######## trap_ctrl ########
trap_ctrl, cell sizes after repair:
Scale bar: 50 um.
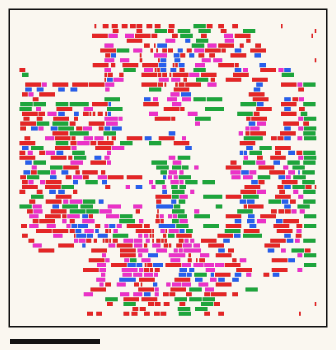

**src/rtl/trap_ctrl_pkg.sv**
```systemverilog
// Shared definitions for the machine-mode trap controller: FSM states,
// request codes, CSR addresses and mstatus field positions.
package trap_ctrl_pkg;

    typedef enum logic [2:0] {
        ST_IDLE,
        ST_WR_EPC,
        ST_WR_CAUSE,
        ST_RD_STATUS,
        ST_WR_STATUS,
        ST_RD_VEC,
        ST_RD_EPC,
        ST_REDIRECT
    } state_e;

    localparam logic [1:0] REQ_RSVD  = 2'b00;
    localparam logic [1:0] REQ_ECALL = 2'b01;
    localparam logic [1:0] REQ_MRET  = 2'b10;
    localparam logic [1:0] REQ_EXC   = 2'b11;

    localparam logic [11:0] CSR_MSTATUS = 12'h300;
    localparam logic [11:0] CSR_MTVEC   = 12'h305;
    localparam logic [11:0] CSR_MEPC    = 12'h341;
    localparam logic [11:0] CSR_MCAUSE  = 12'h342;

    localparam int MSTATUS_MIE    = 3;
    localparam int MSTATUS_MPIE   = 7;
    localparam int MSTATUS_MPP_LO = 11;
    localparam int MSTATUS_MPP_HI = 12;

endpackage

```
**src/rtl/trap_ctrl_mstatus_update.sv**
```systemverilog
// Combinational mstatus rewrite for trap entry (is_ret=0) and mret (is_ret=1).
module mstatus_update
    import trap_ctrl_pkg::*;
#(
    parameter int DATA_WIDTH = 32
) (
    input  logic [DATA_WIDTH-1:0] old_val,
    input  logic                  is_ret,
    output logic [DATA_WIDTH-1:0] new_val
);

    always_comb begin
        new_val = old_val;
        if (is_ret) begin
            new_val[MSTATUS_MIE]                   = old_val[MSTATUS_MPIE];
            new_val[MSTATUS_MPIE]                  = 1'b1;
            new_val[MSTATUS_MPP_HI:MSTATUS_MPP_LO] = 2'b00;
        end else begin
            new_val[MSTATUS_MPIE]                  = old_val[MSTATUS_MIE];
            new_val[MSTATUS_MIE]                   = 1'b0;
            new_val[MSTATUS_MPP_HI:MSTATUS_MPP_LO] = 2'b11;
        end
    end

endmodule

```
**src/rtl/trap_ctrl.sv**
```systemverilog
// Machine-mode trap controller: sequences the CSR accesses for ecall,
// synchronous exceptions and mret, then issues a one-cycle fetch redirect.
module trap_ctrl
    import trap_ctrl_pkg::*;
#(
    parameter int DATA_WIDTH = 32
) (
    input  logic                  clk,
    input  logic                  rst_n,
    input  logic                  req_valid,
    output logic                  req_ready,
    input  logic [1:0]            req_type,
    input  logic [DATA_WIDTH-1:0] req_pc,
    input  logic [DATA_WIDTH-1:0] req_cause,
    output logic                  csr_we,
    output logic                  csr_re,
    output logic [11:0]           csr_addr,
    output logic [DATA_WIDTH-1:0] csr_wdata,
    input  logic [DATA_WIDTH-1:0] csr_rdata,
    output logic                  redir_valid,
    output logic [DATA_WIDTH-1:0] redir_pc,
    output logic                  busy
);

    state_e                state_q, state_d;
    logic [1:0]            type_q, type_d;
    logic [DATA_WIDTH-1:0] pc_q, pc_d;
    logic [DATA_WIDTH-1:0] cause_q, cause_d;
    logic [DATA_WIDTH-1:0] status_q, status_d;
    logic [DATA_WIDTH-1:0] target_q, target_d;
    logic [DATA_WIDTH-1:0] status_new;
    logic                  hs;

    assign req_ready = (state_q == ST_IDLE);
    assign hs        = req_valid && req_ready && (req_type != REQ_RSVD);

    mstatus_update #(.DATA_WIDTH(DATA_WIDTH)) u_mstatus_update (
        .old_val (status_q),
        .is_ret  (type_q == REQ_MRET),
        .new_val (status_new)
    );

    always_ff @(posedge clk or negedge rst_n) begin
        if (!rst_n) begin
            state_q  <= ST_IDLE;
            type_q   <= '0;
            pc_q     <= '0;
            cause_q  <= '0;
            status_q <= '0;
            target_q <= '0;
        end else begin
            state_q  <= state_d;
            type_q   <= type_d;
            pc_q     <= pc_d;
            cause_q  <= cause_d;
            status_q <= status_d;
            target_q <= target_d;
        end
    end

    always_comb begin
        state_d = state_q;
        case (state_q)
            ST_IDLE:      if (hs) state_d = (req_type == REQ_MRET) ? ST_RD_STATUS : ST_WR_EPC;
            ST_WR_EPC:    state_d = ST_WR_CAUSE;
            ST_WR_CAUSE:  state_d = ST_RD_STATUS;
            ST_RD_STATUS: state_d = ST_WR_STATUS;
            ST_WR_STATUS: state_d = (type_q == REQ_MRET) ? ST_RD_EPC : ST_RD_VEC;
            ST_RD_VEC:    state_d = ST_REDIRECT;
            ST_RD_EPC:    state_d = ST_REDIRECT;
            ST_REDIRECT:  state_d = ST_IDLE;
            default:      state_d = ST_IDLE;
        endcase
    end

    // Request fields are captured only on a handshake, so the core may
    // change them freely while the sequence runs.
    always_comb begin
        type_d   = type_q;
        pc_d     = pc_q;
        cause_d  = cause_q;
        status_d = status_q;
        target_d = target_q;
        if (state_q == ST_IDLE && hs) begin
            type_d  = req_type;
            pc_d    = req_pc;
            cause_d = req_cause;
        end
        if (state_q == ST_RD_STATUS) status_d = csr_rdata;
        if (state_q == ST_RD_VEC || state_q == ST_RD_EPC)
            target_d = {csr_rdata[DATA_WIDTH-1:2], 2'b00};
    end

    always_comb begin
        csr_we      = 1'b0;
        csr_re      = 1'b0;
        csr_addr    = '0;
        csr_wdata   = '0;
        redir_valid = 1'b0;
        redir_pc    = '0;
        busy        = (state_q != ST_IDLE);
        case (state_q)
            ST_WR_EPC: begin
                csr_we    = 1'b1;
                csr_addr  = CSR_MEPC;
                csr_wdata = (type_q == REQ_ECALL) ? pc_q + DATA_WIDTH'(4) : pc_q;
            end
            ST_WR_CAUSE: begin
                csr_we    = 1'b1;
                csr_addr  = CSR_MCAUSE;
                csr_wdata = cause_q;
            end
            ST_RD_STATUS: begin
                csr_re   = 1'b1;
                csr_addr = CSR_MSTATUS;
            end
            ST_WR_STATUS: begin
                csr_we    = 1'b1;
                csr_addr  = CSR_MSTATUS;
                csr_wdata = status_new;
            end
            ST_RD_VEC: begin
                csr_re   = 1'b1;
                csr_addr = CSR_MTVEC;
            end
            ST_RD_EPC: begin
                csr_re   = 1'b1;
                csr_addr = CSR_MEPC;
            end
            ST_REDIRECT: begin
                redir_valid = 1'b1;
                redir_pc    = target_q;
            end
            default: ;
        endcase
    end

endmodule

```
**config.mk**
```make
export PLATFORM = sky130hd
export DESIGN_NAME = trap_ctrl
export DESIGN_NICKNAME = d
export VERILOG_FILES = /design/src/rtl/trap_ctrl_pkg.sv /design/src/rtl/trap_ctrl_mstatus_update.sv /design/src/rtl/trap_ctrl.sv
export SDC_FILE = /design/constraint.sdc
export NUM_CORES = 1
export LEC_CHECK = 0
export CORE_MARGIN = 5
export CORE_UTILIZATION = 23
export DETAILED_ROUTE_END_ITERATION = 10
export PLACE_DENSITY = 0.55
export SETUP_SLACK_MARGIN = 0.05
export SYNTH_ARGS = -nofsm -noshare
export SYNTH_HDL_FRONTEND = slang
export SYNTH_SLANG_ARGS = --single-unit
```
**constraint.sdc**
```tcl
create_clock -name clk -period 2.3 [get_ports clk]
set_input_delay 0.46 -clock clk [delete_from_list [all_inputs] [get_ports clk]]
set_output_delay 0.46 -clock clk [all_outputs]
set_load 0.1 [all_outputs]
```
######## configurable_seq_multiplier ########
**src/rtl/configurable_seq_multiplier.sv**
```systemverilog
// Sequential WIDTH x WIDTH multiplier, signed or unsigned per operation, BITS_PER_CYCLE multiplier bits per clock.
// Latency WIDTH/BITS_PER_CYCLE+1 cycles from accept to ready; start is ignored while busy (no queueing).
module configurable_seq_multiplier #(
    parameter int WIDTH          = 8,
    parameter int BITS_PER_CYCLE = 1
) (
    input  logic                 clk,
    input  logic                 rst,
    input  logic [WIDTH-1:0]     ina,
    input  logic [WIDTH-1:0]     inb,
    input  logic                 is_signed,
    input  logic                 start,
    output logic [2*WIDTH-1:0]   out,
    output logic                 ready,
    output logic                 busy
);
    localparam int N  = WIDTH / BITS_PER_CYCLE;
    localparam int CW = $clog2(N + 1);
    localparam int PW = 2 * WIDTH;

    typedef enum logic [1:0] {S_IDLE, S_RUN, S_FIX} state_t;

    state_t          state_q, state_d;
    logic [PW-1:0]   mcand_q, mcand_d;
    logic [WIDTH-1:0] mplier_q, mplier_d;
    logic            neg_q, neg_d;
    logic [PW-1:0]   acc_q, acc_d;
    logic [CW-1:0]   cnt_q, cnt_d;
    logic [PW-1:0]   out_q, out_d;
    logic            ready_q, ready_d;

    logic            last_iter;
    logic [WIDTH-1:0] mag_a, mag_b;
    logic [PW-1:0]   pp;

    assign last_iter = (cnt_q == CW'(N - 1));

    // Signed operands become magnitudes; -2^(WIDTH-1) maps onto itself as an unsigned value.
    always_comb begin
        mag_a = (is_signed && ina[WIDTH-1]) ? -ina : ina;
        mag_b = (is_signed && inb[WIDTH-1]) ? -inb : inb;
        pp    = mcand_q * PW'(mplier_q[BITS_PER_CYCLE-1:0]);
    end

    always_ff @(posedge clk) begin
        if (rst) begin
            state_q <= S_IDLE;
        end else begin
            state_q <= state_d;
        end
    end

    always_comb begin
        state_d = state_q;
        case (state_q)
            S_IDLE:  if (start) state_d = S_RUN;
            S_RUN:   if (last_iter) state_d = S_FIX;
            S_FIX:   state_d = S_IDLE;
            default: state_d = S_IDLE;
        endcase
    end

    always_comb begin
        busy     = (state_q != S_IDLE);
        mcand_d  = mcand_q;
        mplier_d = mplier_q;
        neg_d    = neg_q;
        acc_d    = acc_q;
        cnt_d    = cnt_q;
        out_d    = out_q;
        ready_d  = ready_q;
        case (state_q)
            S_IDLE: begin
                if (start) begin
                    mcand_d  = PW'(mag_a);
                    mplier_d = mag_b;
                    neg_d    = is_signed & (ina[WIDTH-1] ^ inb[WIDTH-1]);
                    acc_d    = '0;
                    cnt_d    = '0;
                    ready_d  = 1'b0;
                end
            end
            S_RUN: begin
                // Multiplicand shifts up as the multiplier shifts down, so each digit lands at its weight.
                acc_d    = acc_q + pp;
                mcand_d  = mcand_q << BITS_PER_CYCLE;
                mplier_d = mplier_q >> BITS_PER_CYCLE;
                cnt_d    = cnt_q + CW'(1);
            end
            S_FIX: begin
                out_d   = neg_q ? -acc_q : acc_q;
                ready_d = 1'b1;
            end
            default: ;
        endcase
    end

    always_ff @(posedge clk) begin
        if (rst) begin
            mcand_q  <= '0;
            mplier_q <= '0;
            neg_q    <= 1'b0;
            acc_q    <= '0;
            cnt_q    <= '0;
            out_q    <= '0;
            ready_q  <= 1'b0;
        end else begin
            mcand_q  <= mcand_d;
            mplier_q <= mplier_d;
            neg_q    <= neg_d;
            acc_q    <= acc_d;
            cnt_q    <= cnt_d;
            out_q    <= out_d;
            ready_q  <= ready_d;
        end
    end

    assign out   = out_q;
    assign ready = ready_q;

endmodule

```
**config.mk**
```make
export PLATFORM = sky130hd
export DESIGN_NAME = configurable_seq_multiplier
export DESIGN_NICKNAME = d
export VERILOG_FILES = /design/src/rtl/configurable_seq_multiplier.sv
export SDC_FILE = /design/constraint.sdc
export NUM_CORES = 1
export LEC_CHECK = 0
export CAP_MARGIN = 25
export CORE_MARGIN = 1.5
export CORE_UTILIZATION = 30
export DETAILED_ROUTE_END_ITERATION = 12
export HOLD_SLACK_MARGIN = 0.05
export PLACE_DENSITY = 0.54
export RECOVER_POWER = 25
export SLEW_MARGIN = 5
export SYNTH_ARGS = -nofsm -noshare
export SYNTH_HDL_FRONTEND = slang
export SYNTH_SLANG_ARGS = --single-unit
```
**constraint.sdc**
```tcl
create_clock -name clk -period 5.1 [get_ports clk]
set_input_delay 1.275 -clock clk [delete_from_list [all_inputs] [get_ports clk]]
set_output_delay 1.275 -clock clk [all_outputs]
set_load 0.02 [all_outputs]
```
######## moore_seq_det ########
**config.mk**
```make
export PLATFORM = sky130hd
export DESIGN_NAME = moore_seq_det
export DESIGN_NICKNAME = d
export VERILOG_FILES = /design/src/rtl/moore_seq_det_pkg.sv /design/src/rtl/moore_seq_det.sv
export SDC_FILE = /design/constraint.sdc
export NUM_CORES = 1
export LEC_CHECK = 0
export ABC_CLOCK_PERIOD_IN_PS = 2300
export CORE_AREA = 10 10 47 49
export DETAILED_ROUTE_END_ITERATION = 10
export DIE_AREA = 0 0 57 59
export SYNTH_ARGS = -nofsm -noshare
export SYNTH_HDL_FRONTEND = slang
export SYNTH_SLANG_ARGS = --single-unit
```
**constraint.sdc**
```tcl
create_clock -name clk -period 2.3 [get_ports clk]
set_clock_uncertainty 0.05 [all_clocks]
set_input_delay 0.575 -clock clk [delete_from_list [all_inputs] [get_ports clk]]
set_output_delay 0.575 -clock clk [all_outputs]
set_load 0.05 [all_outputs]
```
**src/rtl/moore_seq_det_pkg.sv**
```systemverilog
// Shared types for the 1-0-1-1 Moore sequence detector: state encoding and target pattern.
package moore_seq_pkg;

  typedef enum logic [2:0] {
    IDLE = 3'd0,
    S1   = 3'd1,
    S2   = 3'd2,
    S3   = 3'd3,
    S4   = 3'd4
  } state_e;

  // Oldest bit is PATTERN[3].
  localparam logic [3:0] PATTERN = 4'b1011;

endpackage

```
**src/rtl/moore_seq_det.sv**
```systemverilog
// Moore FSM detecting the overlapping serial pattern 1-0-1-1; y is high only in S4.
// Optional detection counter det_cnt is built when MOORE_SEQ_CNT_EN is defined.
module moore_seq_det
  import moore_seq_pkg::*;
#(
  parameter int unsigned CNT_W = 8
)
(
  input  logic clk,
  input  logic rst_b,
  input  logic x,
  output logic y
`ifdef MOORE_SEQ_CNT_EN
  ,
  output logic [CNT_W-1:0] det_cnt
`endif
);

  state_e state_q, state_d;

  always_ff @(posedge clk) begin
    if (rst_b) begin
      state_q <= IDLE;
    end else begin
      state_q <= state_d;
    end
  end

  // Each state advances when x matches the next pattern bit; otherwise fall back to the
  // longest suffix that is still a pattern prefix.
  always_comb begin
    state_d = IDLE;
    case (state_q)
      IDLE:    state_d = (x == PATTERN[3]) ? S1 : IDLE;
      S1:      state_d = (x == PATTERN[2]) ? S2 : S1;
      S2:      state_d = (x == PATTERN[1]) ? S3 : IDLE;
      S3:      state_d = (x == PATTERN[0]) ? S4 : S2;
      S4:      state_d = x ? S1 : S2;
      default: state_d = IDLE;
    endcase
  end

  always_comb begin
    y = (state_q == S4);
  end

`ifdef MOORE_SEQ_CNT_EN
  logic [CNT_W-1:0] det_cnt_q;

  always_ff @(posedge clk) begin
    if (rst_b) begin
      det_cnt_q <= '0;
    end else if (state_d == S4) begin
      det_cnt_q <= det_cnt_q + CNT_W'(1);
    end
  end

  assign det_cnt = det_cnt_q;
`endif

endmodule

```
######## grapheme_node_rx_parser ########
<file path="config.mk">
export PLATFORM = sky130hd
export DESIGN_NAME = grapheme_node_rx_parser
export DESIGN_NICKNAME = d
export VERILOG_FILES = /design/src/rtl/grapheme_node_prot_pkg.sv /design/src/rtl/grapheme_node_pipe_slice.sv /design/src/rtl/grapheme_node_rx_parser.sv
export SDC_FILE = /design/constraint.sdc
export NUM_CORES = 1
export LEC_CHECK = 0
export CORE_MARGIN = 3
export CORE_UTILIZATION = 47
export DETAILED_ROUTE_END_ITERATION = 10
export GPL_TIMING_DRIVEN = 0
export HOLD_SLACK_MARGIN = 0.15
export PLACE_DENSITY = 0.88
export SLEW_MARGIN = 20
export SYNTH_ARGS = -nofsm -noshare
export SYNTH_HDL_FRONTEND = slang
export SYNTH_SLANG_ARGS = --single-unit
</file>
<file path="constraint.sdc">
create_clock -name clk -period 3.2 [get_ports clk]
set_input_delay 0.64 -clock clk [delete_from_list [all_inputs] [get_ports clk]]
set_output_delay 0.64 -clock clk [all_outputs]
set_load 0.1 [all_outputs]
</file>
<file path="src/rtl/grapheme_node_prot_pkg.sv">
// Shared gnode protocol types: stream commands, header layout, ingress FSM states and slice word.
package grapheme_node_prot_pkg;

    typedef enum logic [1:0] {
        GNODE_IDLE  = 2'd0,
        GNODE_SOP   = 2'd1,
        GNODE_VALID = 2'd2,
        GNODE_EOP   = 2'd3
    } gnode_prot_cmd_t;

    // Header carried on the SOP word; job_dst sits in the low byte.
    typedef struct packed {
        logic [7:0] job_id;
        logic [7:0] job_type;
        logic [7:0] job_src;
        logic [7:0] job_dst;
    } gnode_prot_hdr_t;

    localparam logic [7:0] GNODE_JOB_WRITE_PXL = 8'h01;
    localparam logic [7:0] GNODE_BCAST_ID      = 8'hFF;

    typedef enum logic [1:0] {
        S_IDLE,
        S_LOCAL,
        S_BYPASS,
        S_TRUNC
    } gnode_rx_fsm_t;

    typedef struct packed {
        gnode_prot_cmd_t cmd;
        logic [31:0]     data;
    } gnode_slice_t;

endpackage

</file>
<file path="src/rtl/grapheme_node_pipe_slice.sv">
// Single-entry registered cmd/data slice; one cycle latency.
// Accepts a new word whenever empty or being drained the same cycle, so streaming has no bubbles.
module grapheme_node_pipe_slice
    import grapheme_node_prot_pkg::*;
(
    input  logic         clk,
    input  logic         rst_n,
    input  logic         load,
    input  gnode_slice_t load_word,
    output logic         ready,
    output gnode_slice_t word,
    input  logic         down_ready
);

    logic full;

    assign full  = (word.cmd != GNODE_IDLE);
    assign ready = !full || down_ready;

    always_ff @(posedge clk) begin
        if (!rst_n) begin
            word <= '{cmd: GNODE_IDLE, data: 32'h0};
        end else if (load && ready) begin
            word <= load_word;
        end else if (down_ready) begin
            word <= '{cmd: GNODE_IDLE, data: 32'h0};
        end
    end

endmodule

</file>
<file path="src/rtl/grapheme_node_rx_parser.sv">
// Ring ingress: decodes the SOP header and steers each packet to the local job engine or bypass.
// One cycle latency per path; malformed words are dropped and truncated packets get a synthetic EOP.
module grapheme_node_rx_parser
    import grapheme_node_prot_pkg::*;
#(
    parameter logic [7:0] NODE_ID  = 8'h00,
    parameter logic [7:0] BCAST_ID = GNODE_BCAST_ID,
    parameter int         CNT_W    = 16
) (
    input  logic             clk,
    input  logic             rst_n,
    input  logic [1:0]       ingr_cmd,
    input  logic [31:0]      ingr_data,
    output logic             ingr_ready,
    output logic [1:0]       loc_cmd,
    output logic [31:0]      loc_data,
    input  logic             loc_ready,
    output logic [7:0]       loc_job_id,
    output logic [7:0]       loc_job_type,
    output logic [7:0]       loc_job_src,
    output logic [1:0]       byp_cmd,
    output logic [31:0]      byp_data,
    input  logic             byp_ready,
    output logic [CNT_W-1:0] cnt_local,
    output logic [CNT_W-1:0] cnt_bypass,
    output logic [CNT_W-1:0] cnt_err
);

    gnode_rx_fsm_t   state;
    logic            trunc_local;
    gnode_prot_cmd_t cmd;
    gnode_prot_hdr_t hdr;
    logic            is_local;
    logic            ready_int;
    logic            xfer;
    logic            loc_load, byp_load;
    logic            loc_slice_rdy, byp_slice_rdy;
    gnode_slice_t    push_word, loc_word, byp_word;

    function automatic logic [CNT_W-1:0] sat_inc(input logic [CNT_W-1:0] c);
        return (c == '1) ? c : c + CNT_W'(1);
    endfunction

    assign cmd      = gnode_prot_cmd_t'(ingr_cmd);
    assign hdr      = gnode_prot_hdr_t'(ingr_data);
    assign is_local = (hdr.job_dst == NODE_ID) || (hdr.job_dst == BCAST_ID);

    always_comb begin
        ready_int = 1'b0;
        loc_load  = 1'b0;
        byp_load  = 1'b0;
        push_word = '{cmd: cmd, data: ingr_data};
        case (state)
            S_IDLE: begin
                if (cmd == GNODE_SOP) begin
                    ready_int = is_local ? loc_slice_rdy : byp_slice_rdy;
                    loc_load  = is_local && loc_slice_rdy;
                    byp_load  = !is_local && byp_slice_rdy;
                end else if (cmd != GNODE_IDLE) begin
                    ready_int = 1'b1;
                end
            end
            S_LOCAL: begin
                // A new SOP mid-packet is held back until the truncation EOP is out.
                if (cmd != GNODE_SOP) begin
                    ready_int = loc_slice_rdy;
                    loc_load  = (cmd != GNODE_IDLE) && loc_slice_rdy;
                end
            end
            S_BYPASS: begin
                if (cmd != GNODE_SOP) begin
                    ready_int = byp_slice_rdy;
                    byp_load  = (cmd != GNODE_IDLE) && byp_slice_rdy;
                end
            end
            S_TRUNC: begin
                push_word = '{cmd: GNODE_EOP, data: 32'h0};
                loc_load  = trunc_local && loc_slice_rdy;
                byp_load  = !trunc_local && byp_slice_rdy;
            end
            default: ;
        endcase
    end

    assign ingr_ready = rst_n && ready_int;
    assign xfer       = (cmd != GNODE_IDLE) && ingr_ready;

    always_ff @(posedge clk) begin
        if (!rst_n) begin
            state        <= S_IDLE;
            trunc_local  <= 1'b0;
            loc_job_id   <= 8'h0;
            loc_job_type <= 8'h0;
            loc_job_src  <= 8'h0;
            cnt_local    <= '0;
            cnt_bypass   <= '0;
            cnt_err      <= '0;
        end else begin
            case (state)
                S_IDLE: begin
                    if (xfer) begin
                        if (cmd == GNODE_SOP) begin
                            if (is_local) begin
                                loc_job_id   <= hdr.job_id;
                                loc_job_type <= hdr.job_type;
                                loc_job_src  <= hdr.job_src;
                                cnt_local    <= sat_inc(cnt_local);
                                state        <= S_LOCAL;
                            end else begin
                                cnt_bypass <= sat_inc(cnt_bypass);
                                state      <= S_BYPASS;
                            end
                        end else begin
                            cnt_err <= sat_inc(cnt_err);
                        end
                    end
                end
                S_LOCAL, S_BYPASS: begin
                    if (cmd == GNODE_SOP) begin
                        trunc_local <= (state == S_LOCAL);
                        state       <= S_TRUNC;
                    end else if (xfer && cmd == GNODE_EOP) begin
                        state <= S_IDLE;
                    end
                end
                S_TRUNC: begin
                    if (loc_load || byp_load) begin
                        cnt_err <= sat_inc(cnt_err);
                        state   <= S_IDLE;
                    end
                end
                default: state <= S_IDLE;
            endcase
        end
    end

    grapheme_node_pipe_slice u_loc_slice (
        .clk        (clk),
        .rst_n      (rst_n),
        .load       (loc_load),
        .load_word  (push_word),
        .ready      (loc_slice_rdy),
        .word       (loc_word),
        .down_ready (loc_ready)
    );

    grapheme_node_pipe_slice u_byp_slice (
        .clk        (clk),
        .rst_n      (rst_n),
        .load       (byp_load),
        .load_word  (push_word),
        .ready      (byp_slice_rdy),
        .word       (byp_word),
        .down_ready (byp_ready)
    );

    assign loc_cmd  = loc_word.cmd;
    assign loc_data = loc_word.data;
    assign byp_cmd  = byp_word.cmd;
    assign byp_data = byp_word.data;

endmodule

</file>
######## pwm_breath_ctrl ########
--- src/rtl/pwm_breath_ctrl.sv ---
// pwm_breath_ctrl: duty-cycle sequencer for a zPWM instance.
// Ramps duty from 0 to a latched target, holds, ramps back to 0, holds,
// then finishes. Every duty/state change is taken on pwm_tick (the last
// cycle of a PWM period), so each PWM period carries exactly one duty value.
// Optional build macro: ZPWM_BREATH_REPEAT_EN -- when defined the profile
// loops back to RAMP_UP after the low hold instead of returning to IDLE.
module pwm_breath_ctrl #(
   parameter int WIDTH    = 20,
   parameter int PERIOD   = 1000_000,
   parameter int STEP     = 10000,
   parameter int HOLD_PER = 4
) (
   input  logic             clk,
   input  logic             rst_n,
   input  logic             start,
   input  logic             stop,
   input  logic [WIDTH-1:0] duty_max,
   input  logic             pwm_tick,
   output logic             pwm_en,
   output logic [WIDTH-1:0] pwm_duty,
   output logic             busy,
   output logic             done,
   output logic [2:0]       phase
);

   typedef enum logic [2:0] {
      IDLE      = 3'd0,
      RAMP_UP   = 3'd1,
      HOLD_HIGH = 3'd2,
      RAMP_DOWN = 3'd3,
      HOLD_LOW  = 3'd4
   } state_t;

   // Hold counter only needs to reach HOLD_PER-1; keep at least one bit.
   localparam int HCW = (HOLD_PER > 1) ? $clog2(HOLD_PER) : 1;

   // Arithmetic is done one bit wider than the duty bus so the ramp-up sum
   // and the clamp comparison can never wrap.
   localparam logic [WIDTH:0]   PERIOD_W  = (WIDTH+1)'(PERIOD);
   localparam logic [WIDTH:0]   STEP_W    = (WIDTH+1)'(STEP);
   localparam logic [HCW-1:0]   HOLD_LAST = HCW'(HOLD_PER - 1);

   state_t           state_reg;
   logic [WIDTH-1:0] target_reg;
   logic [HCW-1:0]   hold_cnt_reg;

   logic [WIDTH:0]   duty_up_sum;
   logic             up_reach;
   logic             down_reach;
   logic [WIDTH-1:0] duty_dec;
   logic [WIDTH-1:0] target_clamped;
   logic             hold_last;

   // Ramp arithmetic and target clamp, evaluated from the current registers.
   always_comb begin
      duty_up_sum    = {1'b0, pwm_duty} + STEP_W;
      up_reach       = (duty_up_sum >= {1'b0, target_reg});
      down_reach     = ({1'b0, pwm_duty} <= STEP_W);
      // Only used when pwm_duty > STEP, so the subtraction cannot underflow.
      duty_dec       = pwm_duty - STEP_W[WIDTH-1:0];
      target_clamped = ({1'b0, duty_max} > PERIOD_W) ? PERIOD_W[WIDTH-1:0] : duty_max;
      hold_last      = (hold_cnt_reg == HOLD_LAST);
   end

   // Profile sequencer: state, latched target, hold counter and all outputs.
   always_ff @(posedge clk or negedge rst_n) begin
      if (!rst_n) begin
         state_reg    <= IDLE;
         target_reg   <= '0;
         hold_cnt_reg <= '0;
         pwm_en       <= 1'b0;
         pwm_duty     <= '0;
         busy         <= 1'b0;
         done         <= 1'b0;
      end else begin
         done <= 1'b0;
         if (state_reg != IDLE && stop) begin
            // Abort outranks both pwm_tick and start; no completion pulse.
            state_reg <= IDLE;
            pwm_en    <= 1'b0;
            pwm_duty  <= '0;
            busy      <= 1'b0;
         end else begin
            case (state_reg)
               IDLE: begin
                  // pwm_tick is irrelevant here; only an uncontested start begins.
                  if (start && !stop) begin
                     state_reg  <= RAMP_UP;
                     target_reg <= target_clamped;
                     pwm_en     <= 1'b1;
                     pwm_duty   <= '0;
                     busy       <= 1'b1;
                  end
               end
               RAMP_UP: begin
                  if (pwm_tick) begin
                     if (up_reach) begin
                        pwm_duty     <= target_reg;
                        state_reg    <= HOLD_HIGH;
                        hold_cnt_reg <= '0;
                     end else begin
                        pwm_duty <= duty_up_sum[WIDTH-1:0];
                     end
                  end
               end
               HOLD_HIGH: begin
                  if (pwm_tick) begin
                     if (hold_last) begin
                        state_reg <= RAMP_DOWN;
                     end else begin
                        hold_cnt_reg <= hold_cnt_reg + HCW'(1);
                     end
                  end
               end
               RAMP_DOWN: begin
                  if (pwm_tick) begin
                     if (down_reach) begin
                        pwm_duty     <= '0;
                        state_reg    <= HOLD_LOW;
                        hold_cnt_reg <= '0;
                     end else begin
                        pwm_duty <= duty_dec;
                     end
                  end
               end
               HOLD_LOW: begin
                  if (pwm_tick) begin
                     if (hold_last) begin
`ifdef ZPWM_BREATH_REPEAT_EN
                        // Loop with the same latched target; output stays enabled.
                        state_reg <= RAMP_UP;
`else
                        state_reg <= IDLE;
                        pwm_en    <= 1'b0;
                        busy      <= 1'b0;
                        done      <= 1'b1;
`endif
                     end else begin
                        hold_cnt_reg <= hold_cnt_reg + HCW'(1);
                     end
                  end
               end
               default: begin
                  state_reg <= IDLE;
                  pwm_en    <= 1'b0;
                  pwm_duty  <= '0;
                  busy      <= 1'b0;
               end
            endcase
         end
      end
   end

   // The state register doubles as the phase code.
   assign phase = state_reg;

endmodule
--- config.mk ---
export PLATFORM = sky130hd
export DESIGN_NAME = pwm_breath_ctrl
export DESIGN_NICKNAME = d
export VERILOG_FILES = /design/src/rtl/pwm_breath_ctrl.sv
export SDC_FILE = /design/constraint.sdc
export NUM_CORES = 1
export LEC_CHECK = 0
export ABC_AREA = 1
export ABC_CLOCK_PERIOD_IN_PS = 3300
export CAP_MARGIN = 20
export CELL_PAD_IN_SITES_DETAIL_PLACEMENT = 1
export CELL_PAD_IN_SITES_GLOBAL_PLACEMENT = 2
export CORE_ASPECT_RATIO = 2
export CORE_MARGIN = 2
export CORE_UTILIZATION = 31
export DETAILED_ROUTE_END_ITERATION = 8
export PLACE_DENSITY = 0.89
export SLEW_MARGIN = 20
export SYNTH_ARGS = -nofsm -noshare
export SYNTH_HDL_FRONTEND = slang
export SYNTH_SLANG_ARGS = --single-unit
--- constraint.sdc ---
create_clock -name clk -period 3.3 [get_ports clk]
set_input_delay 0.66 -clock clk [delete_from_list [all_inputs] [get_ports clk]]
set_output_delay 0.66 -clock clk [all_outputs]
set_load 0.02 [all_outputs]
moore_seq_det, cell sizes after repair:
Scale bar: 20 um.
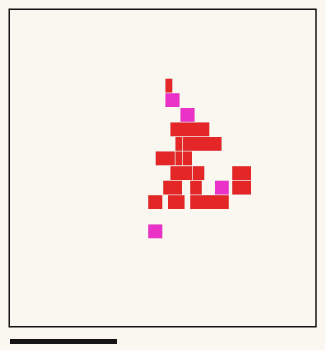
- x3 and x4: magenta (cells 4; share 20%)
- x1 and smaller: red (cells 16; share 80%)

==> impl_metrics.py, moore_seq_det <==
# Generated from Yosys and OpenROAD reports
metrics = {
    "run_status": {
        "status": "finished, final reports clean",
    },
    "hold_path": {
        "whs_path_depth": 2,
    },
    "cells_and_area": {
        "seq-cell-share": 0.291,
        "regMostFlops": "state_q",
        "n_clock_buffer": 4,
        "n_all_inverters": 0,
    },
    "placement": {
        "place.port_buffers": 3,
        "placed_cell_area_um2": 180,
    },
    "grt": {
        "antenna_found_initial": 0,
        "grt.total_usage": 0.0233,
    },
    "clock_tree": {
        "cts-root-buf": "clkbuf_4",
    },
    "setup_path": {
        "worstReg2RegStart": "state_q[0]$_SDFF_PP0_",
        "crit_path_end_kind": "output pin",
        "r2r_cells": 2,
    },
    "sta": {
        "worst_pin_slew_ns": 0.180,
        "drv_slew": 0,
    },
    "routing": {
        "wl_um": 286,
        "viasPerCell": 3.47,
    },
    "synth": {
        "ff_type": "dfxtp_1",
    },
    "floorplanning": {
        "die_height_um": 59,
    },
}
==> moore_seq_det: critical path, stage by stage (launching register included) <==
cell and delay, ns:
dfxtp_1 0.38, nor3b_1 0.20, buf_4 0.23
==> moore_seq_det: cell families (layout without fill, tap and decap cells) <==
| kind of cell | count (synthesis) | in the layout |
|---|---|---|
| fa+ha+maj | 1 | 1 |
| simple gates | 8 | 8 |
| compound gates | 1 | 1 |
| buf+inv | 0 | 7 |
| flops | 3 | 3 |
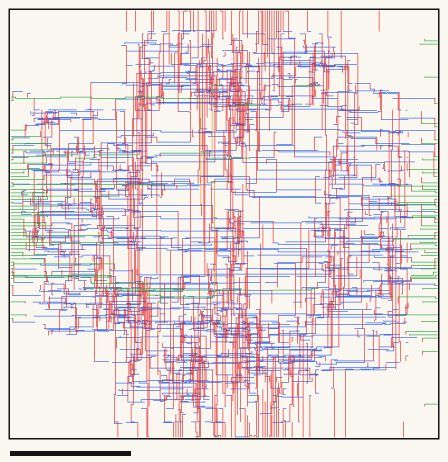
trap_ctrl: metal layers overlaid
Scale bar: 50 um.
- M3: green (wire length 1,460 um)
- M4: orange (wire length 124 um)
- M1: blue (wire length 9,850 um)
- M2: red (wire length 10,300 um)
drt wl/cell: 19.1 um
Vias: 4,901
final wirelength: 21,800 um
GRT Resource Usage Total: 0.142

trap_ctrl, pin map:
Scale bar: 50 um. Pins as bars across the die edge, other pins in grey.
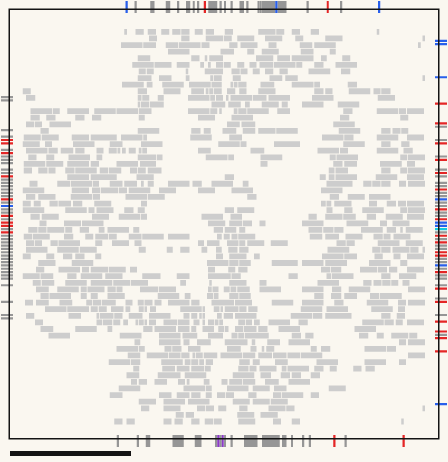
- busy: cyan (pins 1; direction output; edge right)
- redir_pc: red (pins 32; direction output; edge 19 right, 9 left, 2 bottom, 2 top)
- csr_addr: blue (pins 12; direction output; edge 8 right, 3 top, 1 left)
- req_type: purple (pins 2; direction input; edge bottom)

About 'cell sizes after repair' of trap_ctrl:
- x6 and larger: green (cells 129; share 17%)
- x2: blue (cells 116; share 15%)
- x3 and x4: magenta (cells 194; share 25%)
- x1 and smaller: red (cells 331; share 43%)
Setup WS post-layout: -0.316 ns
bufs w/o clock: 250

==> impl_metrics.py, trap_ctrl <==
# Generated from Yosys and OpenROAD reports
metrics = {
    "run_status": {
        "status": "complete, but fails checks",
        "violations": "negative setup slack",
    },
    "synth": {
        "ys_seq_share": 0.508,
        "ff_type": "dfrtp_1",
        "synth.cellmix.simpleShare": 0.114,
        "ys_sh_adder": 0.00197,
    },
    "sta": {
        "setup_viol": 31,
        "setup_ws_ns": -0.316,
        "drv_slew": 0,
    },
    "cells_and_area": {
        "logic_area_um2": 3890,
        "n_clock_buffer": 18,
        "seq_area_um2": 3230,
    },
    "routing": {
        "viasPerCell": 4.29,
        "first_pass_iters": 4,
    },
    "setup_path": {
        "critPathTopFamily": "simple AND/OR/NAND/NOR gates",
        "critPathMaxFanout": 6,
        "rrSetupSlack_ns": 0.24,
        "cp.depth": 7,
        "startpoint": "type_q[1]$_DFFE_PN0P_",
        "r2r_cells": 8,
    },
    "placement": {
        "dp_slack_ns": -0.0257,
        "dpl.hpwl_um": 15800,
    },
    "clock_tree": {
        "postCtsHoldBufs": 1,
        "clk_latency_ns": 0.42,
    },
    "grt": {
        "antenna_found_initial": 0,
        "grt_pass1_wl_um": 33400,
    },
    "floorplanning": {
        "rows": 60,
    },
}
[trap_ctrl: per-layer routing]
layer	part of all wire	GRT usage	vias to the layer above
met5	0	0	-
met4	0.0057	0.0270	0
met3	0.067	0.0505	10
met2	0.47	0.229	133
met1	0.45	0.185	2433
li1	-	-	2325
[trap_ctrl: sequential cells by signal, summed over array words and instances, names as in the netlist]
register / count
cause_q: 32
pc_q: 32
state_q: 3
status_q: 30
target_q: 30
type_q: 2
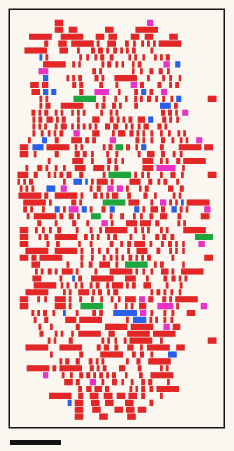
pwm_breath_ctrl: cell sizes after repair
Scale bar: 20 um.
- x3 and x4: magenta (cells 26; share 3.9%)
- x6 and larger: green (cells 8; share 1.2%)
- x1 and smaller: red (cells 604; share 91%)
- x2: blue (cells 27; share 4.1%)
Final Instance Area: 4850 um^2
Area growth syn-to-layout: 22.0%
Setup WS post-layout: 0.188 ns
bufs w/o clock: 70

==> impl_metrics.py, pwm_breath_ctrl <==
# Generated from Yosys and OpenROAD reports
metrics = {
    "run_status": {
        "status": "finished, final reports clean",
    },
    "routing": {
        "highest_layer": "met4",
        "vias": 4215,
    },
    "placement": {
        "dp_slack_ns": 0.0325,
    },
    "synth": {
        "synth-async-reset-ratio": 1.00,
        "syn_nets": 654,
    },
    "cells_and_area": {
        "lay_top_count": "nand2_1",
    },
    "setup_path": {
        "arrival_ns": 3.32,
        "worstReg2RegStart": "pwm_duty[4]$_DFFE_PN0P_",
        "critPathRequiredTime_ns": 3.50,
    },
    "grt": {
        "grt.total_usage": 0.213,
        "use_met2": 0.433,
    },
    "floorplanning": {
        "die_x_um": 84.1,
    },
}
pwm_breath_ctrl: stage by stage:
step | instances | utilization
6_report | 815 | 0.387
5_1_grt | 815 | 0.387
4_1_cts | 814 | 0.384
3_5_place_dp | 806 | 0.373
3_3_place_gp | 806 | 0.373
2_1_floorplan | 605 | -
pwm_breath_ctrl: cell type report:
class                   instances  area [um^2]
clock buffers                   6          129
flip-flops and latches         47         1180
inverters                      86          325
clock inverters                 2         16.3
multi-input cells             454         2370
fillers                      1652         7700
repair buffers                 70          649
well taps                     150          188
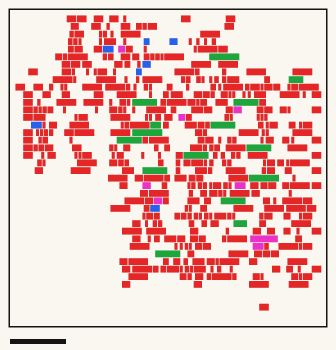
configurable_seq_multiplier: cell sizes after repair
Scale bar: 20 um.
- x2: blue (cells 7; share 1.5%)
- x1 and smaller: red (cells 449; share 94%)
- x3 and x4: magenta (cells 8; share 1.7%)
- x6 and larger: green (cells 15; share 3.1%)

configurable_seq_multiplier, pin map:
Scale bar: 20 um. Pins as bars across the die edge, other pins in grey.
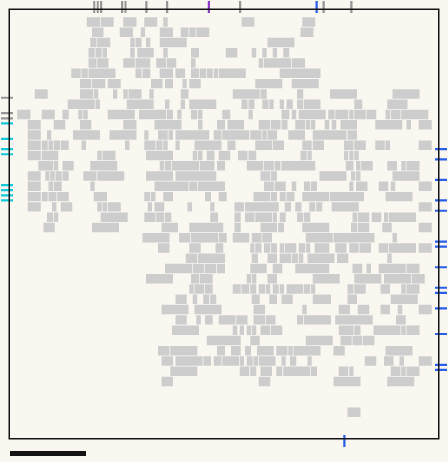
- out: blue (pins 16; direction output; edge 14 right, 1 top, 1 bottom)
- ina: cyan (pins 8; direction input; edge left)
- busy: purple (pins 1; direction output; edge top)
- all pins by edge: 14 right, 12 top, 11 left, 1 bottom
die height: 113 um
I/O Buffers: 37
chip width: 113 um

==> impl_metrics.py, configurable_seq_multiplier <==
# Generated from Yosys and OpenROAD reports
metrics = {
    "run_status": {
        "status": "finished, final reports clean",
    },
    "routing": {
        "wl_met1_um": 4280,
    },
    "clock_tree": {
        "numClockSinks": 64,
    },
    "floorplanning": {
        "rows": 40,
    },
    "setup_path": {
        "crit_path_end_kind": "flip-flop",
        "worstReg2RegStart": "mplier_q[0]$_SDFFE_PP0P_",
    },
    "grt": {
        "grt.total_usage": 0.136,
        "antenna_found_initial": 0,
        "grt_start_max_net_pins": 28,
        "use_met2": 0.221,
    },
    "synth": {
        "syn_area_um2": 3650,
        "muxShareOfSynthArea": 0.0116,
        "ff_type": "dfxtp_1",
    },
    "placement": {
        "gp_congestion": 0.817,
        "dp_slack_ns": 1.93,
    },
    "cells_and_area": {
        "final_util": 0.378,
    },
    "sta": {
        "setup_tns_ns": 0,
    },
}
## configurable_seq_multiplier: area by class of cell
cell class / count / area share
tap: 147 / 0.0406
inverter: 15 / 0.0124
multi-input combinational: 341 / 0.493
clock buffer: 10 / 0.0528
timing repair buffer: 43 / 0.0926
clock inverter: 6 / 0.0257
sequential: 64 / 0.283
## configurable_seq_multiplier: worst max-delay path, cell delays in order
cell           delay (ns)
dlygate4sd3_1        0.54
clkbuf_1             0.84
nor2_1               0.46
buf_6                0.27
a22o_1               0.23
grapheme_node_rx_parser, signal wires on met4:
Supply wires on this layer in grey. Cells faint in the background.
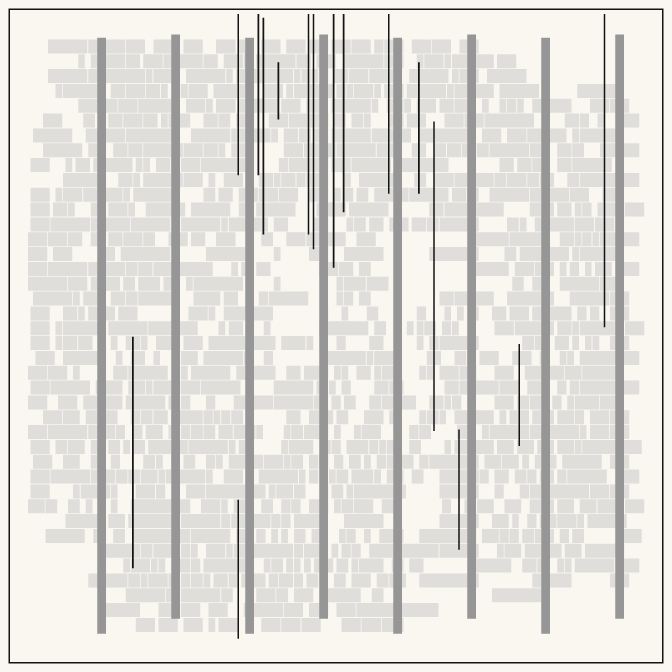
- main direction: vertical
- share of all routed wire: 3.0%
final wirelength: 18,200 um
Vias: 5,887

==> impl_metrics.py, grapheme_node_rx_parser <==
# Generated from Yosys and OpenROAD reports
metrics = {
    "floorplanning": {
        "die_x_um": 120,
    },
    "synth": {
        "top_area_frac": 0.472,
        "synth.cellmix.simpleShare": 0.256,
        "ys_sh_adder": 0.0165,
        "ys_seq_share": 0.472,
        "synth-async-reset-ratio": 0,
        "avgSynthCellArea_um2": 8.71,
        "top_area_cell": "dfxtp_1",
    },
    "clock_tree": {
        "postCtsHoldBufs": 0,
    },
    "run_status": {
        "status": "finished, final reports clean",
    },
    "cells_and_area": {
        "seq_cells": 143,
        "drive_gt1_frac": 0.0607,
    },
    "hold_path": {
        "whs_path_depth": 2,
        "min-delay-start": "loc_job_src[1]$_SDFFE_PN0P_",
    },
    "sta": {
        "fin_crit_sh": 0.965,
    },
    "setup_path": {
        "crit_chain": "clkdlybuf4s50_1 > or4_4 > nor2_4 > or2_2 > nand2_1 > a31oi_2 > buf_6",
        "rrSetupSlack_ns": 0.44,
    },
    "placement": {
        "dp_slack_ns": -0.948,
    },
}
==> grapheme_node_rx_parser: layer usage <==
| layer | track usage | vias to the layer above | routed length, um |
|---|---|---|---|
| met3 | 0.0674 | 37 | 1360 |
| met5 | 0 | - | 0 |
| met1 | 0.326 | 2769 | 7800 |
| met4 | 0.112 | 0 | 550 |
| met2 | 0.407 | 257 | 8490 |
| li1 | - | 2824 | - |

######## fifo_burst_reader_flat ########
fifo_burst_reader_flat, cell outlines without signal wires:
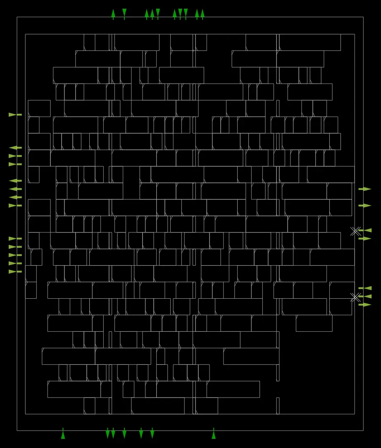

<file path="src/rtl/fifo_burst_reader_if.sv">
`default_nettype none
// ============================================================================
// Module   : fifo_burst_reader_if
// Purpose  : Bundles the start/status, FIFO read-side and downstream
//            valid/ready signals of fifo_burst_reader.
// Revision : 1.0 - initial release
// ----------------------------------------------------------------------------
// Signals
//   start        1-cycle start pulse (sampled by the reader only in IDLE)
//   burst_len    bytes to drain, sampled with start
//   fifo_empty   FIFO empty flag, core domain
//   fifo_data    FIFO read data, valid the cycle after an accepted read
//   fifo_read_en FIFO read strobe
//   out_data     downstream data
//   out_valid    downstream valid
//   out_ready    downstream ready
//   out_last     final beat of the burst
//   busy         burst in progress
//   done         1-cycle pulse, burst completed
//   timeout      1-cycle pulse, burst aborted (FIFO stayed empty too long)
//   beat_count   data bytes delivered in the current/last burst
// Modports
//   master : the reader itself (drives the FIFO strobe and downstream side)
//   slave  : the environment (FIFO, core consumer, controller)
// ============================================================================
interface fifo_burst_reader_if #(
  parameter int DATA_WIDTH = 8,
  parameter int LEN_WIDTH  = 5
);

  logic                  start;
  logic [LEN_WIDTH-1:0]  burst_len;
  logic                  fifo_empty;
  logic [DATA_WIDTH-1:0] fifo_data;
  logic                  fifo_read_en;
  logic [DATA_WIDTH-1:0] out_data;
  logic                  out_valid;
  logic                  out_ready;
  logic                  out_last;
  logic                  busy;
  logic                  done;
  logic                  timeout;
  logic [LEN_WIDTH-1:0]  beat_count;

  modport master (
    input  start,
    input  burst_len,
    input  fifo_empty,
    input  fifo_data,
    input  out_ready,
    output fifo_read_en,
    output out_data,
    output out_valid,
    output out_last,
    output busy,
    output done,
    output timeout,
    output beat_count
  );

  modport slave (
    output start,
    output burst_len,
    output fifo_empty,
    output fifo_data,
    output out_ready,
    input  fifo_read_en,
    input  out_data,
    input  out_valid,
    input  out_last,
    input  busy,
    input  done,
    input  timeout,
    input  beat_count
  );

endinterface : fifo_burst_reader_if
`default_nettype wire

</file>
<file path="src/rtl/fifo_burst_reader.sv">
`default_nettype none
// ============================================================================
// Module   : fifo_burst_reader
// Purpose  : Core-domain controller that drains a fixed-length burst from the
//            read side of a dual-clock FIFO and forwards each byte downstream
//            over a valid/ready handshake. Started by a single start pulse;
//            reports busy, done and timeout status.
// Revision : 1.0 - initial release
// ----------------------------------------------------------------------------
// Parameters
//   DATA_WIDTH     width of FIFO data and out_data (>= 8 when the checksum
//                  beat is built in)
//   MAX_BURST      largest burst; a larger burst_len is clamped to this
//   LEN_WIDTH      width of burst_len / beat_count (must hold MAX_BURST)
//   TIMEOUT_CYCLES consecutive empty cycles in REQ before the burst aborts
// Ports
//   clk2   in  core clock, all logic on its rising edge
//   reset  in  synchronous, active-high reset
//   bus    fifo_burst_reader_if.master (start/burst_len, FIFO read side,
//          downstream valid/ready, busy/done/timeout/beat_count)
// Build option
//   BURST_CHECKSUM_EN : when defined, an extra beat carrying the mod-256 sum
//                       of the delivered bytes closes every completed burst
//                       and carries out_last; data beats have out_last = 0.
// ============================================================================
module fifo_burst_reader #(
  parameter int DATA_WIDTH     = 8,
  parameter int MAX_BURST      = 16,
  parameter int LEN_WIDTH      = 5,
  parameter int TIMEOUT_CYCLES = 255
) (
  input  logic                clk2,
  input  logic                reset,
  fifo_burst_reader_if.master bus
);

  // The empty-cycle counter only ever needs to hold TIMEOUT_CYCLES-1: the
  // cycle that would take it to TIMEOUT_CYCLES aborts the burst instead.
  localparam int TO_WIDTH = (TIMEOUT_CYCLES > 1) ? $clog2(TIMEOUT_CYCLES) : 1;
  localparam logic [TO_WIDTH-1:0]  c_to_last   = TO_WIDTH'(TIMEOUT_CYCLES - 1);
  localparam logic [LEN_WIDTH-1:0] c_max_burst = LEN_WIDTH'(MAX_BURST);

  typedef enum logic [2:0] {
    S_IDLE = 3'd0,
    S_REQ  = 3'd1,
    S_CAPT = 3'd2,
    S_SEND = 3'd3,
    S_FIN  = 3'd4
  } state_t;

  // --------------------------------------------------------------------------
  // Registers and their next-state values
  // --------------------------------------------------------------------------
  state_t                r_state;
  state_t                w_state_nxt;
  logic [LEN_WIDTH-1:0]  r_len;
  logic [LEN_WIDTH-1:0]  w_len_nxt;
  logic [TO_WIDTH-1:0]   r_to_cnt;
  logic [TO_WIDTH-1:0]   w_to_cnt_nxt;
  logic [DATA_WIDTH-1:0] r_out_data;
  logic [DATA_WIDTH-1:0] w_out_data_nxt;
  logic                  r_out_valid;
  logic                  w_out_valid_nxt;
  logic                  r_out_last;
  logic                  w_out_last_nxt;
  logic                  r_busy;
  logic                  w_busy_nxt;
  logic                  r_done;
  logic                  w_done_nxt;
  logic                  r_timeout;
  logic                  w_timeout_nxt;
  logic [LEN_WIDTH-1:0]  r_beat_count;
  logic [LEN_WIDTH-1:0]  w_beat_count_nxt;
`ifdef BURST_CHECKSUM_EN
  logic [7:0]            r_sum;
  logic [7:0]            w_sum_nxt;
  logic                  r_csum_beat;   // the beat in SEND is the checksum
  logic                  w_csum_beat_nxt;
`endif

  // --------------------------------------------------------------------------
  // Combinational helpers
  // --------------------------------------------------------------------------
  logic [LEN_WIDTH-1:0]  w_len_clamped;
  logic                  w_final_beat;
  logic                  w_read_en;

  assign w_len_clamped = (bus.burst_len > c_max_burst) ? c_max_burst : bus.burst_len;

  // beat_count still holds the count before the beat currently in CAPT/SEND.
  assign w_final_beat  = ((r_beat_count + LEN_WIDTH'(1)) == r_len);

  // --------------------------------------------------------------------------
  // Next-state and output logic
  // --------------------------------------------------------------------------
  always_comb begin
    w_state_nxt      = r_state;
    w_len_nxt        = r_len;
    w_to_cnt_nxt     = r_to_cnt;
    w_out_data_nxt   = r_out_data;
    w_out_valid_nxt  = r_out_valid;
    w_out_last_nxt   = r_out_last;
    w_busy_nxt       = r_busy;
    w_done_nxt       = 1'b0;
    w_timeout_nxt    = 1'b0;
    w_beat_count_nxt = r_beat_count;
    w_read_en        = 1'b0;
`ifdef BURST_CHECKSUM_EN
    w_sum_nxt        = r_sum;
    w_csum_beat_nxt  = r_csum_beat;
`endif

    unique case (r_state)
      S_IDLE: begin
        if (bus.start) begin
          w_len_nxt        = w_len_clamped;
          w_beat_count_nxt = '0;
          w_to_cnt_nxt     = '0;
`ifdef BURST_CHECKSUM_EN
          w_sum_nxt        = '0;
          w_csum_beat_nxt  = 1'b0;
`endif
          if (w_len_clamped == '0) begin
`ifdef BURST_CHECKSUM_EN
            // An empty burst still closes with its (zero) checksum beat.
            w_state_nxt     = S_SEND;
            w_out_data_nxt  = '0;
            w_out_valid_nxt = 1'b1;
            w_out_last_nxt  = 1'b1;
            w_csum_beat_nxt = 1'b1;
            w_busy_nxt      = 1'b1;
`else
            w_state_nxt     = S_FIN;
`endif
          end else begin
            w_state_nxt = S_REQ;
            w_busy_nxt  = 1'b1;
          end
        end
      end

      S_REQ: begin
        // Read strobe follows the empty flag combinationally, so a read is
        // always accepted when issued and only one is ever in flight.
        w_read_en = !bus.fifo_empty;
        if (!bus.fifo_empty) begin
          w_state_nxt  = S_CAPT;
          w_to_cnt_nxt = '0;
        end else if (r_to_cnt == c_to_last) begin
          w_state_nxt   = S_IDLE;
          w_timeout_nxt = 1'b1;
          w_busy_nxt    = 1'b0;
          w_to_cnt_nxt  = '0;
        end else begin
          w_to_cnt_nxt = r_to_cnt + TO_WIDTH'(1);
        end
      end

      S_CAPT: begin
        w_out_data_nxt  = bus.fifo_data;
        w_out_valid_nxt = 1'b1;
`ifdef BURST_CHECKSUM_EN
        w_out_last_nxt  = 1'b0;
        w_sum_nxt       = r_sum + bus.fifo_data[7:0];
`else
        w_out_last_nxt  = w_final_beat;
`endif
        w_state_nxt     = S_SEND;
      end

      S_SEND: begin
        if (bus.out_ready) begin
          w_out_valid_nxt = 1'b0;
          w_out_last_nxt  = 1'b0;
`ifdef BURST_CHECKSUM_EN
          if (r_csum_beat) begin
            w_state_nxt     = S_FIN;
            w_csum_beat_nxt = 1'b0;
          end else begin
            w_beat_count_nxt = r_beat_count + LEN_WIDTH'(1);
            if (w_final_beat) begin
              // Sum already includes this beat (accumulated in CAPT), so the
              // checksum beat follows back-to-back from SEND.
              w_out_data_nxt  = DATA_WIDTH'(r_sum);
              w_out_valid_nxt = 1'b1;
              w_out_last_nxt  = 1'b1;
              w_csum_beat_nxt = 1'b1;
            end else begin
              w_state_nxt = S_REQ;
            end
          end
`else
          w_beat_count_nxt = r_beat_count + LEN_WIDTH'(1);
          w_state_nxt      = w_final_beat ? S_FIN : S_REQ;
`endif
        end
      end

      S_FIN: begin
        w_done_nxt  = 1'b1;
        w_busy_nxt  = 1'b0;
        w_state_nxt = S_IDLE;
      end

      default: begin
        w_state_nxt = S_IDLE;
      end
    endcase
  end

  // --------------------------------------------------------------------------
  // State and output registers
  // --------------------------------------------------------------------------
  always_ff @(posedge clk2) begin
    if (reset) begin
      r_state      <= S_IDLE;
      r_len        <= '0;
      r_to_cnt     <= '0;
      r_out_data   <= '0;
      r_out_valid  <= 1'b0;
      r_out_last   <= 1'b0;
      r_busy       <= 1'b0;
      r_done       <= 1'b0;
      r_timeout    <= 1'b0;
      r_beat_count <= '0;
`ifdef BURST_CHECKSUM_EN
      r_sum        <= '0;
      r_csum_beat  <= 1'b0;
`endif
    end else begin
      r_state      <= w_state_nxt;
      r_len        <= w_len_nxt;
      r_to_cnt     <= w_to_cnt_nxt;
      r_out_data   <= w_out_data_nxt;
      r_out_valid  <= w_out_valid_nxt;
      r_out_last   <= w_out_last_nxt;
      r_busy       <= w_busy_nxt;
      r_done       <= w_done_nxt;
      r_timeout    <= w_timeout_nxt;
      r_beat_count <= w_beat_count_nxt;
`ifdef BURST_CHECKSUM_EN
      r_sum        <= w_sum_nxt;
      r_csum_beat  <= w_csum_beat_nxt;
`endif
    end
  end

  // --------------------------------------------------------------------------
  // Outputs
  // --------------------------------------------------------------------------
  assign bus.fifo_read_en = w_read_en;
  assign bus.out_data     = r_out_data;
  assign bus.out_valid    = r_out_valid;
  assign bus.out_last     = r_out_last;
  assign bus.busy         = r_busy;
  assign bus.done         = r_done;
  assign bus.timeout      = r_timeout;
  assign bus.beat_count   = r_beat_count;

endmodule : fifo_burst_reader
`default_nettype wire
</file>
<file path="src/flat_wrapper.sv">
// flat-port wrapper written by rule: the top's interface ports become plain ports
module fifo_burst_reader_flat 
#(
  parameter int DATA_WIDTH     = 8,
  parameter int MAX_BURST      = 16,
  parameter int LEN_WIDTH      = 5,
  parameter int TIMEOUT_CYCLES = 255
)
  (clk2, reset, bus_start, bus_burst_len, bus_fifo_empty, bus_fifo_data, bus_out_ready, bus_fifo_read_en, bus_out_data, bus_out_valid, bus_out_last, bus_busy, bus_done, bus_timeout, bus_beat_count);
  fifo_burst_reader_if #(.DATA_WIDTH(DATA_WIDTH), .LEN_WIDTH(LEN_WIDTH)) bus_i ();
  input  logic clk2;
  input  logic reset;
  input wire logic [$bits(bus_i.start)-1:0] bus_start;
  input wire logic [$bits(bus_i.burst_len)-1:0] bus_burst_len;
  input wire logic [$bits(bus_i.fifo_empty)-1:0] bus_fifo_empty;
  input wire logic [$bits(bus_i.fifo_data)-1:0] bus_fifo_data;
  input wire logic [$bits(bus_i.out_ready)-1:0] bus_out_ready;
  output wire logic [$bits(bus_i.fifo_read_en)-1:0] bus_fifo_read_en;
  output wire logic [$bits(bus_i.out_data)-1:0] bus_out_data;
  output wire logic [$bits(bus_i.out_valid)-1:0] bus_out_valid;
  output wire logic [$bits(bus_i.out_last)-1:0] bus_out_last;
  output wire logic [$bits(bus_i.busy)-1:0] bus_busy;
  output wire logic [$bits(bus_i.done)-1:0] bus_done;
  output wire logic [$bits(bus_i.timeout)-1:0] bus_timeout;
  output wire logic [$bits(bus_i.beat_count)-1:0] bus_beat_count;
  assign bus_i.start = bus_start;
  assign bus_i.burst_len = bus_burst_len;
  assign bus_i.fifo_empty = bus_fifo_empty;
  assign bus_i.fifo_data = bus_fifo_data;
  assign bus_i.out_ready = bus_out_ready;
  assign bus_fifo_read_en = bus_i.fifo_read_en;
  assign bus_out_data = bus_i.out_data;
  assign bus_out_valid = bus_i.out_valid;
  assign bus_out_last = bus_i.out_last;
  assign bus_busy = bus_i.busy;
  assign bus_done = bus_i.done;
  assign bus_timeout = bus_i.timeout;
  assign bus_beat_count = bus_i.beat_count;
  fifo_burst_reader #(.DATA_WIDTH(DATA_WIDTH), .MAX_BURST(MAX_BURST), .LEN_WIDTH(LEN_WIDTH), .TIMEOUT_CYCLES(TIMEOUT_CYCLES)) u_core (.clk2(clk2), .reset(reset), .bus(bus_i));
endmodule
</file>
<file path="config.mk">
export PLATFORM = sky130hd
export DESIGN_NAME = fifo_burst_reader_flat
export DESIGN_NICKNAME = d
export VERILOG_FILES = /design/src/rtl/fifo_burst_reader_if.sv /design/src/rtl/fifo_burst_reader.sv /design/src/flat_wrapper.sv
export SDC_FILE = /design/constraint.sdc
export NUM_CORES = 1
export LEC_CHECK = 0
export CORE_ASPECT_RATIO = 1.2
export CORE_MARGIN = 1
export CORE_UTILIZATION = 45
export CTS_CLUSTER_SIZE = 25
export DETAILED_ROUTE_END_ITERATION = 6
export GPL_TIMING_DRIVEN = 0
export MAX_ROUTING_LAYER = met4
export PLACE_DENSITY = 0.85
export SYNTH_ARGS = -nofsm -noshare
export SYNTH_HDL_FRONTEND = slang
export SYNTH_SLANG_ARGS = --single-unit
</file>
<file path="constraint.sdc">
create_clock -name clk2 -period 1.4 [get_ports clk2]
set_input_delay 0.21 -clock clk2 [delete_from_list [all_inputs] [get_ports clk2]]
set_output_delay 0.21 -clock clk2 [all_outputs]
set_load 0.1 [all_outputs]
</file>
######## qpu_exu_cwbck_arb ########
### config.mk
export PLATFORM = sky130hd
export DESIGN_NAME = qpu_exu_cwbck_arb
export DESIGN_NICKNAME = d
export VERILOG_FILES = /design/src/rtl/qpu_exu_cwbck_arb_pkg.sv /design/src/rtl/qpu_wbck_slot.sv /design/src/rtl/qpu_exu_cwbck_arb.sv
export SDC_FILE = /design/constraint.sdc
export NUM_CORES = 1
export LEC_CHECK = 0
export CAP_MARGIN = 0
export CORE_MARGIN = 2
export CORE_UTILIZATION = 39
export CTS_BUF_LIST = sky130_fd_sc_hd__clkbuf_16
export DETAILED_ROUTE_END_ITERATION = 6
export GPL_TIMING_DRIVEN = 1
export HOLD_SLACK_MARGIN = 0.12
export PLACE_DENSITY = 0.89
export SLEW_MARGIN = 10
export SYNTH_ARGS = -nofsm -noshare
export SYNTH_HDL_FRONTEND = slang
export SYNTH_SLANG_ARGS = --single-unit
### constraint.sdc
create_clock -name clk -period 2.08 [get_ports clk]
set_clock_uncertainty 0.2 [all_clocks]
set_input_delay 0.312 -clock clk [delete_from_list [all_inputs] [get_ports clk]]
set_output_delay 0.312 -clock clk [all_outputs]
set_load 0.005 [all_outputs]
### src/rtl/qpu_exu_cwbck_arb_pkg.sv
// Shared types and constants for the CRF writeback arbiter.
package qpu_exu_cwbck_arb_pkg;

  typedef enum logic {
    PriLsu   = 1'b0,
    ForceAlu = 1'b1
  } arb_state_e;

  localparam logic WbckSrcAlu = 1'b0;
  localparam logic WbckSrcLsu = 1'b1;

  localparam int unsigned MaxWaitDefault = 4;
  localparam int unsigned WaitCntW       = 4;

endpackage

### src/rtl/qpu_wbck_slot.sv
// Single-entry valid/ready output register; a load may coincide with the drain of the held entry.
module qpu_wbck_slot #(
  parameter int unsigned XLEN    = 32,
  parameter int unsigned RFIDX_W = 5
) (
  input  logic               clk,
  input  logic               rst_n,
  input  logic               load_i,
  input  logic [XLEN-1:0]    data_i,
  input  logic [RFIDX_W-1:0] rdidx_i,
  input  logic               src_i,
  output logic               free_o,
  output logic               out_valid_o,
  input  logic               out_ready_i,
  output logic [XLEN-1:0]    out_data_o,
  output logic [RFIDX_W-1:0] out_rdidx_o,
  output logic               out_src_o
);

  logic               valid_q, valid_d;
  logic [XLEN-1:0]    data_q, data_d;
  logic [RFIDX_W-1:0] rdidx_q, rdidx_d;
  logic               src_q, src_d;

  always_comb begin
    free_o  = !valid_q || out_ready_i;
    valid_d = valid_q;
    data_d  = data_q;
    rdidx_d = rdidx_q;
    src_d   = src_q;
    if (load_i) begin
      valid_d = 1'b1;
      data_d  = data_i;
      rdidx_d = rdidx_i;
      src_d   = src_i;
    end else if (out_ready_i) begin
      valid_d = 1'b0;
    end
  end

  always_ff @(posedge clk or negedge rst_n) begin
    if (!rst_n) begin
      valid_q <= 1'b0;
      data_q  <= '0;
      rdidx_q <= '0;
      src_q   <= 1'b0;
    end else begin
      valid_q <= valid_d;
      data_q  <= data_d;
      rdidx_q <= rdidx_d;
      src_q   <= src_d;
    end
  end

  assign out_valid_o = valid_q;
  assign out_data_o  = data_q;
  assign out_rdidx_o = rdidx_q;
  assign out_src_o   = src_q;

endmodule

### src/rtl/qpu_exu_cwbck_arb.sv
// CRF write-port arbiter: LSU has priority, ALU is force-granted after MAX_WAIT blocked cycles.
// Optional stall counters are built when QPU_CWBCK_ARB_PERF_EN is defined.
module qpu_exu_cwbck_arb
  import qpu_exu_cwbck_arb_pkg::*;
#(
  parameter int unsigned XLEN     = 32,
  parameter int unsigned RFIDX_W  = 5,
  parameter int unsigned MAX_WAIT = MaxWaitDefault
) (
  input  logic               clk,
  input  logic               rst_n,
  input  logic               alu_wbck_i_valid,
  output logic               alu_wbck_i_ready,
  input  logic [XLEN-1:0]    alu_wbck_i_data,
  input  logic [RFIDX_W-1:0] alu_wbck_i_rdidx,
  input  logic               lsu_wbck_i_valid,
  output logic               lsu_wbck_i_ready,
  input  logic [XLEN-1:0]    lsu_wbck_i_data,
  input  logic [RFIDX_W-1:0] lsu_wbck_i_rdidx,
  output logic               crf_wbck_o_valid,
  input  logic               crf_wbck_o_ready,
  output logic [XLEN-1:0]    crf_wbck_o_data,
  output logic [RFIDX_W-1:0] crf_wbck_o_rdidx,
  output logic               crf_wbck_o_src
`ifdef QPU_CWBCK_ARB_PERF_EN
  ,
  input  logic               perf_clr,
  output logic [15:0]        perf_alu_stall_cnt,
  output logic [15:0]        perf_lsu_stall_cnt
`endif
);

  localparam logic [WaitCntW-1:0] MaxWaitCnt = WaitCntW'(MAX_WAIT);

  arb_state_e            state_q, state_d;
  logic [WaitCntW-1:0]   wait_cnt_q, wait_cnt_d;
  logic                  slot_free, grant_alu, grant_lsu;
  logic                  load;
  logic [XLEN-1:0]       load_data;
  logic [RFIDX_W-1:0]    load_rdidx;
  logic                  load_src;

  always_comb begin
    grant_alu = 1'b0;
    grant_lsu = 1'b0;
    if (slot_free) begin
      if (state_q == ForceAlu) begin
        grant_alu = alu_wbck_i_valid;
        grant_lsu = !alu_wbck_i_valid && lsu_wbck_i_valid;
      end else begin
        grant_lsu = lsu_wbck_i_valid;
        grant_alu = !lsu_wbck_i_valid && alu_wbck_i_valid;
      end
    end
    load_data  = grant_alu ? alu_wbck_i_data : lsu_wbck_i_data;
    load_rdidx = grant_alu ? alu_wbck_i_rdidx : lsu_wbck_i_rdidx;
    load_src   = grant_alu ? WbckSrcAlu : WbckSrcLsu;
    // x0 writes are acknowledged but never occupy the slot
    load       = (grant_alu || grant_lsu) && (load_rdidx != '0);
  end

  assign alu_wbck_i_ready = grant_alu;
  assign lsu_wbck_i_ready = grant_lsu;

  always_comb begin
    wait_cnt_d = wait_cnt_q;
    if (!alu_wbck_i_valid || grant_alu) begin
      wait_cnt_d = '0;
    end else if (wait_cnt_q < MaxWaitCnt) begin
      wait_cnt_d = wait_cnt_q + 1'b1;
    end
    state_d = state_q;
    unique case (state_q)
      PriLsu:   if (wait_cnt_d == MaxWaitCnt) state_d = ForceAlu;
      ForceAlu: if (grant_alu) state_d = PriLsu;
      default:  state_d = PriLsu;
    endcase
  end

  always_ff @(posedge clk or negedge rst_n) begin
    if (!rst_n) begin
      state_q    <= PriLsu;
      wait_cnt_q <= '0;
    end else begin
      state_q    <= state_d;
      wait_cnt_q <= wait_cnt_d;
    end
  end

  qpu_wbck_slot #(
    .XLEN   (XLEN),
    .RFIDX_W(RFIDX_W)
  ) u_slot (
    .clk        (clk),
    .rst_n      (rst_n),
    .load_i     (load),
    .data_i     (load_data),
    .rdidx_i    (load_rdidx),
    .src_i      (load_src),
    .free_o     (slot_free),
    .out_valid_o(crf_wbck_o_valid),
    .out_ready_i(crf_wbck_o_ready),
    .out_data_o (crf_wbck_o_data),
    .out_rdidx_o(crf_wbck_o_rdidx),
    .out_src_o  (crf_wbck_o_src)
  );

`ifdef QPU_CWBCK_ARB_PERF_EN
  logic [15:0] perf_alu_q, perf_alu_d, perf_lsu_q, perf_lsu_d;

  always_comb begin
    perf_alu_d = perf_alu_q;
    perf_lsu_d = perf_lsu_q;
    if (perf_clr) begin
      perf_alu_d = '0;
      perf_lsu_d = '0;
    end else begin
      if (alu_wbck_i_valid && !grant_alu && perf_alu_q != 16'hFFFF) perf_alu_d = perf_alu_q + 1'b1;
      if (lsu_wbck_i_valid && !grant_lsu && perf_lsu_q != 16'hFFFF) perf_lsu_d = perf_lsu_q + 1'b1;
    end
  end

  always_ff @(posedge clk or negedge rst_n) begin
    if (!rst_n) begin
      perf_alu_q <= '0;
      perf_lsu_q <= '0;
    end else begin
      perf_alu_q <= perf_alu_d;
      perf_lsu_q <= perf_lsu_d;
    end
  end

  assign perf_alu_stall_cnt = perf_alu_q;
  assign perf_lsu_stall_cnt = perf_lsu_q;
`endif

endmodule

######## sync_fifo ########
## config.mk

```make
export PLATFORM = sky130hd
export DESIGN_NAME = sync_fifo
export DESIGN_NICKNAME = d
export VERILOG_FILES = /design/src/rtl/sync_fifo_pkg.sv /design/src/rtl/fifo_mem.sv /design/src/rtl/sync_fifo.sv
export SDC_FILE = /design/constraint.sdc
export NUM_CORES = 1
export LEC_CHECK = 0
export ABC_AREA = 1
export CAP_MARGIN = 10
export CORE_UTILIZATION = 33
export CTS_CLUSTER_DIAMETER = 60
export CTS_CLUSTER_SIZE = 8
export DETAILED_ROUTE_END_ITERATION = 7
export GPL_TIMING_DRIVEN = 0
export HOLD_SLACK_MARGIN = 0.15
export SYNTH_ARGS = -nofsm -noshare
export SYNTH_HDL_FRONTEND = slang
export SYNTH_SLANG_ARGS = --single-unit
```

## constraint.sdc

```tcl
create_clock -name clk -period 0.95 [get_ports clk]
set_input_delay 0.19 -clock clk [delete_from_list [all_inputs] [get_ports clk]]
set_output_delay 0.19 -clock clk [all_outputs]
set_load 0.05 [all_outputs]
```

## src/rtl/sync_fifo_pkg.sv

```systemverilog
// Shared FIFO definitions: default geometry, flag bundle and the flag derivation helper.
// Imported by sync_fifo and fifo_mem so every FIFO instance agrees on sizing.
package sync_fifo_pkg;

    localparam int DEF_DATA_WIDTH = 10;
    localparam int DEF_ADDR_WIDTH = 3;

    typedef struct packed {
        logic full;
        logic empty;
        logic almost_full;
        logic almost_empty;
    } fifo_flags_t;

    // Flags for a given occupancy; also used to build the reset values.
    function automatic fifo_flags_t calc_flags(input int count, input int depth,
                                               input int af_margin, input int ae_margin);
        fifo_flags_t f;
        f.full         = (count == depth);
        f.empty        = (count == 0);
        f.almost_full  = (count >= depth - af_margin);
        f.almost_empty = (count <= ae_margin);
        return f;
    endfunction

endpackage

```

## src/rtl/fifo_mem.sv

```systemverilog
// DATA_WIDTH x DEPTH storage with synchronous write and registered read.
// No reset: contents and read register are undefined until written.
module fifo_mem
    import sync_fifo_pkg::*;
#(
    parameter int DATA_WIDTH = DEF_DATA_WIDTH,
    parameter int ADDR_WIDTH = DEF_ADDR_WIDTH
) (
    input  logic                  clk,
    input  logic                  we,
    input  logic [ADDR_WIDTH-1:0] waddr,
    input  logic [DATA_WIDTH-1:0] wdata,
    input  logic                  re,
    input  logic [ADDR_WIDTH-1:0] raddr,
    output logic [DATA_WIDTH-1:0] rdata
);

    localparam int DEPTH = 1 << ADDR_WIDTH;

    logic [DATA_WIDTH-1:0] mem_q [0:DEPTH-1];
    logic [DATA_WIDTH-1:0] rdata_q;

    always_ff @(posedge clk) begin
        if (we) mem_q[waddr] <= wdata;
        if (re) rdata_q <= mem_q[raddr];
    end

    assign rdata = rdata_q;

endmodule

```

## src/rtl/sync_fifo.sv

```systemverilog
// Single-clock FIFO: pointers, occupancy counter, registered flags and registered read data.
// Define SYNC_FIFO_ERR_EN to add sticky overflow/underflow outputs.
module sync_fifo
    import sync_fifo_pkg::*;
#(
    parameter int DATA_WIDTH = DEF_DATA_WIDTH,
    parameter int ADDR_WIDTH = DEF_ADDR_WIDTH,
    parameter int AF_MARGIN  = 1,
    parameter int AE_MARGIN  = 1
) (
    input  logic                  clk,
    input  logic                  reset_L,
    input  logic [DATA_WIDTH-1:0] Fifo_Data_in,
    input  logic                  push,
    input  logic                  pop,
    output logic [DATA_WIDTH-1:0] Fifo_Data_out,
    output logic                  data_valid,
    output logic                  full,
    output logic                  empty,
    output logic                  almost_full,
    output logic                  almost_empty,
    output logic [ADDR_WIDTH:0]   fifo_count
`ifdef SYNC_FIFO_ERR_EN
    ,
    output logic                  overflow,
    output logic                  underflow
`endif
);

    localparam int          DEPTH     = 1 << ADDR_WIDTH;
    localparam fifo_flags_t RST_FLAGS = calc_flags(0, DEPTH, AF_MARGIN, AE_MARGIN);

    // Reset asserts immediately but releases only on a clock edge.
    logic [1:0] rst_sync_q;
    logic       rst_n;

    always_ff @(posedge clk or negedge reset_L) begin
        if (!reset_L) rst_sync_q <= 2'b00;
        else          rst_sync_q <= {rst_sync_q[0], 1'b1};
    end

    assign rst_n = rst_sync_q[1];

    logic [ADDR_WIDTH-1:0] wr_ptr_q, rd_ptr_q;
    logic [ADDR_WIDTH:0]   count_q, count_d;
    fifo_flags_t           flags_q, flags_d;
    logic                  data_valid_q;
    logic                  rd_seen_q;
    logic                  push_ok, pop_ok;
    logic [DATA_WIDTH-1:0] mem_rdata;

    assign pop_ok  = pop & ~flags_q.empty;
    assign push_ok = push & (~flags_q.full | pop_ok);

    always_comb begin
        count_d = count_q;
        if (push_ok && !pop_ok)      count_d = count_q + 1'b1;
        else if (pop_ok && !push_ok) count_d = count_q - 1'b1;
        flags_d = calc_flags(int'(count_d), DEPTH, AF_MARGIN, AE_MARGIN);
    end

    always_ff @(posedge clk or negedge rst_n) begin
        if (!rst_n) begin
            wr_ptr_q     <= '0;
            rd_ptr_q     <= '0;
            count_q      <= '0;
            flags_q      <= RST_FLAGS;
            data_valid_q <= 1'b0;
            rd_seen_q    <= 1'b0;
        end else begin
            if (push_ok) wr_ptr_q <= wr_ptr_q + 1'b1;
            if (pop_ok) begin
                rd_ptr_q  <= rd_ptr_q + 1'b1;
                rd_seen_q <= 1'b1;
            end
            count_q      <= count_d;
            flags_q      <= flags_d;
            data_valid_q <= pop_ok;
        end
    end

    fifo_mem #(
        .DATA_WIDTH(DATA_WIDTH),
        .ADDR_WIDTH(ADDR_WIDTH)
    ) u_mem (
        .clk   (clk),
        .we    (push_ok),
        .waddr (wr_ptr_q),
        .wdata (Fifo_Data_in),
        .re    (pop_ok),
        .raddr (rd_ptr_q),
        .rdata (mem_rdata)
    );

    // The unreset read register is masked until the first pop after reset.
    assign Fifo_Data_out = rd_seen_q ? mem_rdata : '0;
    assign data_valid    = data_valid_q;
    assign full          = flags_q.full;
    assign empty         = flags_q.empty;
    assign almost_full   = flags_q.almost_full;
    assign almost_empty  = flags_q.almost_empty;
    assign fifo_count    = count_q;

`ifdef SYNC_FIFO_ERR_EN
    logic overflow_q, underflow_q;

    always_ff @(posedge clk or negedge rst_n) begin
        if (!rst_n) begin
            overflow_q  <= 1'b0;
            underflow_q <= 1'b0;
        end else begin
            if (push && flags_q.full && !pop) overflow_q  <= 1'b1;
            if (pop && flags_q.empty)         underflow_q <= 1'b1;
        end
    end

    assign overflow  = overflow_q;
    assign underflow = underflow_q;
`endif

endmodule

```


==> notes/layouts.md <==
Pictures saved along the way, in no particular order.

Cell sizes after repair.
Scale bar: 20 um.
(a)
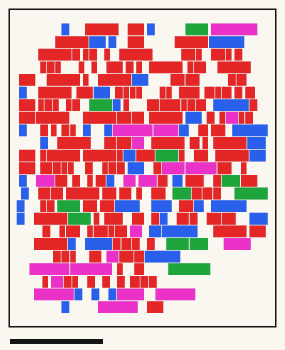
(b)
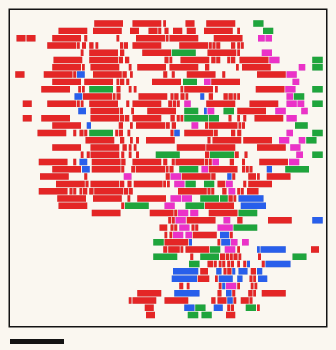
(c)
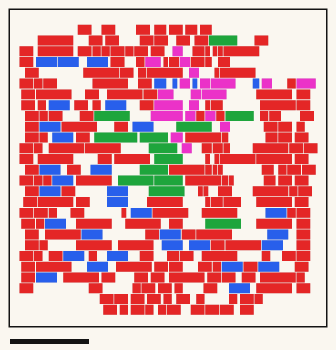
| picture | from |
|---|---|
| (c) | qpu_exu_cwbck_arb |
| (a) | fifo_burst_reader_flat |
| (b) | sync_fifo |
- most cells: (b)
- smallest die: (a)

Key to (a):
- x6 and larger: green (cells 11; share 4.5%)
- x2: blue (cells 42; share 17%)
- x3 and x4: magenta (cells 20; share 8.2%)
- x1 and smaller: red (cells 171; share 70%)

qpu_exu_cwbck_arb, pin map:
Scale bar: 20 um. Pins as bars across the die edge, other pins in grey.
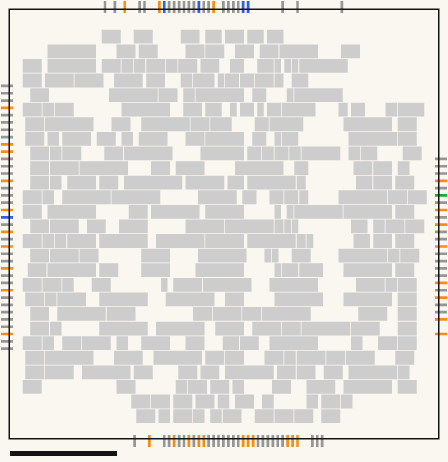
- crf_wbck_o_data: orange (pins 32; direction output; edge 11 bottom, 10 left, 8 right, 3 top)
- crf_wbck_o_src: green (pins 1; direction output; edge right)
- crf_wbck_o_rdidx: blue (pins 5; direction output; edge 4 top, 1 left)
- all pins by edge: 37 left, 33 bottom, 26 top, 24 right

==> impl_metrics.py, qpu_exu_cwbck_arb <==
# Generated from Yosys and OpenROAD reports
metrics = {
    "cells_and_area": {
        "final_area_um2": 3790,
        "seq-cell-share": 0.290,
    },
    "pwr": {
        "leakage_uw": 0.00151,
        "internal-power_uw": 2410,
    },
    "floorplanning": {
        "chipArea_um2": 6360,
    },
    "setup_path": {
        "arrival_ns": 1.91,
        "critPathBufInv": 2,
        "cp.depth": 6,
        "crit_path_end_kind": "flip-flop",
    },
    "run_status": {
        "status": "finished, final reports clean",
    },
    "clock_tree": {
        "cts-resized-gates": 7,
        "cts_max_level": 2,
    },
    "grt": {
        "grt.total_usage": 0.204,
        "grt.busiest_layer": "met2",
    },
    "synth": {
        "ys_cells": 170,
    },
    "routing": {
        "wl_met1_um": 2290,
    },
}
-- qpu_exu_cwbck_arb: placed cells by master (no fill, tap or decap), types with 2 or more instances in the layout --
cell	Yosys	routed
a2bb2oi_1	5	5
nor2_1	8	8
dfrtp_1	44	44
inv_1	3	3
nand2b_1	3	2
dlygate4sd2_1	0	4
nand2_1	3	3
inv_2	2	2
clkbuf_16	0	5
clkdlybuf4s50_1	0	114
a2bb2oi_2	30	30
buf_12	0	5
a21oi_1	3	3
o22ai_1	35	35
buf_4	1	12
nor2_8	2	2
nand3_4	1	2
or4_4	2	2
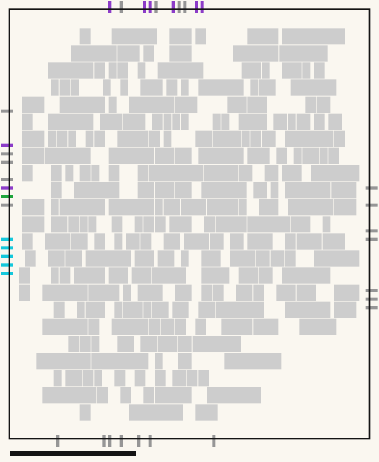
fifo_burst_reader_flat: pin map
Scale bar: 20 um. Pins as bars across the die edge, other pins in grey.
- bus_out_data: purple (pins 8; direction output; edge 6 top, 2 left)
- bus_burst_len: cyan (pins 5; direction input; edge left)
- bus_out_valid: green (pins 1; direction output; edge left)
- all pins by edge: 13 left, 10 top, 7 bottom, 7 right
die height: 68.1 um
chip width: 57.1 um
I/O Buffers: 36

About 'cell outlines without signal wires' of fifo_burst_reader_flat:
core area: 3400 um^2
Layout fillers: 279
row count: 23

==> impl_metrics.py, fifo_burst_reader_flat <==
# Generated from Yosys and OpenROAD reports
metrics = {
    "run_status": {
        "status": "complete, but fails checks",
        "violations": "design-rule violations, negative setup slack",
    },
    "cells_and_area": {
        "buffers": 50,
        "clk_share": 0.0473,
        "fin_cells": 281,
        "logic_area_um2": 995,
    },
    "synth": {
        "synth-async-reset-ratio": 0,
        "syn_area_um2": 1640,
        "synthAoiAreaFrac": 0.174,
        "most_common_cell": "dfxtp_1",
        "top_area_frac": 0.415,
    },
    "grt": {
        "first_global_vias": 1430,
    },
    "sta": {
        "setup_viol": 6,
        "fin_crit_sh": 1.07,
        "setup_ws_ns": -0.0938,
        "rsz0062_at_grt": "yes",
    },
    "setup_path": {
        "rrSetupSlack_ns": -0.05,
        "startpoint": "u_core.r_state[2]$_SDFFE_PP0P_",
        "critPathBufInv": 2,
    },
    "clock_tree": {
        "cts_tree": "built",
        "cts-resized-gates": 98,
        "clk_latency_ns": 0.29,
    },
    "floorplanning": {
        "taps": 37,
    },
    "placement": {
        "gp_congestion": 0.879,
    },
    "routing": {
        "drc": 4,
    },
}
-- fifo_burst_reader_flat: report_power, final --
part	internal [uW]	switching, uW	total (uW)
sequential	999	36.2	1040
combinational	175	318	493
clock	497	350	848
total	1670	705	2380
-- fifo_burst_reader_flat: metal layers --
layer	track usage	share of wire	up-vias	routed length (um)
met4	0.110	0.025	0	98
met2	0.365	0.49	47	1910
met3	0.0605	0.056	9	216
met5	-	0	-	0
li1	-	-	790	-
met1	0.252	0.43	750	1660
sync_fifo, metal layers overlaid:
Scale bar: 20 um.
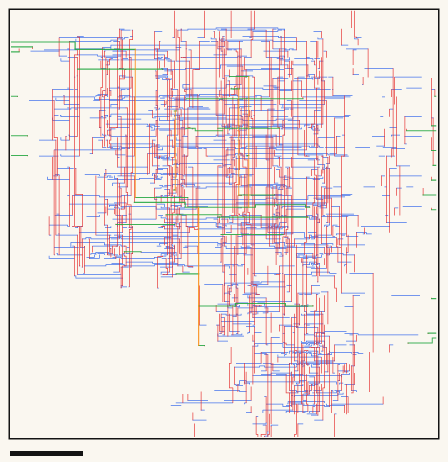
- M2: red (wire length 4,700 um)
- M3: green (wire length 369 um)
- M1: blue (wire length 4,050 um)
- M4: orange (wire length 166 um)
Vias: 2,889
drt wl/cell: 14.9 um
final wirelength: 9280 um

sync_fifo, signal wires on met4:
Supply wires on this layer in grey. Cells faint in the background.
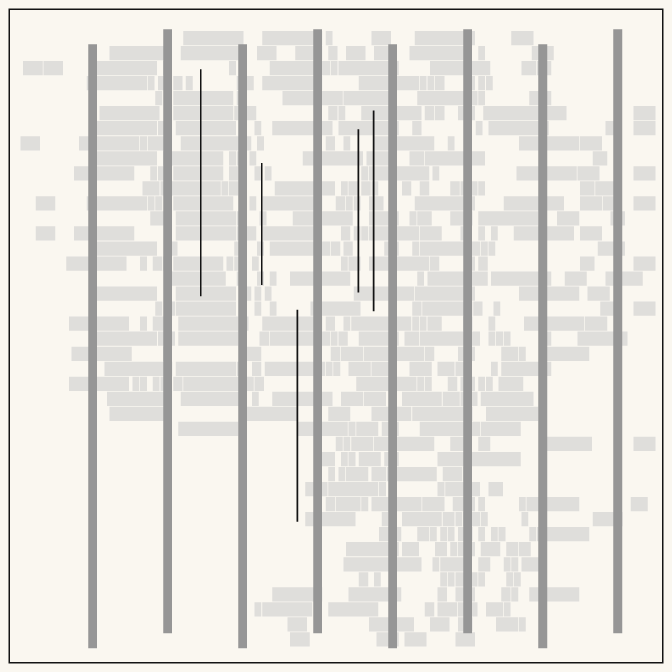
- wire length on this layer: 166 um
- main direction: vertical

==> impl_metrics.py, sync_fifo <==
# Generated from Yosys and OpenROAD reports
metrics = {
    "sta": {
        "min_period_ns": 1.59,
        "fin_crit_sh": 1.67,
        "setup_ws_ns": -0.640,
        "setup_viol": 135,
    },
    "cells_and_area": {
        "seq_cells": 108,
    },
    "synth": {
        "xor_area_frac": 0.00987,
        "synth-async-reset-ratio": 0.167,
    },
    "job": {
        "warnings": 30,
        "cap_viol_max_count": 0,
    },
    "setup_path": {
        "crit_path_top_delay_cell": "dfstp_2",
    },
    "grt": {
        "antenna_found_initial": 0,
        "grt.total_usage": 0.141,
    },
    "routing": {
        "drc": 0,
    },
    "run_status": {
        "violations": "negative setup slack",
        "status": "complete, but fails checks",
    },
}
## sync_fifo: cells in the final DEF, fill, tap and decap left out, drive strengths merged
cell,count
edfxtp,90
nand2,82
nor2,72
o21ai,62
buf,35
clkbuf,17
inv,17
dfrtp,16
clkinvlp,13
clkdlybuf4s50,13
nand3,10
or2,5
xor2,4
ha,4
dfstp,2
clkdlybuf4s15,2
clkinv,2
xnor2,1
nand4,1
nor3,1
dlygate4sd3,1
dlygate4sd2,1
conb,1

######## lcd12864_bus_reader_flat ########
lcd12864_bus_reader_flat, signal wires on met4:
Supply wires on this layer in grey. Cells faint in the background.
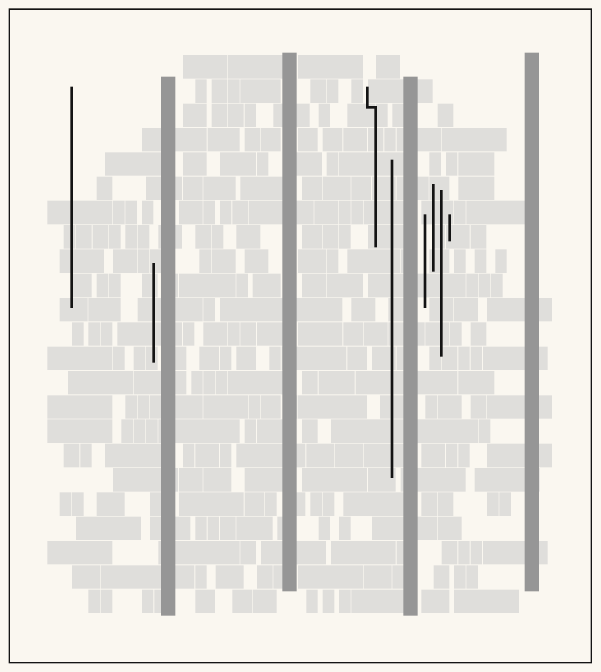

==> config.mk <==
export PLATFORM = sky130hd
export DESIGN_NAME = lcd12864_bus_reader_flat
export DESIGN_NICKNAME = d
export VERILOG_FILES = /design/src/rtl/lcd12864_bus_reader_pkg.sv /design/src/rtl/lcd12864_bus_reader_if.sv /design/src/rtl/lcd12864_bus_reader_timer.sv /design/src/rtl/lcd12864_bus_reader.sv /design/src/flat_wrapper.sv
export SDC_FILE = /design/constraint.sdc
export NUM_CORES = 1
export LEC_CHECK = 0
export ABC_AREA = 1
export CORE_AREA = 4 4 61 69
export DETAILED_ROUTE_END_ITERATION = 10
export DIE_AREA = 0 0 65 73
export DONT_BUFFER_PORTS = 1
export GPL_ROUTABILITY_DRIVEN = 0
export PLACE_DENSITY = 0.68
export SETUP_SLACK_MARGIN = 0.05
export SLEW_MARGIN = 20
export SYNTH_ARGS = -nofsm -noshare
export SYNTH_HDL_FRONTEND = slang
export SYNTH_SLANG_ARGS = --single-unit
==> constraint.sdc <==
create_clock -name clk -period 1.46 [get_ports clk]
set_input_delay 0.292 -clock clk [delete_from_list [all_inputs] [get_ports clk]]
set_output_delay 0.292 -clock clk [all_outputs]
set_load 0.01 [all_outputs]
==> src/rtl/lcd12864_bus_reader_pkg.sv <==
`default_nettype none
// ============================================================================
// Package     : lcd12864_pkg
// Description : Shared types and ST7920 constants for the LCD12864 read-side
//               controller (state encoding, status-byte fields, RS codes).
// Revision    : 1.0 - initial release
// ============================================================================
package lcd12864_pkg;

    // Read controller sequencing states
    typedef enum logic [2:0] {
        IDLE  = 3'd0,
        SETUP = 3'd1,
        EN_HI = 3'd2,
        EN_LO = 3'd3,
        CHECK = 3'd4,
        RESP  = 3'd5
    } state_t;

    // Status byte layout: D7 is the busy flag, D6..D0 the address counter
    localparam int         ST7920_BF_BIT  = 7;
    localparam logic [6:0] ST7920_AC_MASK = 7'h7F;

    // RS pin encoding for reads
    localparam logic RS_STATUS = 1'b0;
    localparam logic RS_DATA   = 1'b1;

    // Busy flag of a sampled status byte
    function automatic logic st7920_busy(input logic [7:0] status);
        return status[ST7920_BF_BIT];
    endfunction

    // Address counter field of a sampled status byte
    function automatic logic [6:0] st7920_ac(input logic [7:0] status);
        return status[6:0] & ST7920_AC_MASK;
    endfunction

endpackage : lcd12864_pkg
`default_nettype wire

==> src/rtl/lcd12864_bus_reader_if.sv <==
`default_nettype none
// ============================================================================
// Interface   : lcd12864_bus_reader_if
// Description : Host request/response handshake plus LCD12864 parallel-bus
//               pins. The slave modport is the reader controller, the master
//               modport is the host logic / pin model facing it.
// Revision    : 1.0 - initial release
// ============================================================================
interface lcd12864_bus_reader_if;

    // Host request channel
    logic       req_valid;
    logic       req_ready;
    logic       req_rs;
    logic       req_poll;

    // Host response channel
    logic       rsp_valid;
    logic [7:0] rsp_data;
    logic       rsp_timeout;

    // LCD pins (data bus as seen through the top-level input buffer)
    logic       lcd_rs;
    logic       lcd_rw;
    logic       lcd_en;
    logic [7:0] lcd_dat;

    modport slave (
        input  req_valid,
        input  req_rs,
        input  req_poll,
        output req_ready,
        output rsp_valid,
        output rsp_data,
        output rsp_timeout,
        output lcd_rs,
        output lcd_rw,
        output lcd_en,
        input  lcd_dat
    );

    modport master (
        output req_valid,
        output req_rs,
        output req_poll,
        input  req_ready,
        input  rsp_valid,
        input  rsp_data,
        input  rsp_timeout,
        input  lcd_rs,
        input  lcd_rw,
        input  lcd_en,
        output lcd_dat
    );

endinterface : lcd12864_bus_reader_if
`default_nettype wire

==> src/rtl/lcd12864_bus_reader_timer.sv <==
`default_nettype none
// ============================================================================
// Module      : lcd_bus_timer
// Description : Loadable 8-bit down-counter timing the address-setup, E-high
//               and E-low bus phases. Loading N-1 on a phase entry makes done
//               assert on the N-th (last) cycle of that phase.
// Revision    : 1.0 - initial release
// ============================================================================
module lcd_bus_timer (
    input  wire logic       clk,
    input  wire logic       rst_n,
    input  wire logic       load,
    input  wire logic [7:0] load_val,
    output logic            done
);

    logic [7:0] r_cnt;

    // Count down to zero and park there until the next load
    always_ff @(posedge clk) begin
        if (!rst_n) begin
            r_cnt <= 8'd0;
        end else if (load) begin
            r_cnt <= load_val;
        end else if (r_cnt != 8'd0) begin
            r_cnt <= r_cnt - 8'd1;
        end
    end

    assign done = (r_cnt == 8'd0);

endmodule : lcd_bus_timer
`default_nettype wire

==> src/rtl/lcd12864_bus_reader.sv <==
`default_nettype none
// ============================================================================
// Module      : lcd12864_bus_reader
// Description : Read-side controller for the ST7920 LCD12864 8-bit parallel
//               bus. Performs status reads (optionally polled until BF=0) and
//               data reads with E timing derived from the 50 MHz clock.
//               Build option: LCD12864_DUMMY_READ_EN - when defined, every
//               non-poll data read runs two bus cycles and drops the first
//               (stale) sample.
// Revision    : 1.0 - initial release
// ============================================================================
module lcd12864_bus_reader
    import lcd12864_pkg::*;
#(
    parameter int T_AS     = 4,
    parameter int T_PWEH   = 25,
    parameter int T_PWEL   = 35,
    parameter int MAX_POLL = 255
) (
    input  wire logic             clk,
    input  wire logic             rst_n,
    lcd12864_bus_reader_if.slave  bus
);

    // Timer reload values: a phase of N cycles is loaded with N-1
    localparam logic [7:0] c_AS_LOAD   = 8'(T_AS - 1);
    localparam logic [7:0] c_PWEH_LOAD = 8'(T_PWEH - 1);
    localparam logic [7:0] c_PWEL_LOAD = 8'(T_PWEL - 1);
    localparam logic [7:0] c_MAX_POLL  = 8'(MAX_POLL);

    state_t     r_state;
    logic       r_req_ready;
    logic       r_rsp_valid;
    logic [7:0] r_rsp_data;
    logic       r_rsp_timeout;
    logic       r_lcd_rs;
    logic       r_lcd_rw;
    logic       r_lcd_en;
    logic       r_poll;
    logic       r_dummy;
    logic [7:0] r_attempts;
    logic [7:0] r_sample;

    logic       w_accept;
    logic       w_busy;
    logic       w_poll_again;
    logic       w_tmr_load;
    logic [7:0] w_tmr_val;
    logic       w_tmr_done;

    // Request acceptance and poll-retry decision
    always_comb begin
        w_accept     = bus.req_valid && r_req_ready;
        w_busy       = st7920_busy(r_sample);
        w_poll_again = r_poll && w_busy && (r_attempts < c_MAX_POLL);
    end

    // Timer is reloaded on every transition into a timed phase
    always_comb begin
        w_tmr_load = 1'b0;
        w_tmr_val  = 8'd0;
        unique case (r_state)
            IDLE: begin
                if (w_accept) begin
                    w_tmr_load = 1'b1;
                    w_tmr_val  = c_AS_LOAD;
                end
            end
            SETUP: begin
                if (w_tmr_done) begin
                    w_tmr_load = 1'b1;
                    w_tmr_val  = c_PWEH_LOAD;
                end
            end
            EN_HI: begin
                if (w_tmr_done) begin
                    w_tmr_load = 1'b1;
                    w_tmr_val  = c_PWEL_LOAD;
                end
            end
            EN_LO: begin
                // A pending dummy read goes straight into a second bus cycle
                if (w_tmr_done && r_dummy) begin
                    w_tmr_load = 1'b1;
                    w_tmr_val  = c_AS_LOAD;
                end
            end
            CHECK: begin
                if (w_poll_again) begin
                    w_tmr_load = 1'b1;
                    w_tmr_val  = c_AS_LOAD;
                end
            end
            default: begin
                w_tmr_load = 1'b0;
            end
        endcase
    end

    lcd_bus_timer u_timer (
        .clk      (clk),
        .rst_n    (rst_n),
        .load     (w_tmr_load),
        .load_val (w_tmr_val),
        .done     (w_tmr_done)
    );

    // Bus sequencing FSM with registered pin and response outputs
    always_ff @(posedge clk) begin
        if (!rst_n) begin
            r_state       <= IDLE;
            r_req_ready   <= 1'b0;
            r_rsp_valid   <= 1'b0;
            r_rsp_data    <= 8'd0;
            r_rsp_timeout <= 1'b0;
            r_lcd_rs      <= 1'b0;
            r_lcd_rw      <= 1'b0;
            r_lcd_en      <= 1'b0;
            r_poll        <= 1'b0;
            r_dummy       <= 1'b0;
            r_attempts    <= 8'd0;
            r_sample      <= 8'd0;
        end else begin
            // Response strobe and its qualifier are single-cycle
            r_rsp_valid   <= 1'b0;
            r_rsp_timeout <= 1'b0;

            unique case (r_state)
                IDLE: begin
                    if (w_accept) begin
                        r_req_ready <= 1'b0;
                        r_state     <= SETUP;
                        r_lcd_rw    <= 1'b1;
                        // Polling is always a status read
                        r_lcd_rs    <= bus.req_poll ? RS_STATUS : bus.req_rs;
                        r_poll      <= bus.req_poll;
                        r_attempts  <= 8'd1;
`ifdef LCD12864_DUMMY_READ_EN
                        r_dummy     <= !bus.req_poll && (bus.req_rs == RS_DATA);
`else
                        r_dummy     <= 1'b0;
`endif
                    end else begin
                        r_req_ready <= 1'b1;
                    end
                end

                SETUP: begin
                    if (w_tmr_done) begin
                        r_lcd_en <= 1'b1;
                        r_state  <= EN_HI;
                    end
                end

                EN_HI: begin
                    // Sample on the last E-high cycle, when read data is valid
                    if (w_tmr_done) begin
                        r_sample <= bus.lcd_dat;
                        r_lcd_en <= 1'b0;
                        r_state  <= EN_LO;
                    end
                end

                EN_LO: begin
                    if (w_tmr_done) begin
                        if (r_dummy) begin
                            r_dummy <= 1'b0;
                            r_state <= SETUP;
                        end else begin
                            r_state <= CHECK;
                        end
                    end
                end

                CHECK: begin
                    if (w_poll_again) begin
                        r_attempts <= r_attempts + 8'd1;
                        r_state    <= SETUP;
                    end else begin
                        r_rsp_valid   <= 1'b1;
                        r_rsp_data    <= r_sample;
                        r_rsp_timeout <= r_poll && w_busy;
                        r_lcd_rw      <= 1'b0;
                        r_lcd_rs      <= 1'b0;
                        r_state       <= RESP;
                    end
                end

                RESP: begin
                    r_req_ready <= 1'b1;
                    r_state     <= IDLE;
                end

                default: begin
                    r_state <= IDLE;
                end
            endcase
        end
    end

    assign bus.req_ready   = r_req_ready;
    assign bus.rsp_valid   = r_rsp_valid;
    assign bus.rsp_data    = r_rsp_data;
    assign bus.rsp_timeout = r_rsp_timeout;
    assign bus.lcd_rs      = r_lcd_rs;
    assign bus.lcd_rw      = r_lcd_rw;
    assign bus.lcd_en      = r_lcd_en;

endmodule : lcd12864_bus_reader
`default_nettype wire

==> src/flat_wrapper.sv <==
// flat-port wrapper written by rule: the top's interface ports become plain ports
module lcd12864_bus_reader_flat import lcd12864_pkg::*;
#(
    parameter int T_AS     = 4,
    parameter int T_PWEH   = 25,
    parameter int T_PWEL   = 35,
    parameter int MAX_POLL = 255
)
  (clk, rst_n, bus_req_valid, bus_req_rs, bus_req_poll, bus_req_ready, bus_rsp_valid, bus_rsp_data, bus_rsp_timeout, bus_lcd_rs, bus_lcd_rw, bus_lcd_en, bus_lcd_dat);
  lcd12864_bus_reader_if bus_i ();
  input  wire logic clk;
  input  wire logic rst_n;
  input wire logic [$bits(bus_i.req_valid)-1:0] bus_req_valid;
  input wire logic [$bits(bus_i.req_rs)-1:0] bus_req_rs;
  input wire logic [$bits(bus_i.req_poll)-1:0] bus_req_poll;
  output wire logic [$bits(bus_i.req_ready)-1:0] bus_req_ready;
  output wire logic [$bits(bus_i.rsp_valid)-1:0] bus_rsp_valid;
  output wire logic [$bits(bus_i.rsp_data)-1:0] bus_rsp_data;
  output wire logic [$bits(bus_i.rsp_timeout)-1:0] bus_rsp_timeout;
  output wire logic [$bits(bus_i.lcd_rs)-1:0] bus_lcd_rs;
  output wire logic [$bits(bus_i.lcd_rw)-1:0] bus_lcd_rw;
  output wire logic [$bits(bus_i.lcd_en)-1:0] bus_lcd_en;
  input wire logic [$bits(bus_i.lcd_dat)-1:0] bus_lcd_dat;
  assign bus_i.req_valid = bus_req_valid;
  assign bus_i.req_rs = bus_req_rs;
  assign bus_i.req_poll = bus_req_poll;
  assign bus_req_ready = bus_i.req_ready;
  assign bus_rsp_valid = bus_i.rsp_valid;
  assign bus_rsp_data = bus_i.rsp_data;
  assign bus_rsp_timeout = bus_i.rsp_timeout;
  assign bus_lcd_rs = bus_i.lcd_rs;
  assign bus_lcd_rw = bus_i.lcd_rw;
  assign bus_lcd_en = bus_i.lcd_en;
  assign bus_i.lcd_dat = bus_lcd_dat;
  lcd12864_bus_reader #(.T_AS(T_AS), .T_PWEH(T_PWEH), .T_PWEL(T_PWEL), .MAX_POLL(MAX_POLL)) u_core (.clk(clk), .rst_n(rst_n), .bus(bus_i));
endmodule
######## score_request_arbiter ########
**src/rtl/score_request_arbiter.sv**
```systemverilog
// Round-robin arbiter that serialises score events from NUM_REQ sources onto one
// BCD score accumulator, clamping each amount so the score stays within 0..all-nines.
module score_request_arbiter #(
    parameter int NUM_REQ = 4,
    parameter int DIGITS  = 6,
    localparam int W      = 4 * DIGITS,
    localparam int IDX_W  = $clog2(NUM_REQ)
) (
    input  logic                 clk,
    input  logic                 resetN,
    input  logic [NUM_REQ-1:0]   reqValid,
    input  logic [NUM_REQ-1:0]   reqRemove,
    input  logic [NUM_REQ*W-1:0] reqAmount,
    input  logic                 freeze,
    input  logic [W-1:0]         scoreIn,
    output logic                 enableAdd,
    output logic                 enableRemove,
    output logic [W-1:0]         amountOut,
    output logic [NUM_REQ-1:0]   grantPulse,
    output logic                 busy,
    output logic                 dropPulse,
    output logic [7:0]           dropCount
);

    localparam logic [1:0] ST_IDLE   = 2'd0;
    localparam logic [1:0] ST_ISSUE  = 2'd1;
    localparam logic [1:0] ST_SETTLE = 2'd2;

    logic [1:0]         state;
    logic [NUM_REQ-1:0] slot_valid;
    logic [NUM_REQ-1:0] slot_remove;
    logic [W-1:0]       slot_amount [NUM_REQ];
    logic [IDX_W-1:0]   last_grant;
    logic [IDX_W-1:0]   win_idx;
    logic               win_remove;
    logic [W-1:0]       win_amount;

    logic [NUM_REQ-1:0] capture;
    logic [NUM_REQ-1:0] drop;
    logic [NUM_REQ-1:0] freeing;
    logic [3:0]         drop_num;
    logic [8:0]         drop_sum;
    logic               pick_found;
    logic [IDX_W-1:0]   pick_idx;
    logic               sel_remove;
    logic [W-1:0]       sel_amount;
    logic [W-1:0]       nines;
    logic [W-1:0]       clamped;

    function automatic logic bcd_ok(input logic [W-1:0] value);
        bcd_ok = 1'b1;
        for (int d = 0; d < DIGITS; d++)
            if (value[4*d +: 4] > 4'd9) bcd_ok = 1'b0;
    endfunction

    // A slot being served this cycle counts as empty, so a same-cycle re-request is kept.
    always_comb begin
        capture  = '0;
        drop     = '0;
        freeing  = '0;
        drop_num = '0;
        for (int k = 0; k < NUM_REQ; k++) begin
            freeing[k] = (state == ST_ISSUE) && (win_idx == IDX_W'(k));
            if (reqValid[k]) begin
                if (bcd_ok(reqAmount[k*W +: W]) && (!slot_valid[k] || freeing[k]))
                    capture[k] = 1'b1;
                else
                    drop[k] = 1'b1;
            end
            drop_num = drop_num + {3'b000, drop[k]};
        end
        drop_sum = {1'b0, dropCount} + {5'b00000, drop_num};
    end

    always_comb begin
        pick_found = 1'b0;
        pick_idx   = '0;
        for (int off = 1; off <= NUM_REQ; off++) begin
            if (!pick_found && slot_valid[(int'(last_grant) + off) % NUM_REQ]) begin
                pick_found = 1'b1;
                pick_idx   = IDX_W'((int'(last_grant) + off) % NUM_REQ);
            end
        end
    end

    // With valid BCD digits, a plain unsigned compare is the digit-wise magnitude compare.
    always_comb begin
        sel_remove = slot_remove[pick_idx];
        sel_amount = slot_amount[pick_idx];
        nines      = '0;
        for (int d = 0; d < DIGITS; d++)
            nines[4*d +: 4] = 4'd9 - scoreIn[4*d +: 4];
        if (sel_remove)
            clamped = (sel_amount > scoreIn) ? scoreIn : sel_amount;
        else
            clamped = (sel_amount > nines) ? nines : sel_amount;
    end

    // NOTE: slot payloads are qualified by slot_valid, so they carry no reset.
    always_ff @(posedge clk) begin
        for (int k = 0; k < NUM_REQ; k++) begin
            if (capture[k]) begin
                slot_remove[k] <= reqRemove[k];
                slot_amount[k] <= reqAmount[k*W +: W];
            end
        end
    end

    always_ff @(posedge clk or negedge resetN) begin
        if (!resetN) begin
            slot_valid <= '0;
            dropPulse  <= 1'b0;
            dropCount  <= '0;
        end else begin
            for (int k = 0; k < NUM_REQ; k++) begin
                if (capture[k])      slot_valid[k] <= 1'b1;
                else if (freeing[k]) slot_valid[k] <= 1'b0;
            end
            dropPulse <= |drop;
            dropCount <= drop_sum[8] ? 8'hFF : drop_sum[7:0];
        end
    end

    always_ff @(posedge clk or negedge resetN) begin
        if (!resetN) begin
            state      <= ST_IDLE;
            last_grant <= IDX_W'(NUM_REQ - 1);
            win_idx    <= '0;
            win_remove <= 1'b0;
            win_amount <= '0;
        end else begin
            case (state)
                ST_IDLE: begin
                    if (!freeze && pick_found) begin
                        win_idx    <= pick_idx;
                        win_remove <= sel_remove;
                        win_amount <= clamped;
                        state      <= ST_ISSUE;
                    end
                end
                ST_ISSUE: begin
                    last_grant <= win_idx;
                    state      <= ST_SETTLE;
                end
                default: state <= ST_IDLE;
            endcase
        end
    end

    // Outputs decode straight from registers so reset clears them without waiting for a clock.
    always_comb begin
        enableAdd    = (state == ST_ISSUE) && !win_remove;
        enableRemove = (state == ST_ISSUE) && win_remove;
        amountOut    = (state == ST_ISSUE) ? win_amount : '0;
        grantPulse   = '0;
        if (state == ST_ISSUE) grantPulse[win_idx] = 1'b1;
        busy         = (state != ST_IDLE);
    end

endmodule

```
**config.mk**
```make
export PLATFORM = sky130hd
export DESIGN_NAME = score_request_arbiter
export DESIGN_NICKNAME = d
export VERILOG_FILES = /design/src/rtl/score_request_arbiter.sv
export SDC_FILE = /design/constraint.sdc
export NUM_CORES = 1
export LEC_CHECK = 0
export CORE_AREA = 2 2 212 131
export CTS_CLUSTER_SIZE = 16
export DETAILED_ROUTE_END_ITERATION = 10
export DIE_AREA = 0 0 214 133
export GPL_TIMING_DRIVEN = 0
export PLACE_DENSITY_LB_ADDON = 0.08
export SLEW_MARGIN = 30
export SYNTH_ARGS = -nofsm -noshare
export SYNTH_HDL_FRONTEND = slang
export SYNTH_SLANG_ARGS = --single-unit
```
**constraint.sdc**
```tcl
create_clock -name clk -period 4.9 [get_ports clk]
set_input_delay 0.735 -clock clk [delete_from_list [all_inputs] [get_ports clk]]
set_output_delay 0.735 -clock clk [all_outputs]
set_load 0.02 [all_outputs]
```
######## mdu_issue_ctrl ########
$ cat src/rtl/mdu_issue_ctrl_pkg.sv
// mdu_issue_ctrl_pkg: shared codes for the multiply/divide issue controller.
// Holds the ID/EX mdop request codes, the mdu_op encodings, HI/LO select values,
// FSM state encoding and the decoded-request struct.
package mdu_issue_ctrl_pkg;
  typedef enum logic [3:0] {
    MDOP_NONE  = 4'd0,
    MDOP_MULT  = 4'd1,
    MDOP_MULTU = 4'd2,
    MDOP_DIV   = 4'd3,
    MDOP_DIVU  = 4'd4,
    MDOP_MADD  = 4'd5,
    MDOP_MTHI  = 4'd6,
    MDOP_MTLO  = 4'd7,
    MDOP_MFHI  = 4'd8,
    MDOP_MFLO  = 4'd9
  } mdop_e;
  typedef enum logic [1:0] {
    MDU_OP_MULTU = 2'b00,
    MDU_OP_MULT  = 2'b01,
    MDU_OP_DIVU  = 2'b10,
    MDU_OP_DIV   = 2'b11
  } mdu_op_e;
  typedef enum logic [1:0] {
    ST_IDLE = 2'd0,
    ST_ARM  = 2'd1,
    ST_WAIT = 2'd2
  } state_e;
  localparam logic HILO_HI = 1'b0;
  localparam logic HILO_LO = 1'b1;
  typedef struct packed {
    logic    is_compute;
    logic    is_mt;
    logic    is_mf;
    mdu_op_e op;
    logic    madd;
    logic    hilo;
  } dec_t;
endpackage

$ cat src/rtl/mdu_issue_ctrl_decode.sv
// mdu_issue_ctrl_decode: combinational decode of the ID/EX mdop field.
// Ports: mdop_i (4-bit request code) -> dec_o {is_compute, is_mt, is_mf, op, madd, hilo}.
// hilo selects LO for both MTLO and MFLO so the same bit drives the write target and the read mux.
module mdu_issue_ctrl_decode
  import mdu_issue_ctrl_pkg::*;
(
  input  logic [3:0] mdop_i,
  output dec_t       dec_o
);
  always_comb begin
    dec_o.is_compute = mdop_i inside {MDOP_MULT, MDOP_MULTU, MDOP_DIV, MDOP_DIVU, MDOP_MADD};
    dec_o.is_mt      = mdop_i inside {MDOP_MTHI, MDOP_MTLO};
    dec_o.is_mf      = mdop_i inside {MDOP_MFHI, MDOP_MFLO};
    dec_o.op         = (mdop_i == MDOP_DIV)   ? MDU_OP_DIV :
                       (mdop_i == MDOP_DIVU)  ? MDU_OP_DIVU :
                       (mdop_i == MDOP_MULTU) ? MDU_OP_MULTU : MDU_OP_MULT;
    dec_o.madd       = mdop_i == MDOP_MADD;
    dec_o.hilo       = (mdop_i inside {MDOP_MTLO, MDOP_MFLO}) ? HILO_LO : HILO_HI;
  end
endmodule

$ cat src/rtl/mdu_issue_ctrl.sv
// mdu_issue_ctrl: EX-stage front end of the multiply/divide unit.
// Inputs : clk, rst (async, active-high), id_valid_i/id_mdop_i/id_rs_i/id_rt_i from ID/EX,
//          flush_i, mdu_busy_i, mdu_hi_i, mdu_lo_i.
// Outputs: registered issue interface mdu_d1_o/mdu_d2_o/mdu_op_o/mdu_start_o/mdu_madd_o/
//          mdu_we_o/mdu_hilo_o; combinational stall_o, mf_data_o, mf_valid_o; sticky timeout_o.
// FSM IDLE -> ARM (one-cycle start/we pulse) -> WAIT (until mdu_busy_i drops) -> IDLE.
module mdu_issue_ctrl
  import mdu_issue_ctrl_pkg::*;
#(
  parameter int WIDTH    = 32,
  parameter int WAIT_MAX = 16
) (
  input  logic             clk,
  input  logic             rst,
  input  logic             id_valid_i,
  input  logic [3:0]       id_mdop_i,
  input  logic [WIDTH-1:0] id_rs_i,
  input  logic [WIDTH-1:0] id_rt_i,
  input  logic             flush_i,
  input  logic             mdu_busy_i,
  input  logic [WIDTH-1:0] mdu_hi_i,
  input  logic [WIDTH-1:0] mdu_lo_i,
  output logic [WIDTH-1:0] mdu_d1_o,
  output logic [WIDTH-1:0] mdu_d2_o,
  output logic [1:0]       mdu_op_o,
  output logic             mdu_start_o,
  output logic             mdu_madd_o,
  output logic             mdu_we_o,
  output logic             mdu_hilo_o,
  output logic             stall_o,
  output logic [WIDTH-1:0] mf_data_o,
  output logic             mf_valid_o,
  output logic             timeout_o
);
  localparam int CW = $clog2(WAIT_MAX + 1);
  state_e           state_q, state_d;
  dec_t             dec;
  logic [WIDTH-1:0] d1_q, d1_d, d2_q, d2_d;
  mdu_op_e          op_q, op_d;
  logic             start_q, start_d, madd_q, madd_d, we_q, we_d, hilo_q, hilo_d;
  logic             tmo_q, tmo_d;
  logic [CW-1:0]    cnt_q, cnt_d;
  logic             req, idle, accept;
  mdu_issue_ctrl_decode u_decode (
    .mdop_i (id_mdop_i),
    .dec_o  (dec)
  );
  assign req    = id_valid_i & ~flush_i;
  assign idle   = state_q == ST_IDLE;
  assign accept = req & (dec.is_compute | dec.is_mt) & idle;
  assign stall_o    = req & (dec.is_compute | dec.is_mt | dec.is_mf) & ~idle;
  assign mf_valid_o = req & dec.is_mf & idle;
  assign mf_data_o  = mf_valid_o ? (dec.hilo ? mdu_lo_i : mdu_hi_i) : '0;
  always_comb begin
    state_d = state_q;
    d1_d    = d1_q;
    d2_d    = d2_q;
    op_d    = op_q;
    start_d = start_q;
    madd_d  = madd_q;
    we_d    = we_q;
    hilo_d  = hilo_q;
    cnt_d   = cnt_q;
    tmo_d   = tmo_q;
    case (state_q)
      ST_IDLE: if (accept) begin
        d1_d    = id_rs_i;
        d2_d    = id_rt_i;
        op_d    = dec.op;
        hilo_d  = dec.hilo;
        start_d = dec.is_compute;
        madd_d  = dec.is_compute & dec.madd;
        we_d    = dec.is_mt;
        state_d = ST_ARM;
      end
      // busy is not consulted here: the mdu only raises it after sampling start
      ST_ARM: begin
        start_d = 1'b0;
        madd_d  = 1'b0;
        we_d    = 1'b0;
        cnt_d   = '0;
        state_d = ST_WAIT;
      end
      ST_WAIT: begin
        cnt_d   = (cnt_q == CW'(WAIT_MAX)) ? cnt_q : cnt_q + 1'b1;
        tmo_d   = tmo_q | (cnt_q == CW'(WAIT_MAX - 1));
        state_d = mdu_busy_i ? ST_WAIT : ST_IDLE;
      end
      default: state_d = ST_IDLE;
    endcase
  end
  always_ff @(posedge clk or posedge rst) begin
    if (rst) begin
      state_q <= ST_IDLE;
      d1_q    <= '0;
      d2_q    <= '0;
      op_q    <= MDU_OP_MULTU;
      start_q <= 1'b0;
      madd_q  <= 1'b0;
      we_q    <= 1'b0;
      hilo_q  <= 1'b0;
      cnt_q   <= '0;
      tmo_q   <= 1'b0;
    end else begin
      state_q <= state_d;
      d1_q    <= d1_d;
      d2_q    <= d2_d;
      op_q    <= op_d;
      start_q <= start_d;
      madd_q  <= madd_d;
      we_q    <= we_d;
      hilo_q  <= hilo_d;
      cnt_q   <= cnt_d;
      tmo_q   <= tmo_d;
    end
  end
  assign mdu_d1_o    = d1_q;
  assign mdu_d2_o    = d2_q;
  assign mdu_op_o    = op_q;
  assign mdu_start_o = start_q;
  assign mdu_madd_o  = madd_q;
  assign mdu_we_o    = we_q;
  assign mdu_hilo_o  = hilo_q;
  assign timeout_o   = tmo_q;
endmodule

$ cat config.mk
export PLATFORM = sky130hd
export DESIGN_NAME = mdu_issue_ctrl
export DESIGN_NICKNAME = d
export VERILOG_FILES = /design/src/rtl/mdu_issue_ctrl_pkg.sv /design/src/rtl/mdu_issue_ctrl_decode.sv /design/src/rtl/mdu_issue_ctrl.sv
export SDC_FILE = /design/constraint.sdc
export NUM_CORES = 1
export LEC_CHECK = 0
export CAP_MARGIN = 20
export CELL_PAD_IN_SITES_DETAIL_PLACEMENT = 1
export CELL_PAD_IN_SITES_GLOBAL_PLACEMENT = 1
export CORE_ASPECT_RATIO = 0.9
export CORE_UTILIZATION = 28
export DETAILED_ROUTE_END_ITERATION = 10
export GPL_TIMING_DRIVEN = 0
export PLACE_DENSITY = 0.89
export SYNTH_ARGS = -nofsm -noshare
export SYNTH_HDL_FRONTEND = slang
export SYNTH_SLANG_ARGS = --single-unit
$ cat constraint.sdc
create_clock -name clk -period 3.1 [get_ports clk]
set_input_delay 0.62 -clock clk [delete_from_list [all_inputs] [get_ports clk]]
set_output_delay 0.62 -clock clk [all_outputs]
set_load 0.005 [all_outputs]

==> screenshots <==
Cell sizes after repair.
picture 1
Scale bar: 50 um.
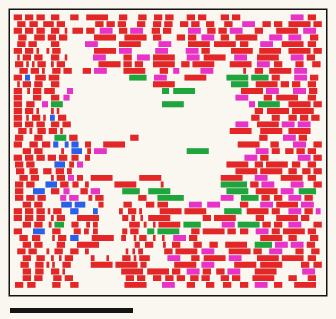
picture 2
Scale bar: 20 um.
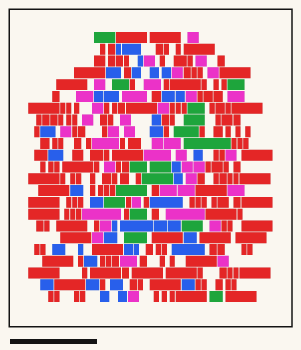
picture 3
Scale bar: 50 um.
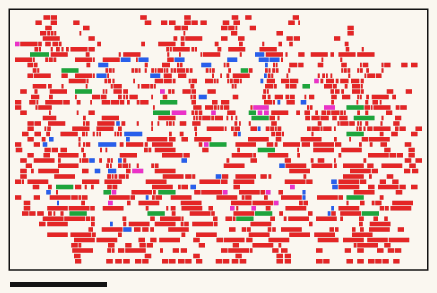
picture 3 -> score_request_arbiter
picture 2 -> lcd12864_bus_reader_flat
picture 1 -> mdu_issue_ctrl

lcd12864_bus_reader_flat, metal layers overlaid:
Scale bar: 20 um.
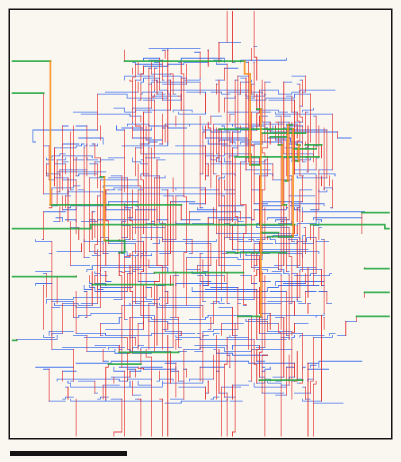
- M1: blue (wire length 2,050 um)
- M3: green (wire length 276 um)
- M4: orange (wire length 130 um)
- M2: red (wire length 2,400 um)

## Picture notes: 'signal wires on met4' of lcd12864_bus_reader_flat
- main direction: vertical
- nets with wire on the layer: 8

==> impl_metrics.py, lcd12864_bus_reader_flat <==
# Generated from Yosys and OpenROAD reports
metrics = {
    "sta": {
        "setup_tns_ns": -0.938,
        "setup_viol": 17,
        "setup_ws_ns": -0.104,
        "hold_ws_ns": 0.111,
    },
    "cells_and_area": {
        "n_clock_buffer": 6,
        "lay_top_count": "nor2_1",
        "seq_cells": 42,
        "final_area_um2": 2520,
    },
    "placement": {
        "dp_slack_ns": -0.117,
        "dpl.hpwl_um": 3030,
    },
    "pwr": {
        "power.density_nw_per_um2": 1740,
        "powerClk_uw": 924,
    },
    "hold_path": {
        "whs_path_depth": 2,
    },
    "clock_tree": {
        "post_cts.repair.setup_buffers": 2,
        "cts-resized-gates": 25,
        "postCtsHoldBufs": 0,
    },
    "run_status": {
        "violations": "negative setup slack",
        "status": "complete, but fails checks",
    },
    "synth": {
        "muxShareOfSynthArea": 0,
        "xor_area_frac": 0.0186,
        "ff_type": "dfxtp_1",
    },
    "routing": {
        "highest_layer": "met4",
        "vias": 1813,
    },
    "setup_path": {
        "slowest_delay_ns": 0.36,
        "critPathRequiredTime_ns": 1.66,
    },
    "grt": {
        "grt_start_max_net_pins": 26,
    },
}
## lcd12864_bus_reader_flat: worst paths after layout
check,from,to
max,u_core.r_attempts[0]$_SDFFE_PN0P_,u_core.u_timer.r_cnt[0]$_SDFFE_PN0P_
min,bus_lcd_dat[1],u_core.r_sample[1]$_SDFFE_PN0P_
max reg2reg,u_core.r_attempts[0]$_SDFFE_PN0P_,u_core.u_timer.r_cnt[0]$_SDFFE_PN0P_
min reg2reg,u_core.r_poll$_SDFFE_PN0N_,u_core.r_poll$_SDFFE_PN0N_
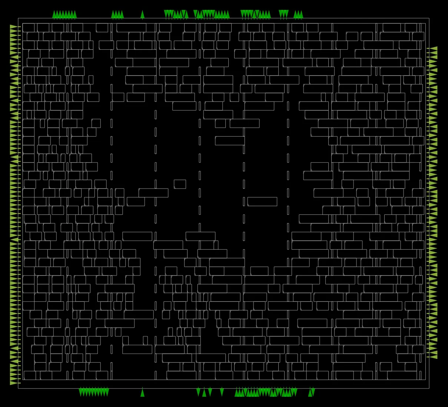
mdu_issue_ctrl: cell outlines without signal wires
seq_cells: 78
final core occ: 0.506
final instance count without filler cells: 740

==> impl_metrics.py, mdu_issue_ctrl <==
# Generated from Yosys and OpenROAD reports
metrics = {
    "setup_path": {
        "critPathTopFamily": "buffers and inverters",
        "slowest_delay_ns": 0.53,
        "critPathRequiredTime_ns": 2.48,
        "critPathBufInv": 4,
        "startpoint": "flush_i",
    },
    "clock_tree": {
        "post_cts.repair.setup_buffers": 2,
    },
    "placement": {
        "dpl.hpwl_um": 10200,
    },
    "cells_and_area": {
        "n_fill_cell": 1463,
        "antenna_cells": 0,
        "seq_area_um2": 1950,
        "nNetsFinal": 682,
    },
    "synth": {
        "yosysUniqueCellTypes": 40,
        "top_cells_by_area": "dfrtp_1, mux2_4, mux2i_1",
        "edf_count": 0,
    },
    "sta": {
        "rsz0062_at_grt": "yes",
        "hold_violations": 0,
        "fin_crit_sh": 0.987,
        "setup_ws_ns": 0.0412,
    },
    "floorplanning": {
        "die_x_um": 129,
        "rows": 41,
        "taps": 193,
    },
    "grt": {
        "grt.total_usage": 0.175,
    },
    "hold_path": {
        "hold_path_end": "timeout_o$_DFFE_PP0P_",
    },
    "pwr": {
        "powerClk_uw": 1150,
    },
    "run_status": {
        "status": "finished, final reports clean",
    },
    "routing": {
        "first_pass_iters": 4,
    },
}
-- mdu_issue_ctrl: routing by layer --
layer  routed length (um)  global-route usage  vias to the layer above
met3                 1080              0.0503                       13
met2                 6720               0.321                      177
met1                 4960               0.192                     1595
met4                  180              0.0620                        0
met5                    0                   0                        -
li1                     -                   -                     1519
-- mdu_issue_ctrl: flip-flops by register name, summed over array words and instances (netlist names) --
name and cells:
cnt_q 5, mdu_d1_o 32, mdu_d2_o 32, mdu_hilo_o 1, mdu_madd_o 1, mdu_op_o 2, mdu_start_o 1, mdu_we_o 1
state_q 2, timeout_o 1
score_request_arbiter, cell outlines without signal wires:
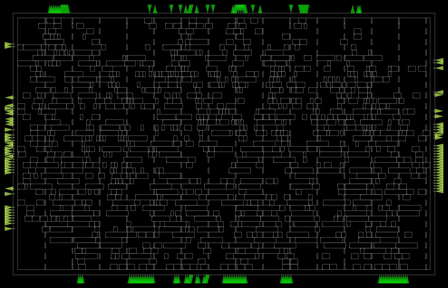
core area: 26,800 um^2
seq_cells: 144
row count: 47

==> impl_metrics.py, score_request_arbiter <==
# Generated from Yosys and OpenROAD reports
metrics = {
    "setup_path": {
        "crit_path_end": "win_amount[1]$_DFFE_PN0P_",
        "r2r_cells": 15,
    },
    "placement": {
        "placed_cell_area_um2": 10000,
    },
    "synth": {
        "syn_area_um2": 7820,
        "yosysChipArea_um2": 7820,
        "yosysUniqueCellTypes": 55,
        "logic_family": "AND-OR/OR-AND gates",
        "edf_count": 100,
        "ys_seq_share": 0.525,
    },
    "sta": {
        "rsz0062_at_grt": "no",
        "clock.fmax_mhz": 218,
    },
    "cells_and_area": {
        "area_growth_pct": 36.1,
    },
    "run_status": {
        "status": "finished, final reports clean",
    },
    "pwr": {
        "comb-power_uw": 4830,
        "switchingPower_uw": 3650,
    },
    "clock_tree": {
        "cts-root-buf": "clkbuf_16",
    },
}
score_request_arbiter: layout make-up:
| class | count | area (um^2) |
|---|---|---|
| clock inverters | 9 | 70.1 |
| repair buffers | 173 | 1740 |
| plain buffers | 31 | 196 |
| fillers | 2631 | 16100 |
| multi-input cells | 495 | 3470 |
| inverters | 42 | 158 |
| clock buffers | 21 | 440 |
| well taps | 367 | 459 |
| flip-flops and latches | 144 | 4110 |
score_request_arbiter: sequential cells by signal, indices dropped and copies added (netlist names):
name,count
slot_amount,96
state,2
dropPulse,1
win_idx,2
slot_valid,4
slot_remove,4
win_remove,1
last_grant,2
dropCount,8
win_amount,24


==> gallery <==
Cell outlines without signal wires.
image #1
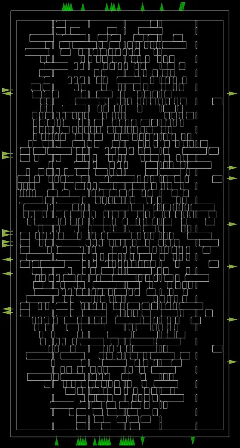
image #2
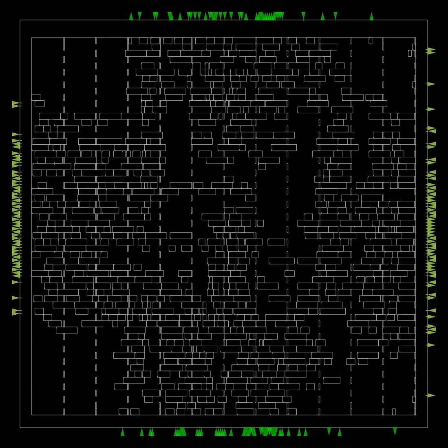
image #3
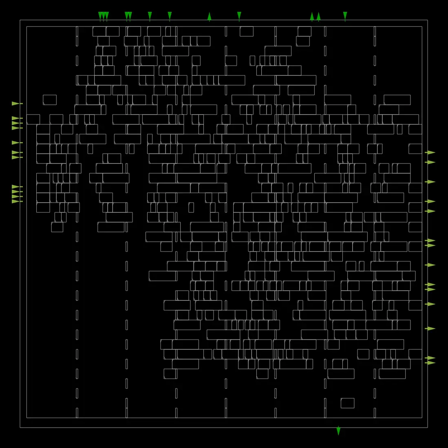
image #4
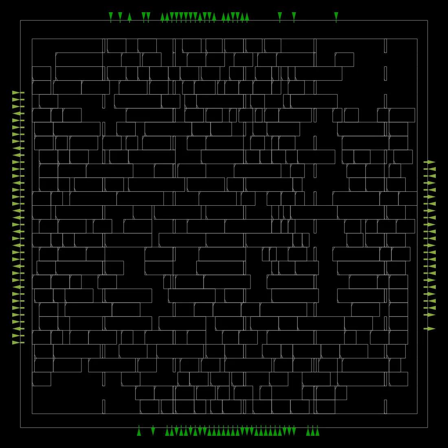
image #5
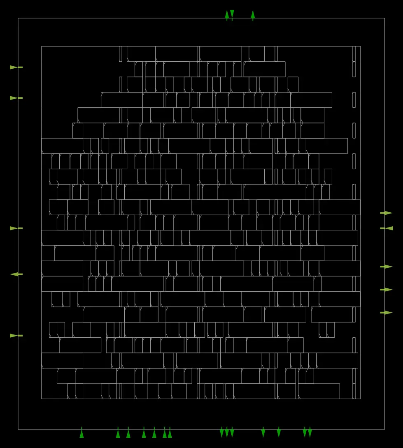
image #6
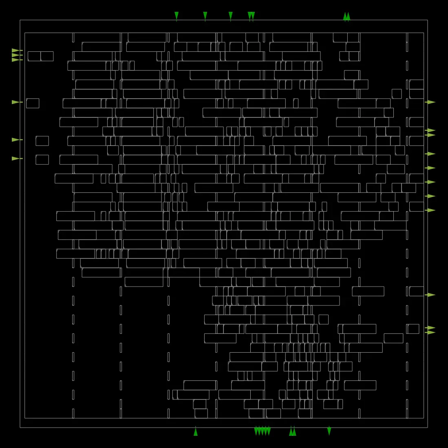
Image #2 comes from trap_ctrl.
Image #6 comes from sync_fifo.
Image #5 comes from lcd12864_bus_reader_flat.
Image #3 comes from configurable_seq_multiplier.
Image #4 comes from qpu_exu_cwbck_arb.
Image #1 comes from pwm_breath_ctrl.


==> layout pictures side by side <==
M3 wires.
Plate I
Scale bar: 20 um.
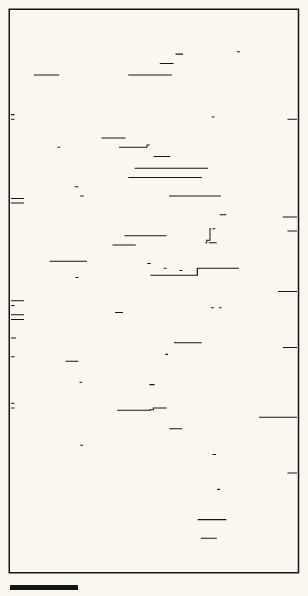
Plate II
Scale bar: 50 um.
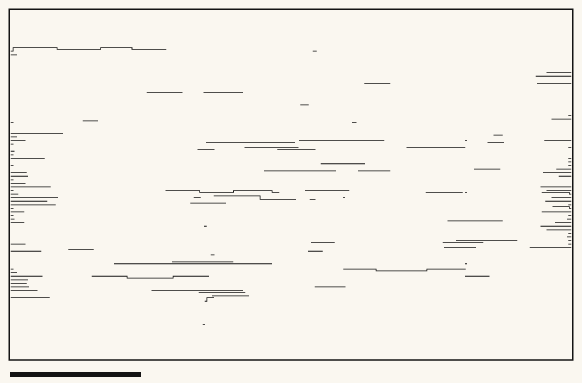
Plate III
Scale bar: 20 um.
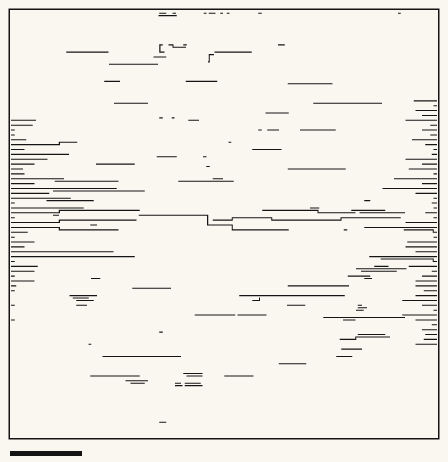
Plate IV
Scale bar: 20 um.
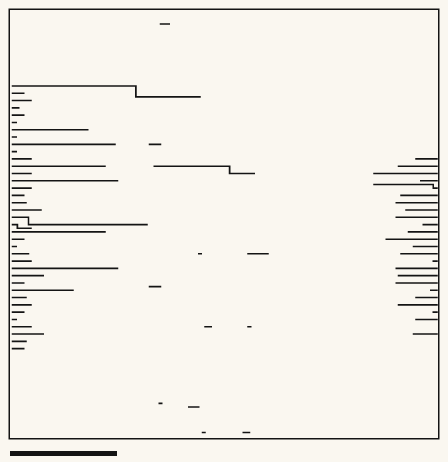
Plate V
Scale bar: 20 um.
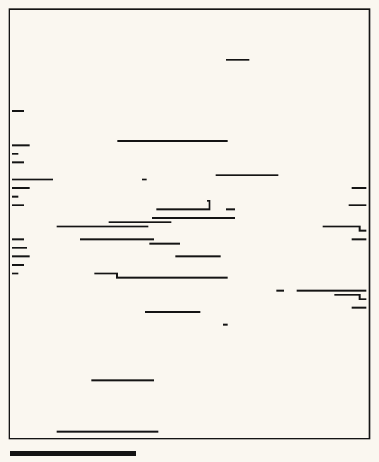
Plate VI
Scale bar: 50 um.
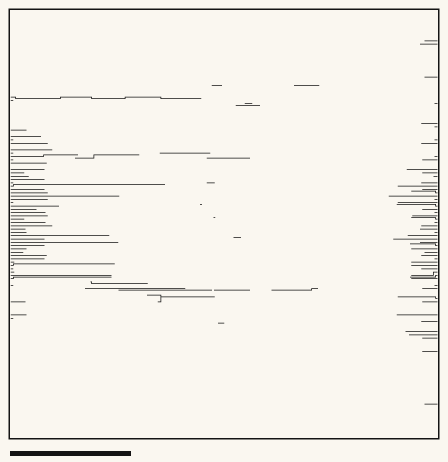
- Plate II = score_request_arbiter
- Plate VI = trap_ctrl
- Plate III = grapheme_node_rx_parser
- Plate IV = qpu_exu_cwbck_arb
- Plate V = fifo_burst_reader_flat
- Plate I = pwm_breath_ctrl
- smallest die: Plate V

No activity file was given, so power comes from the tool's default toggle rates.
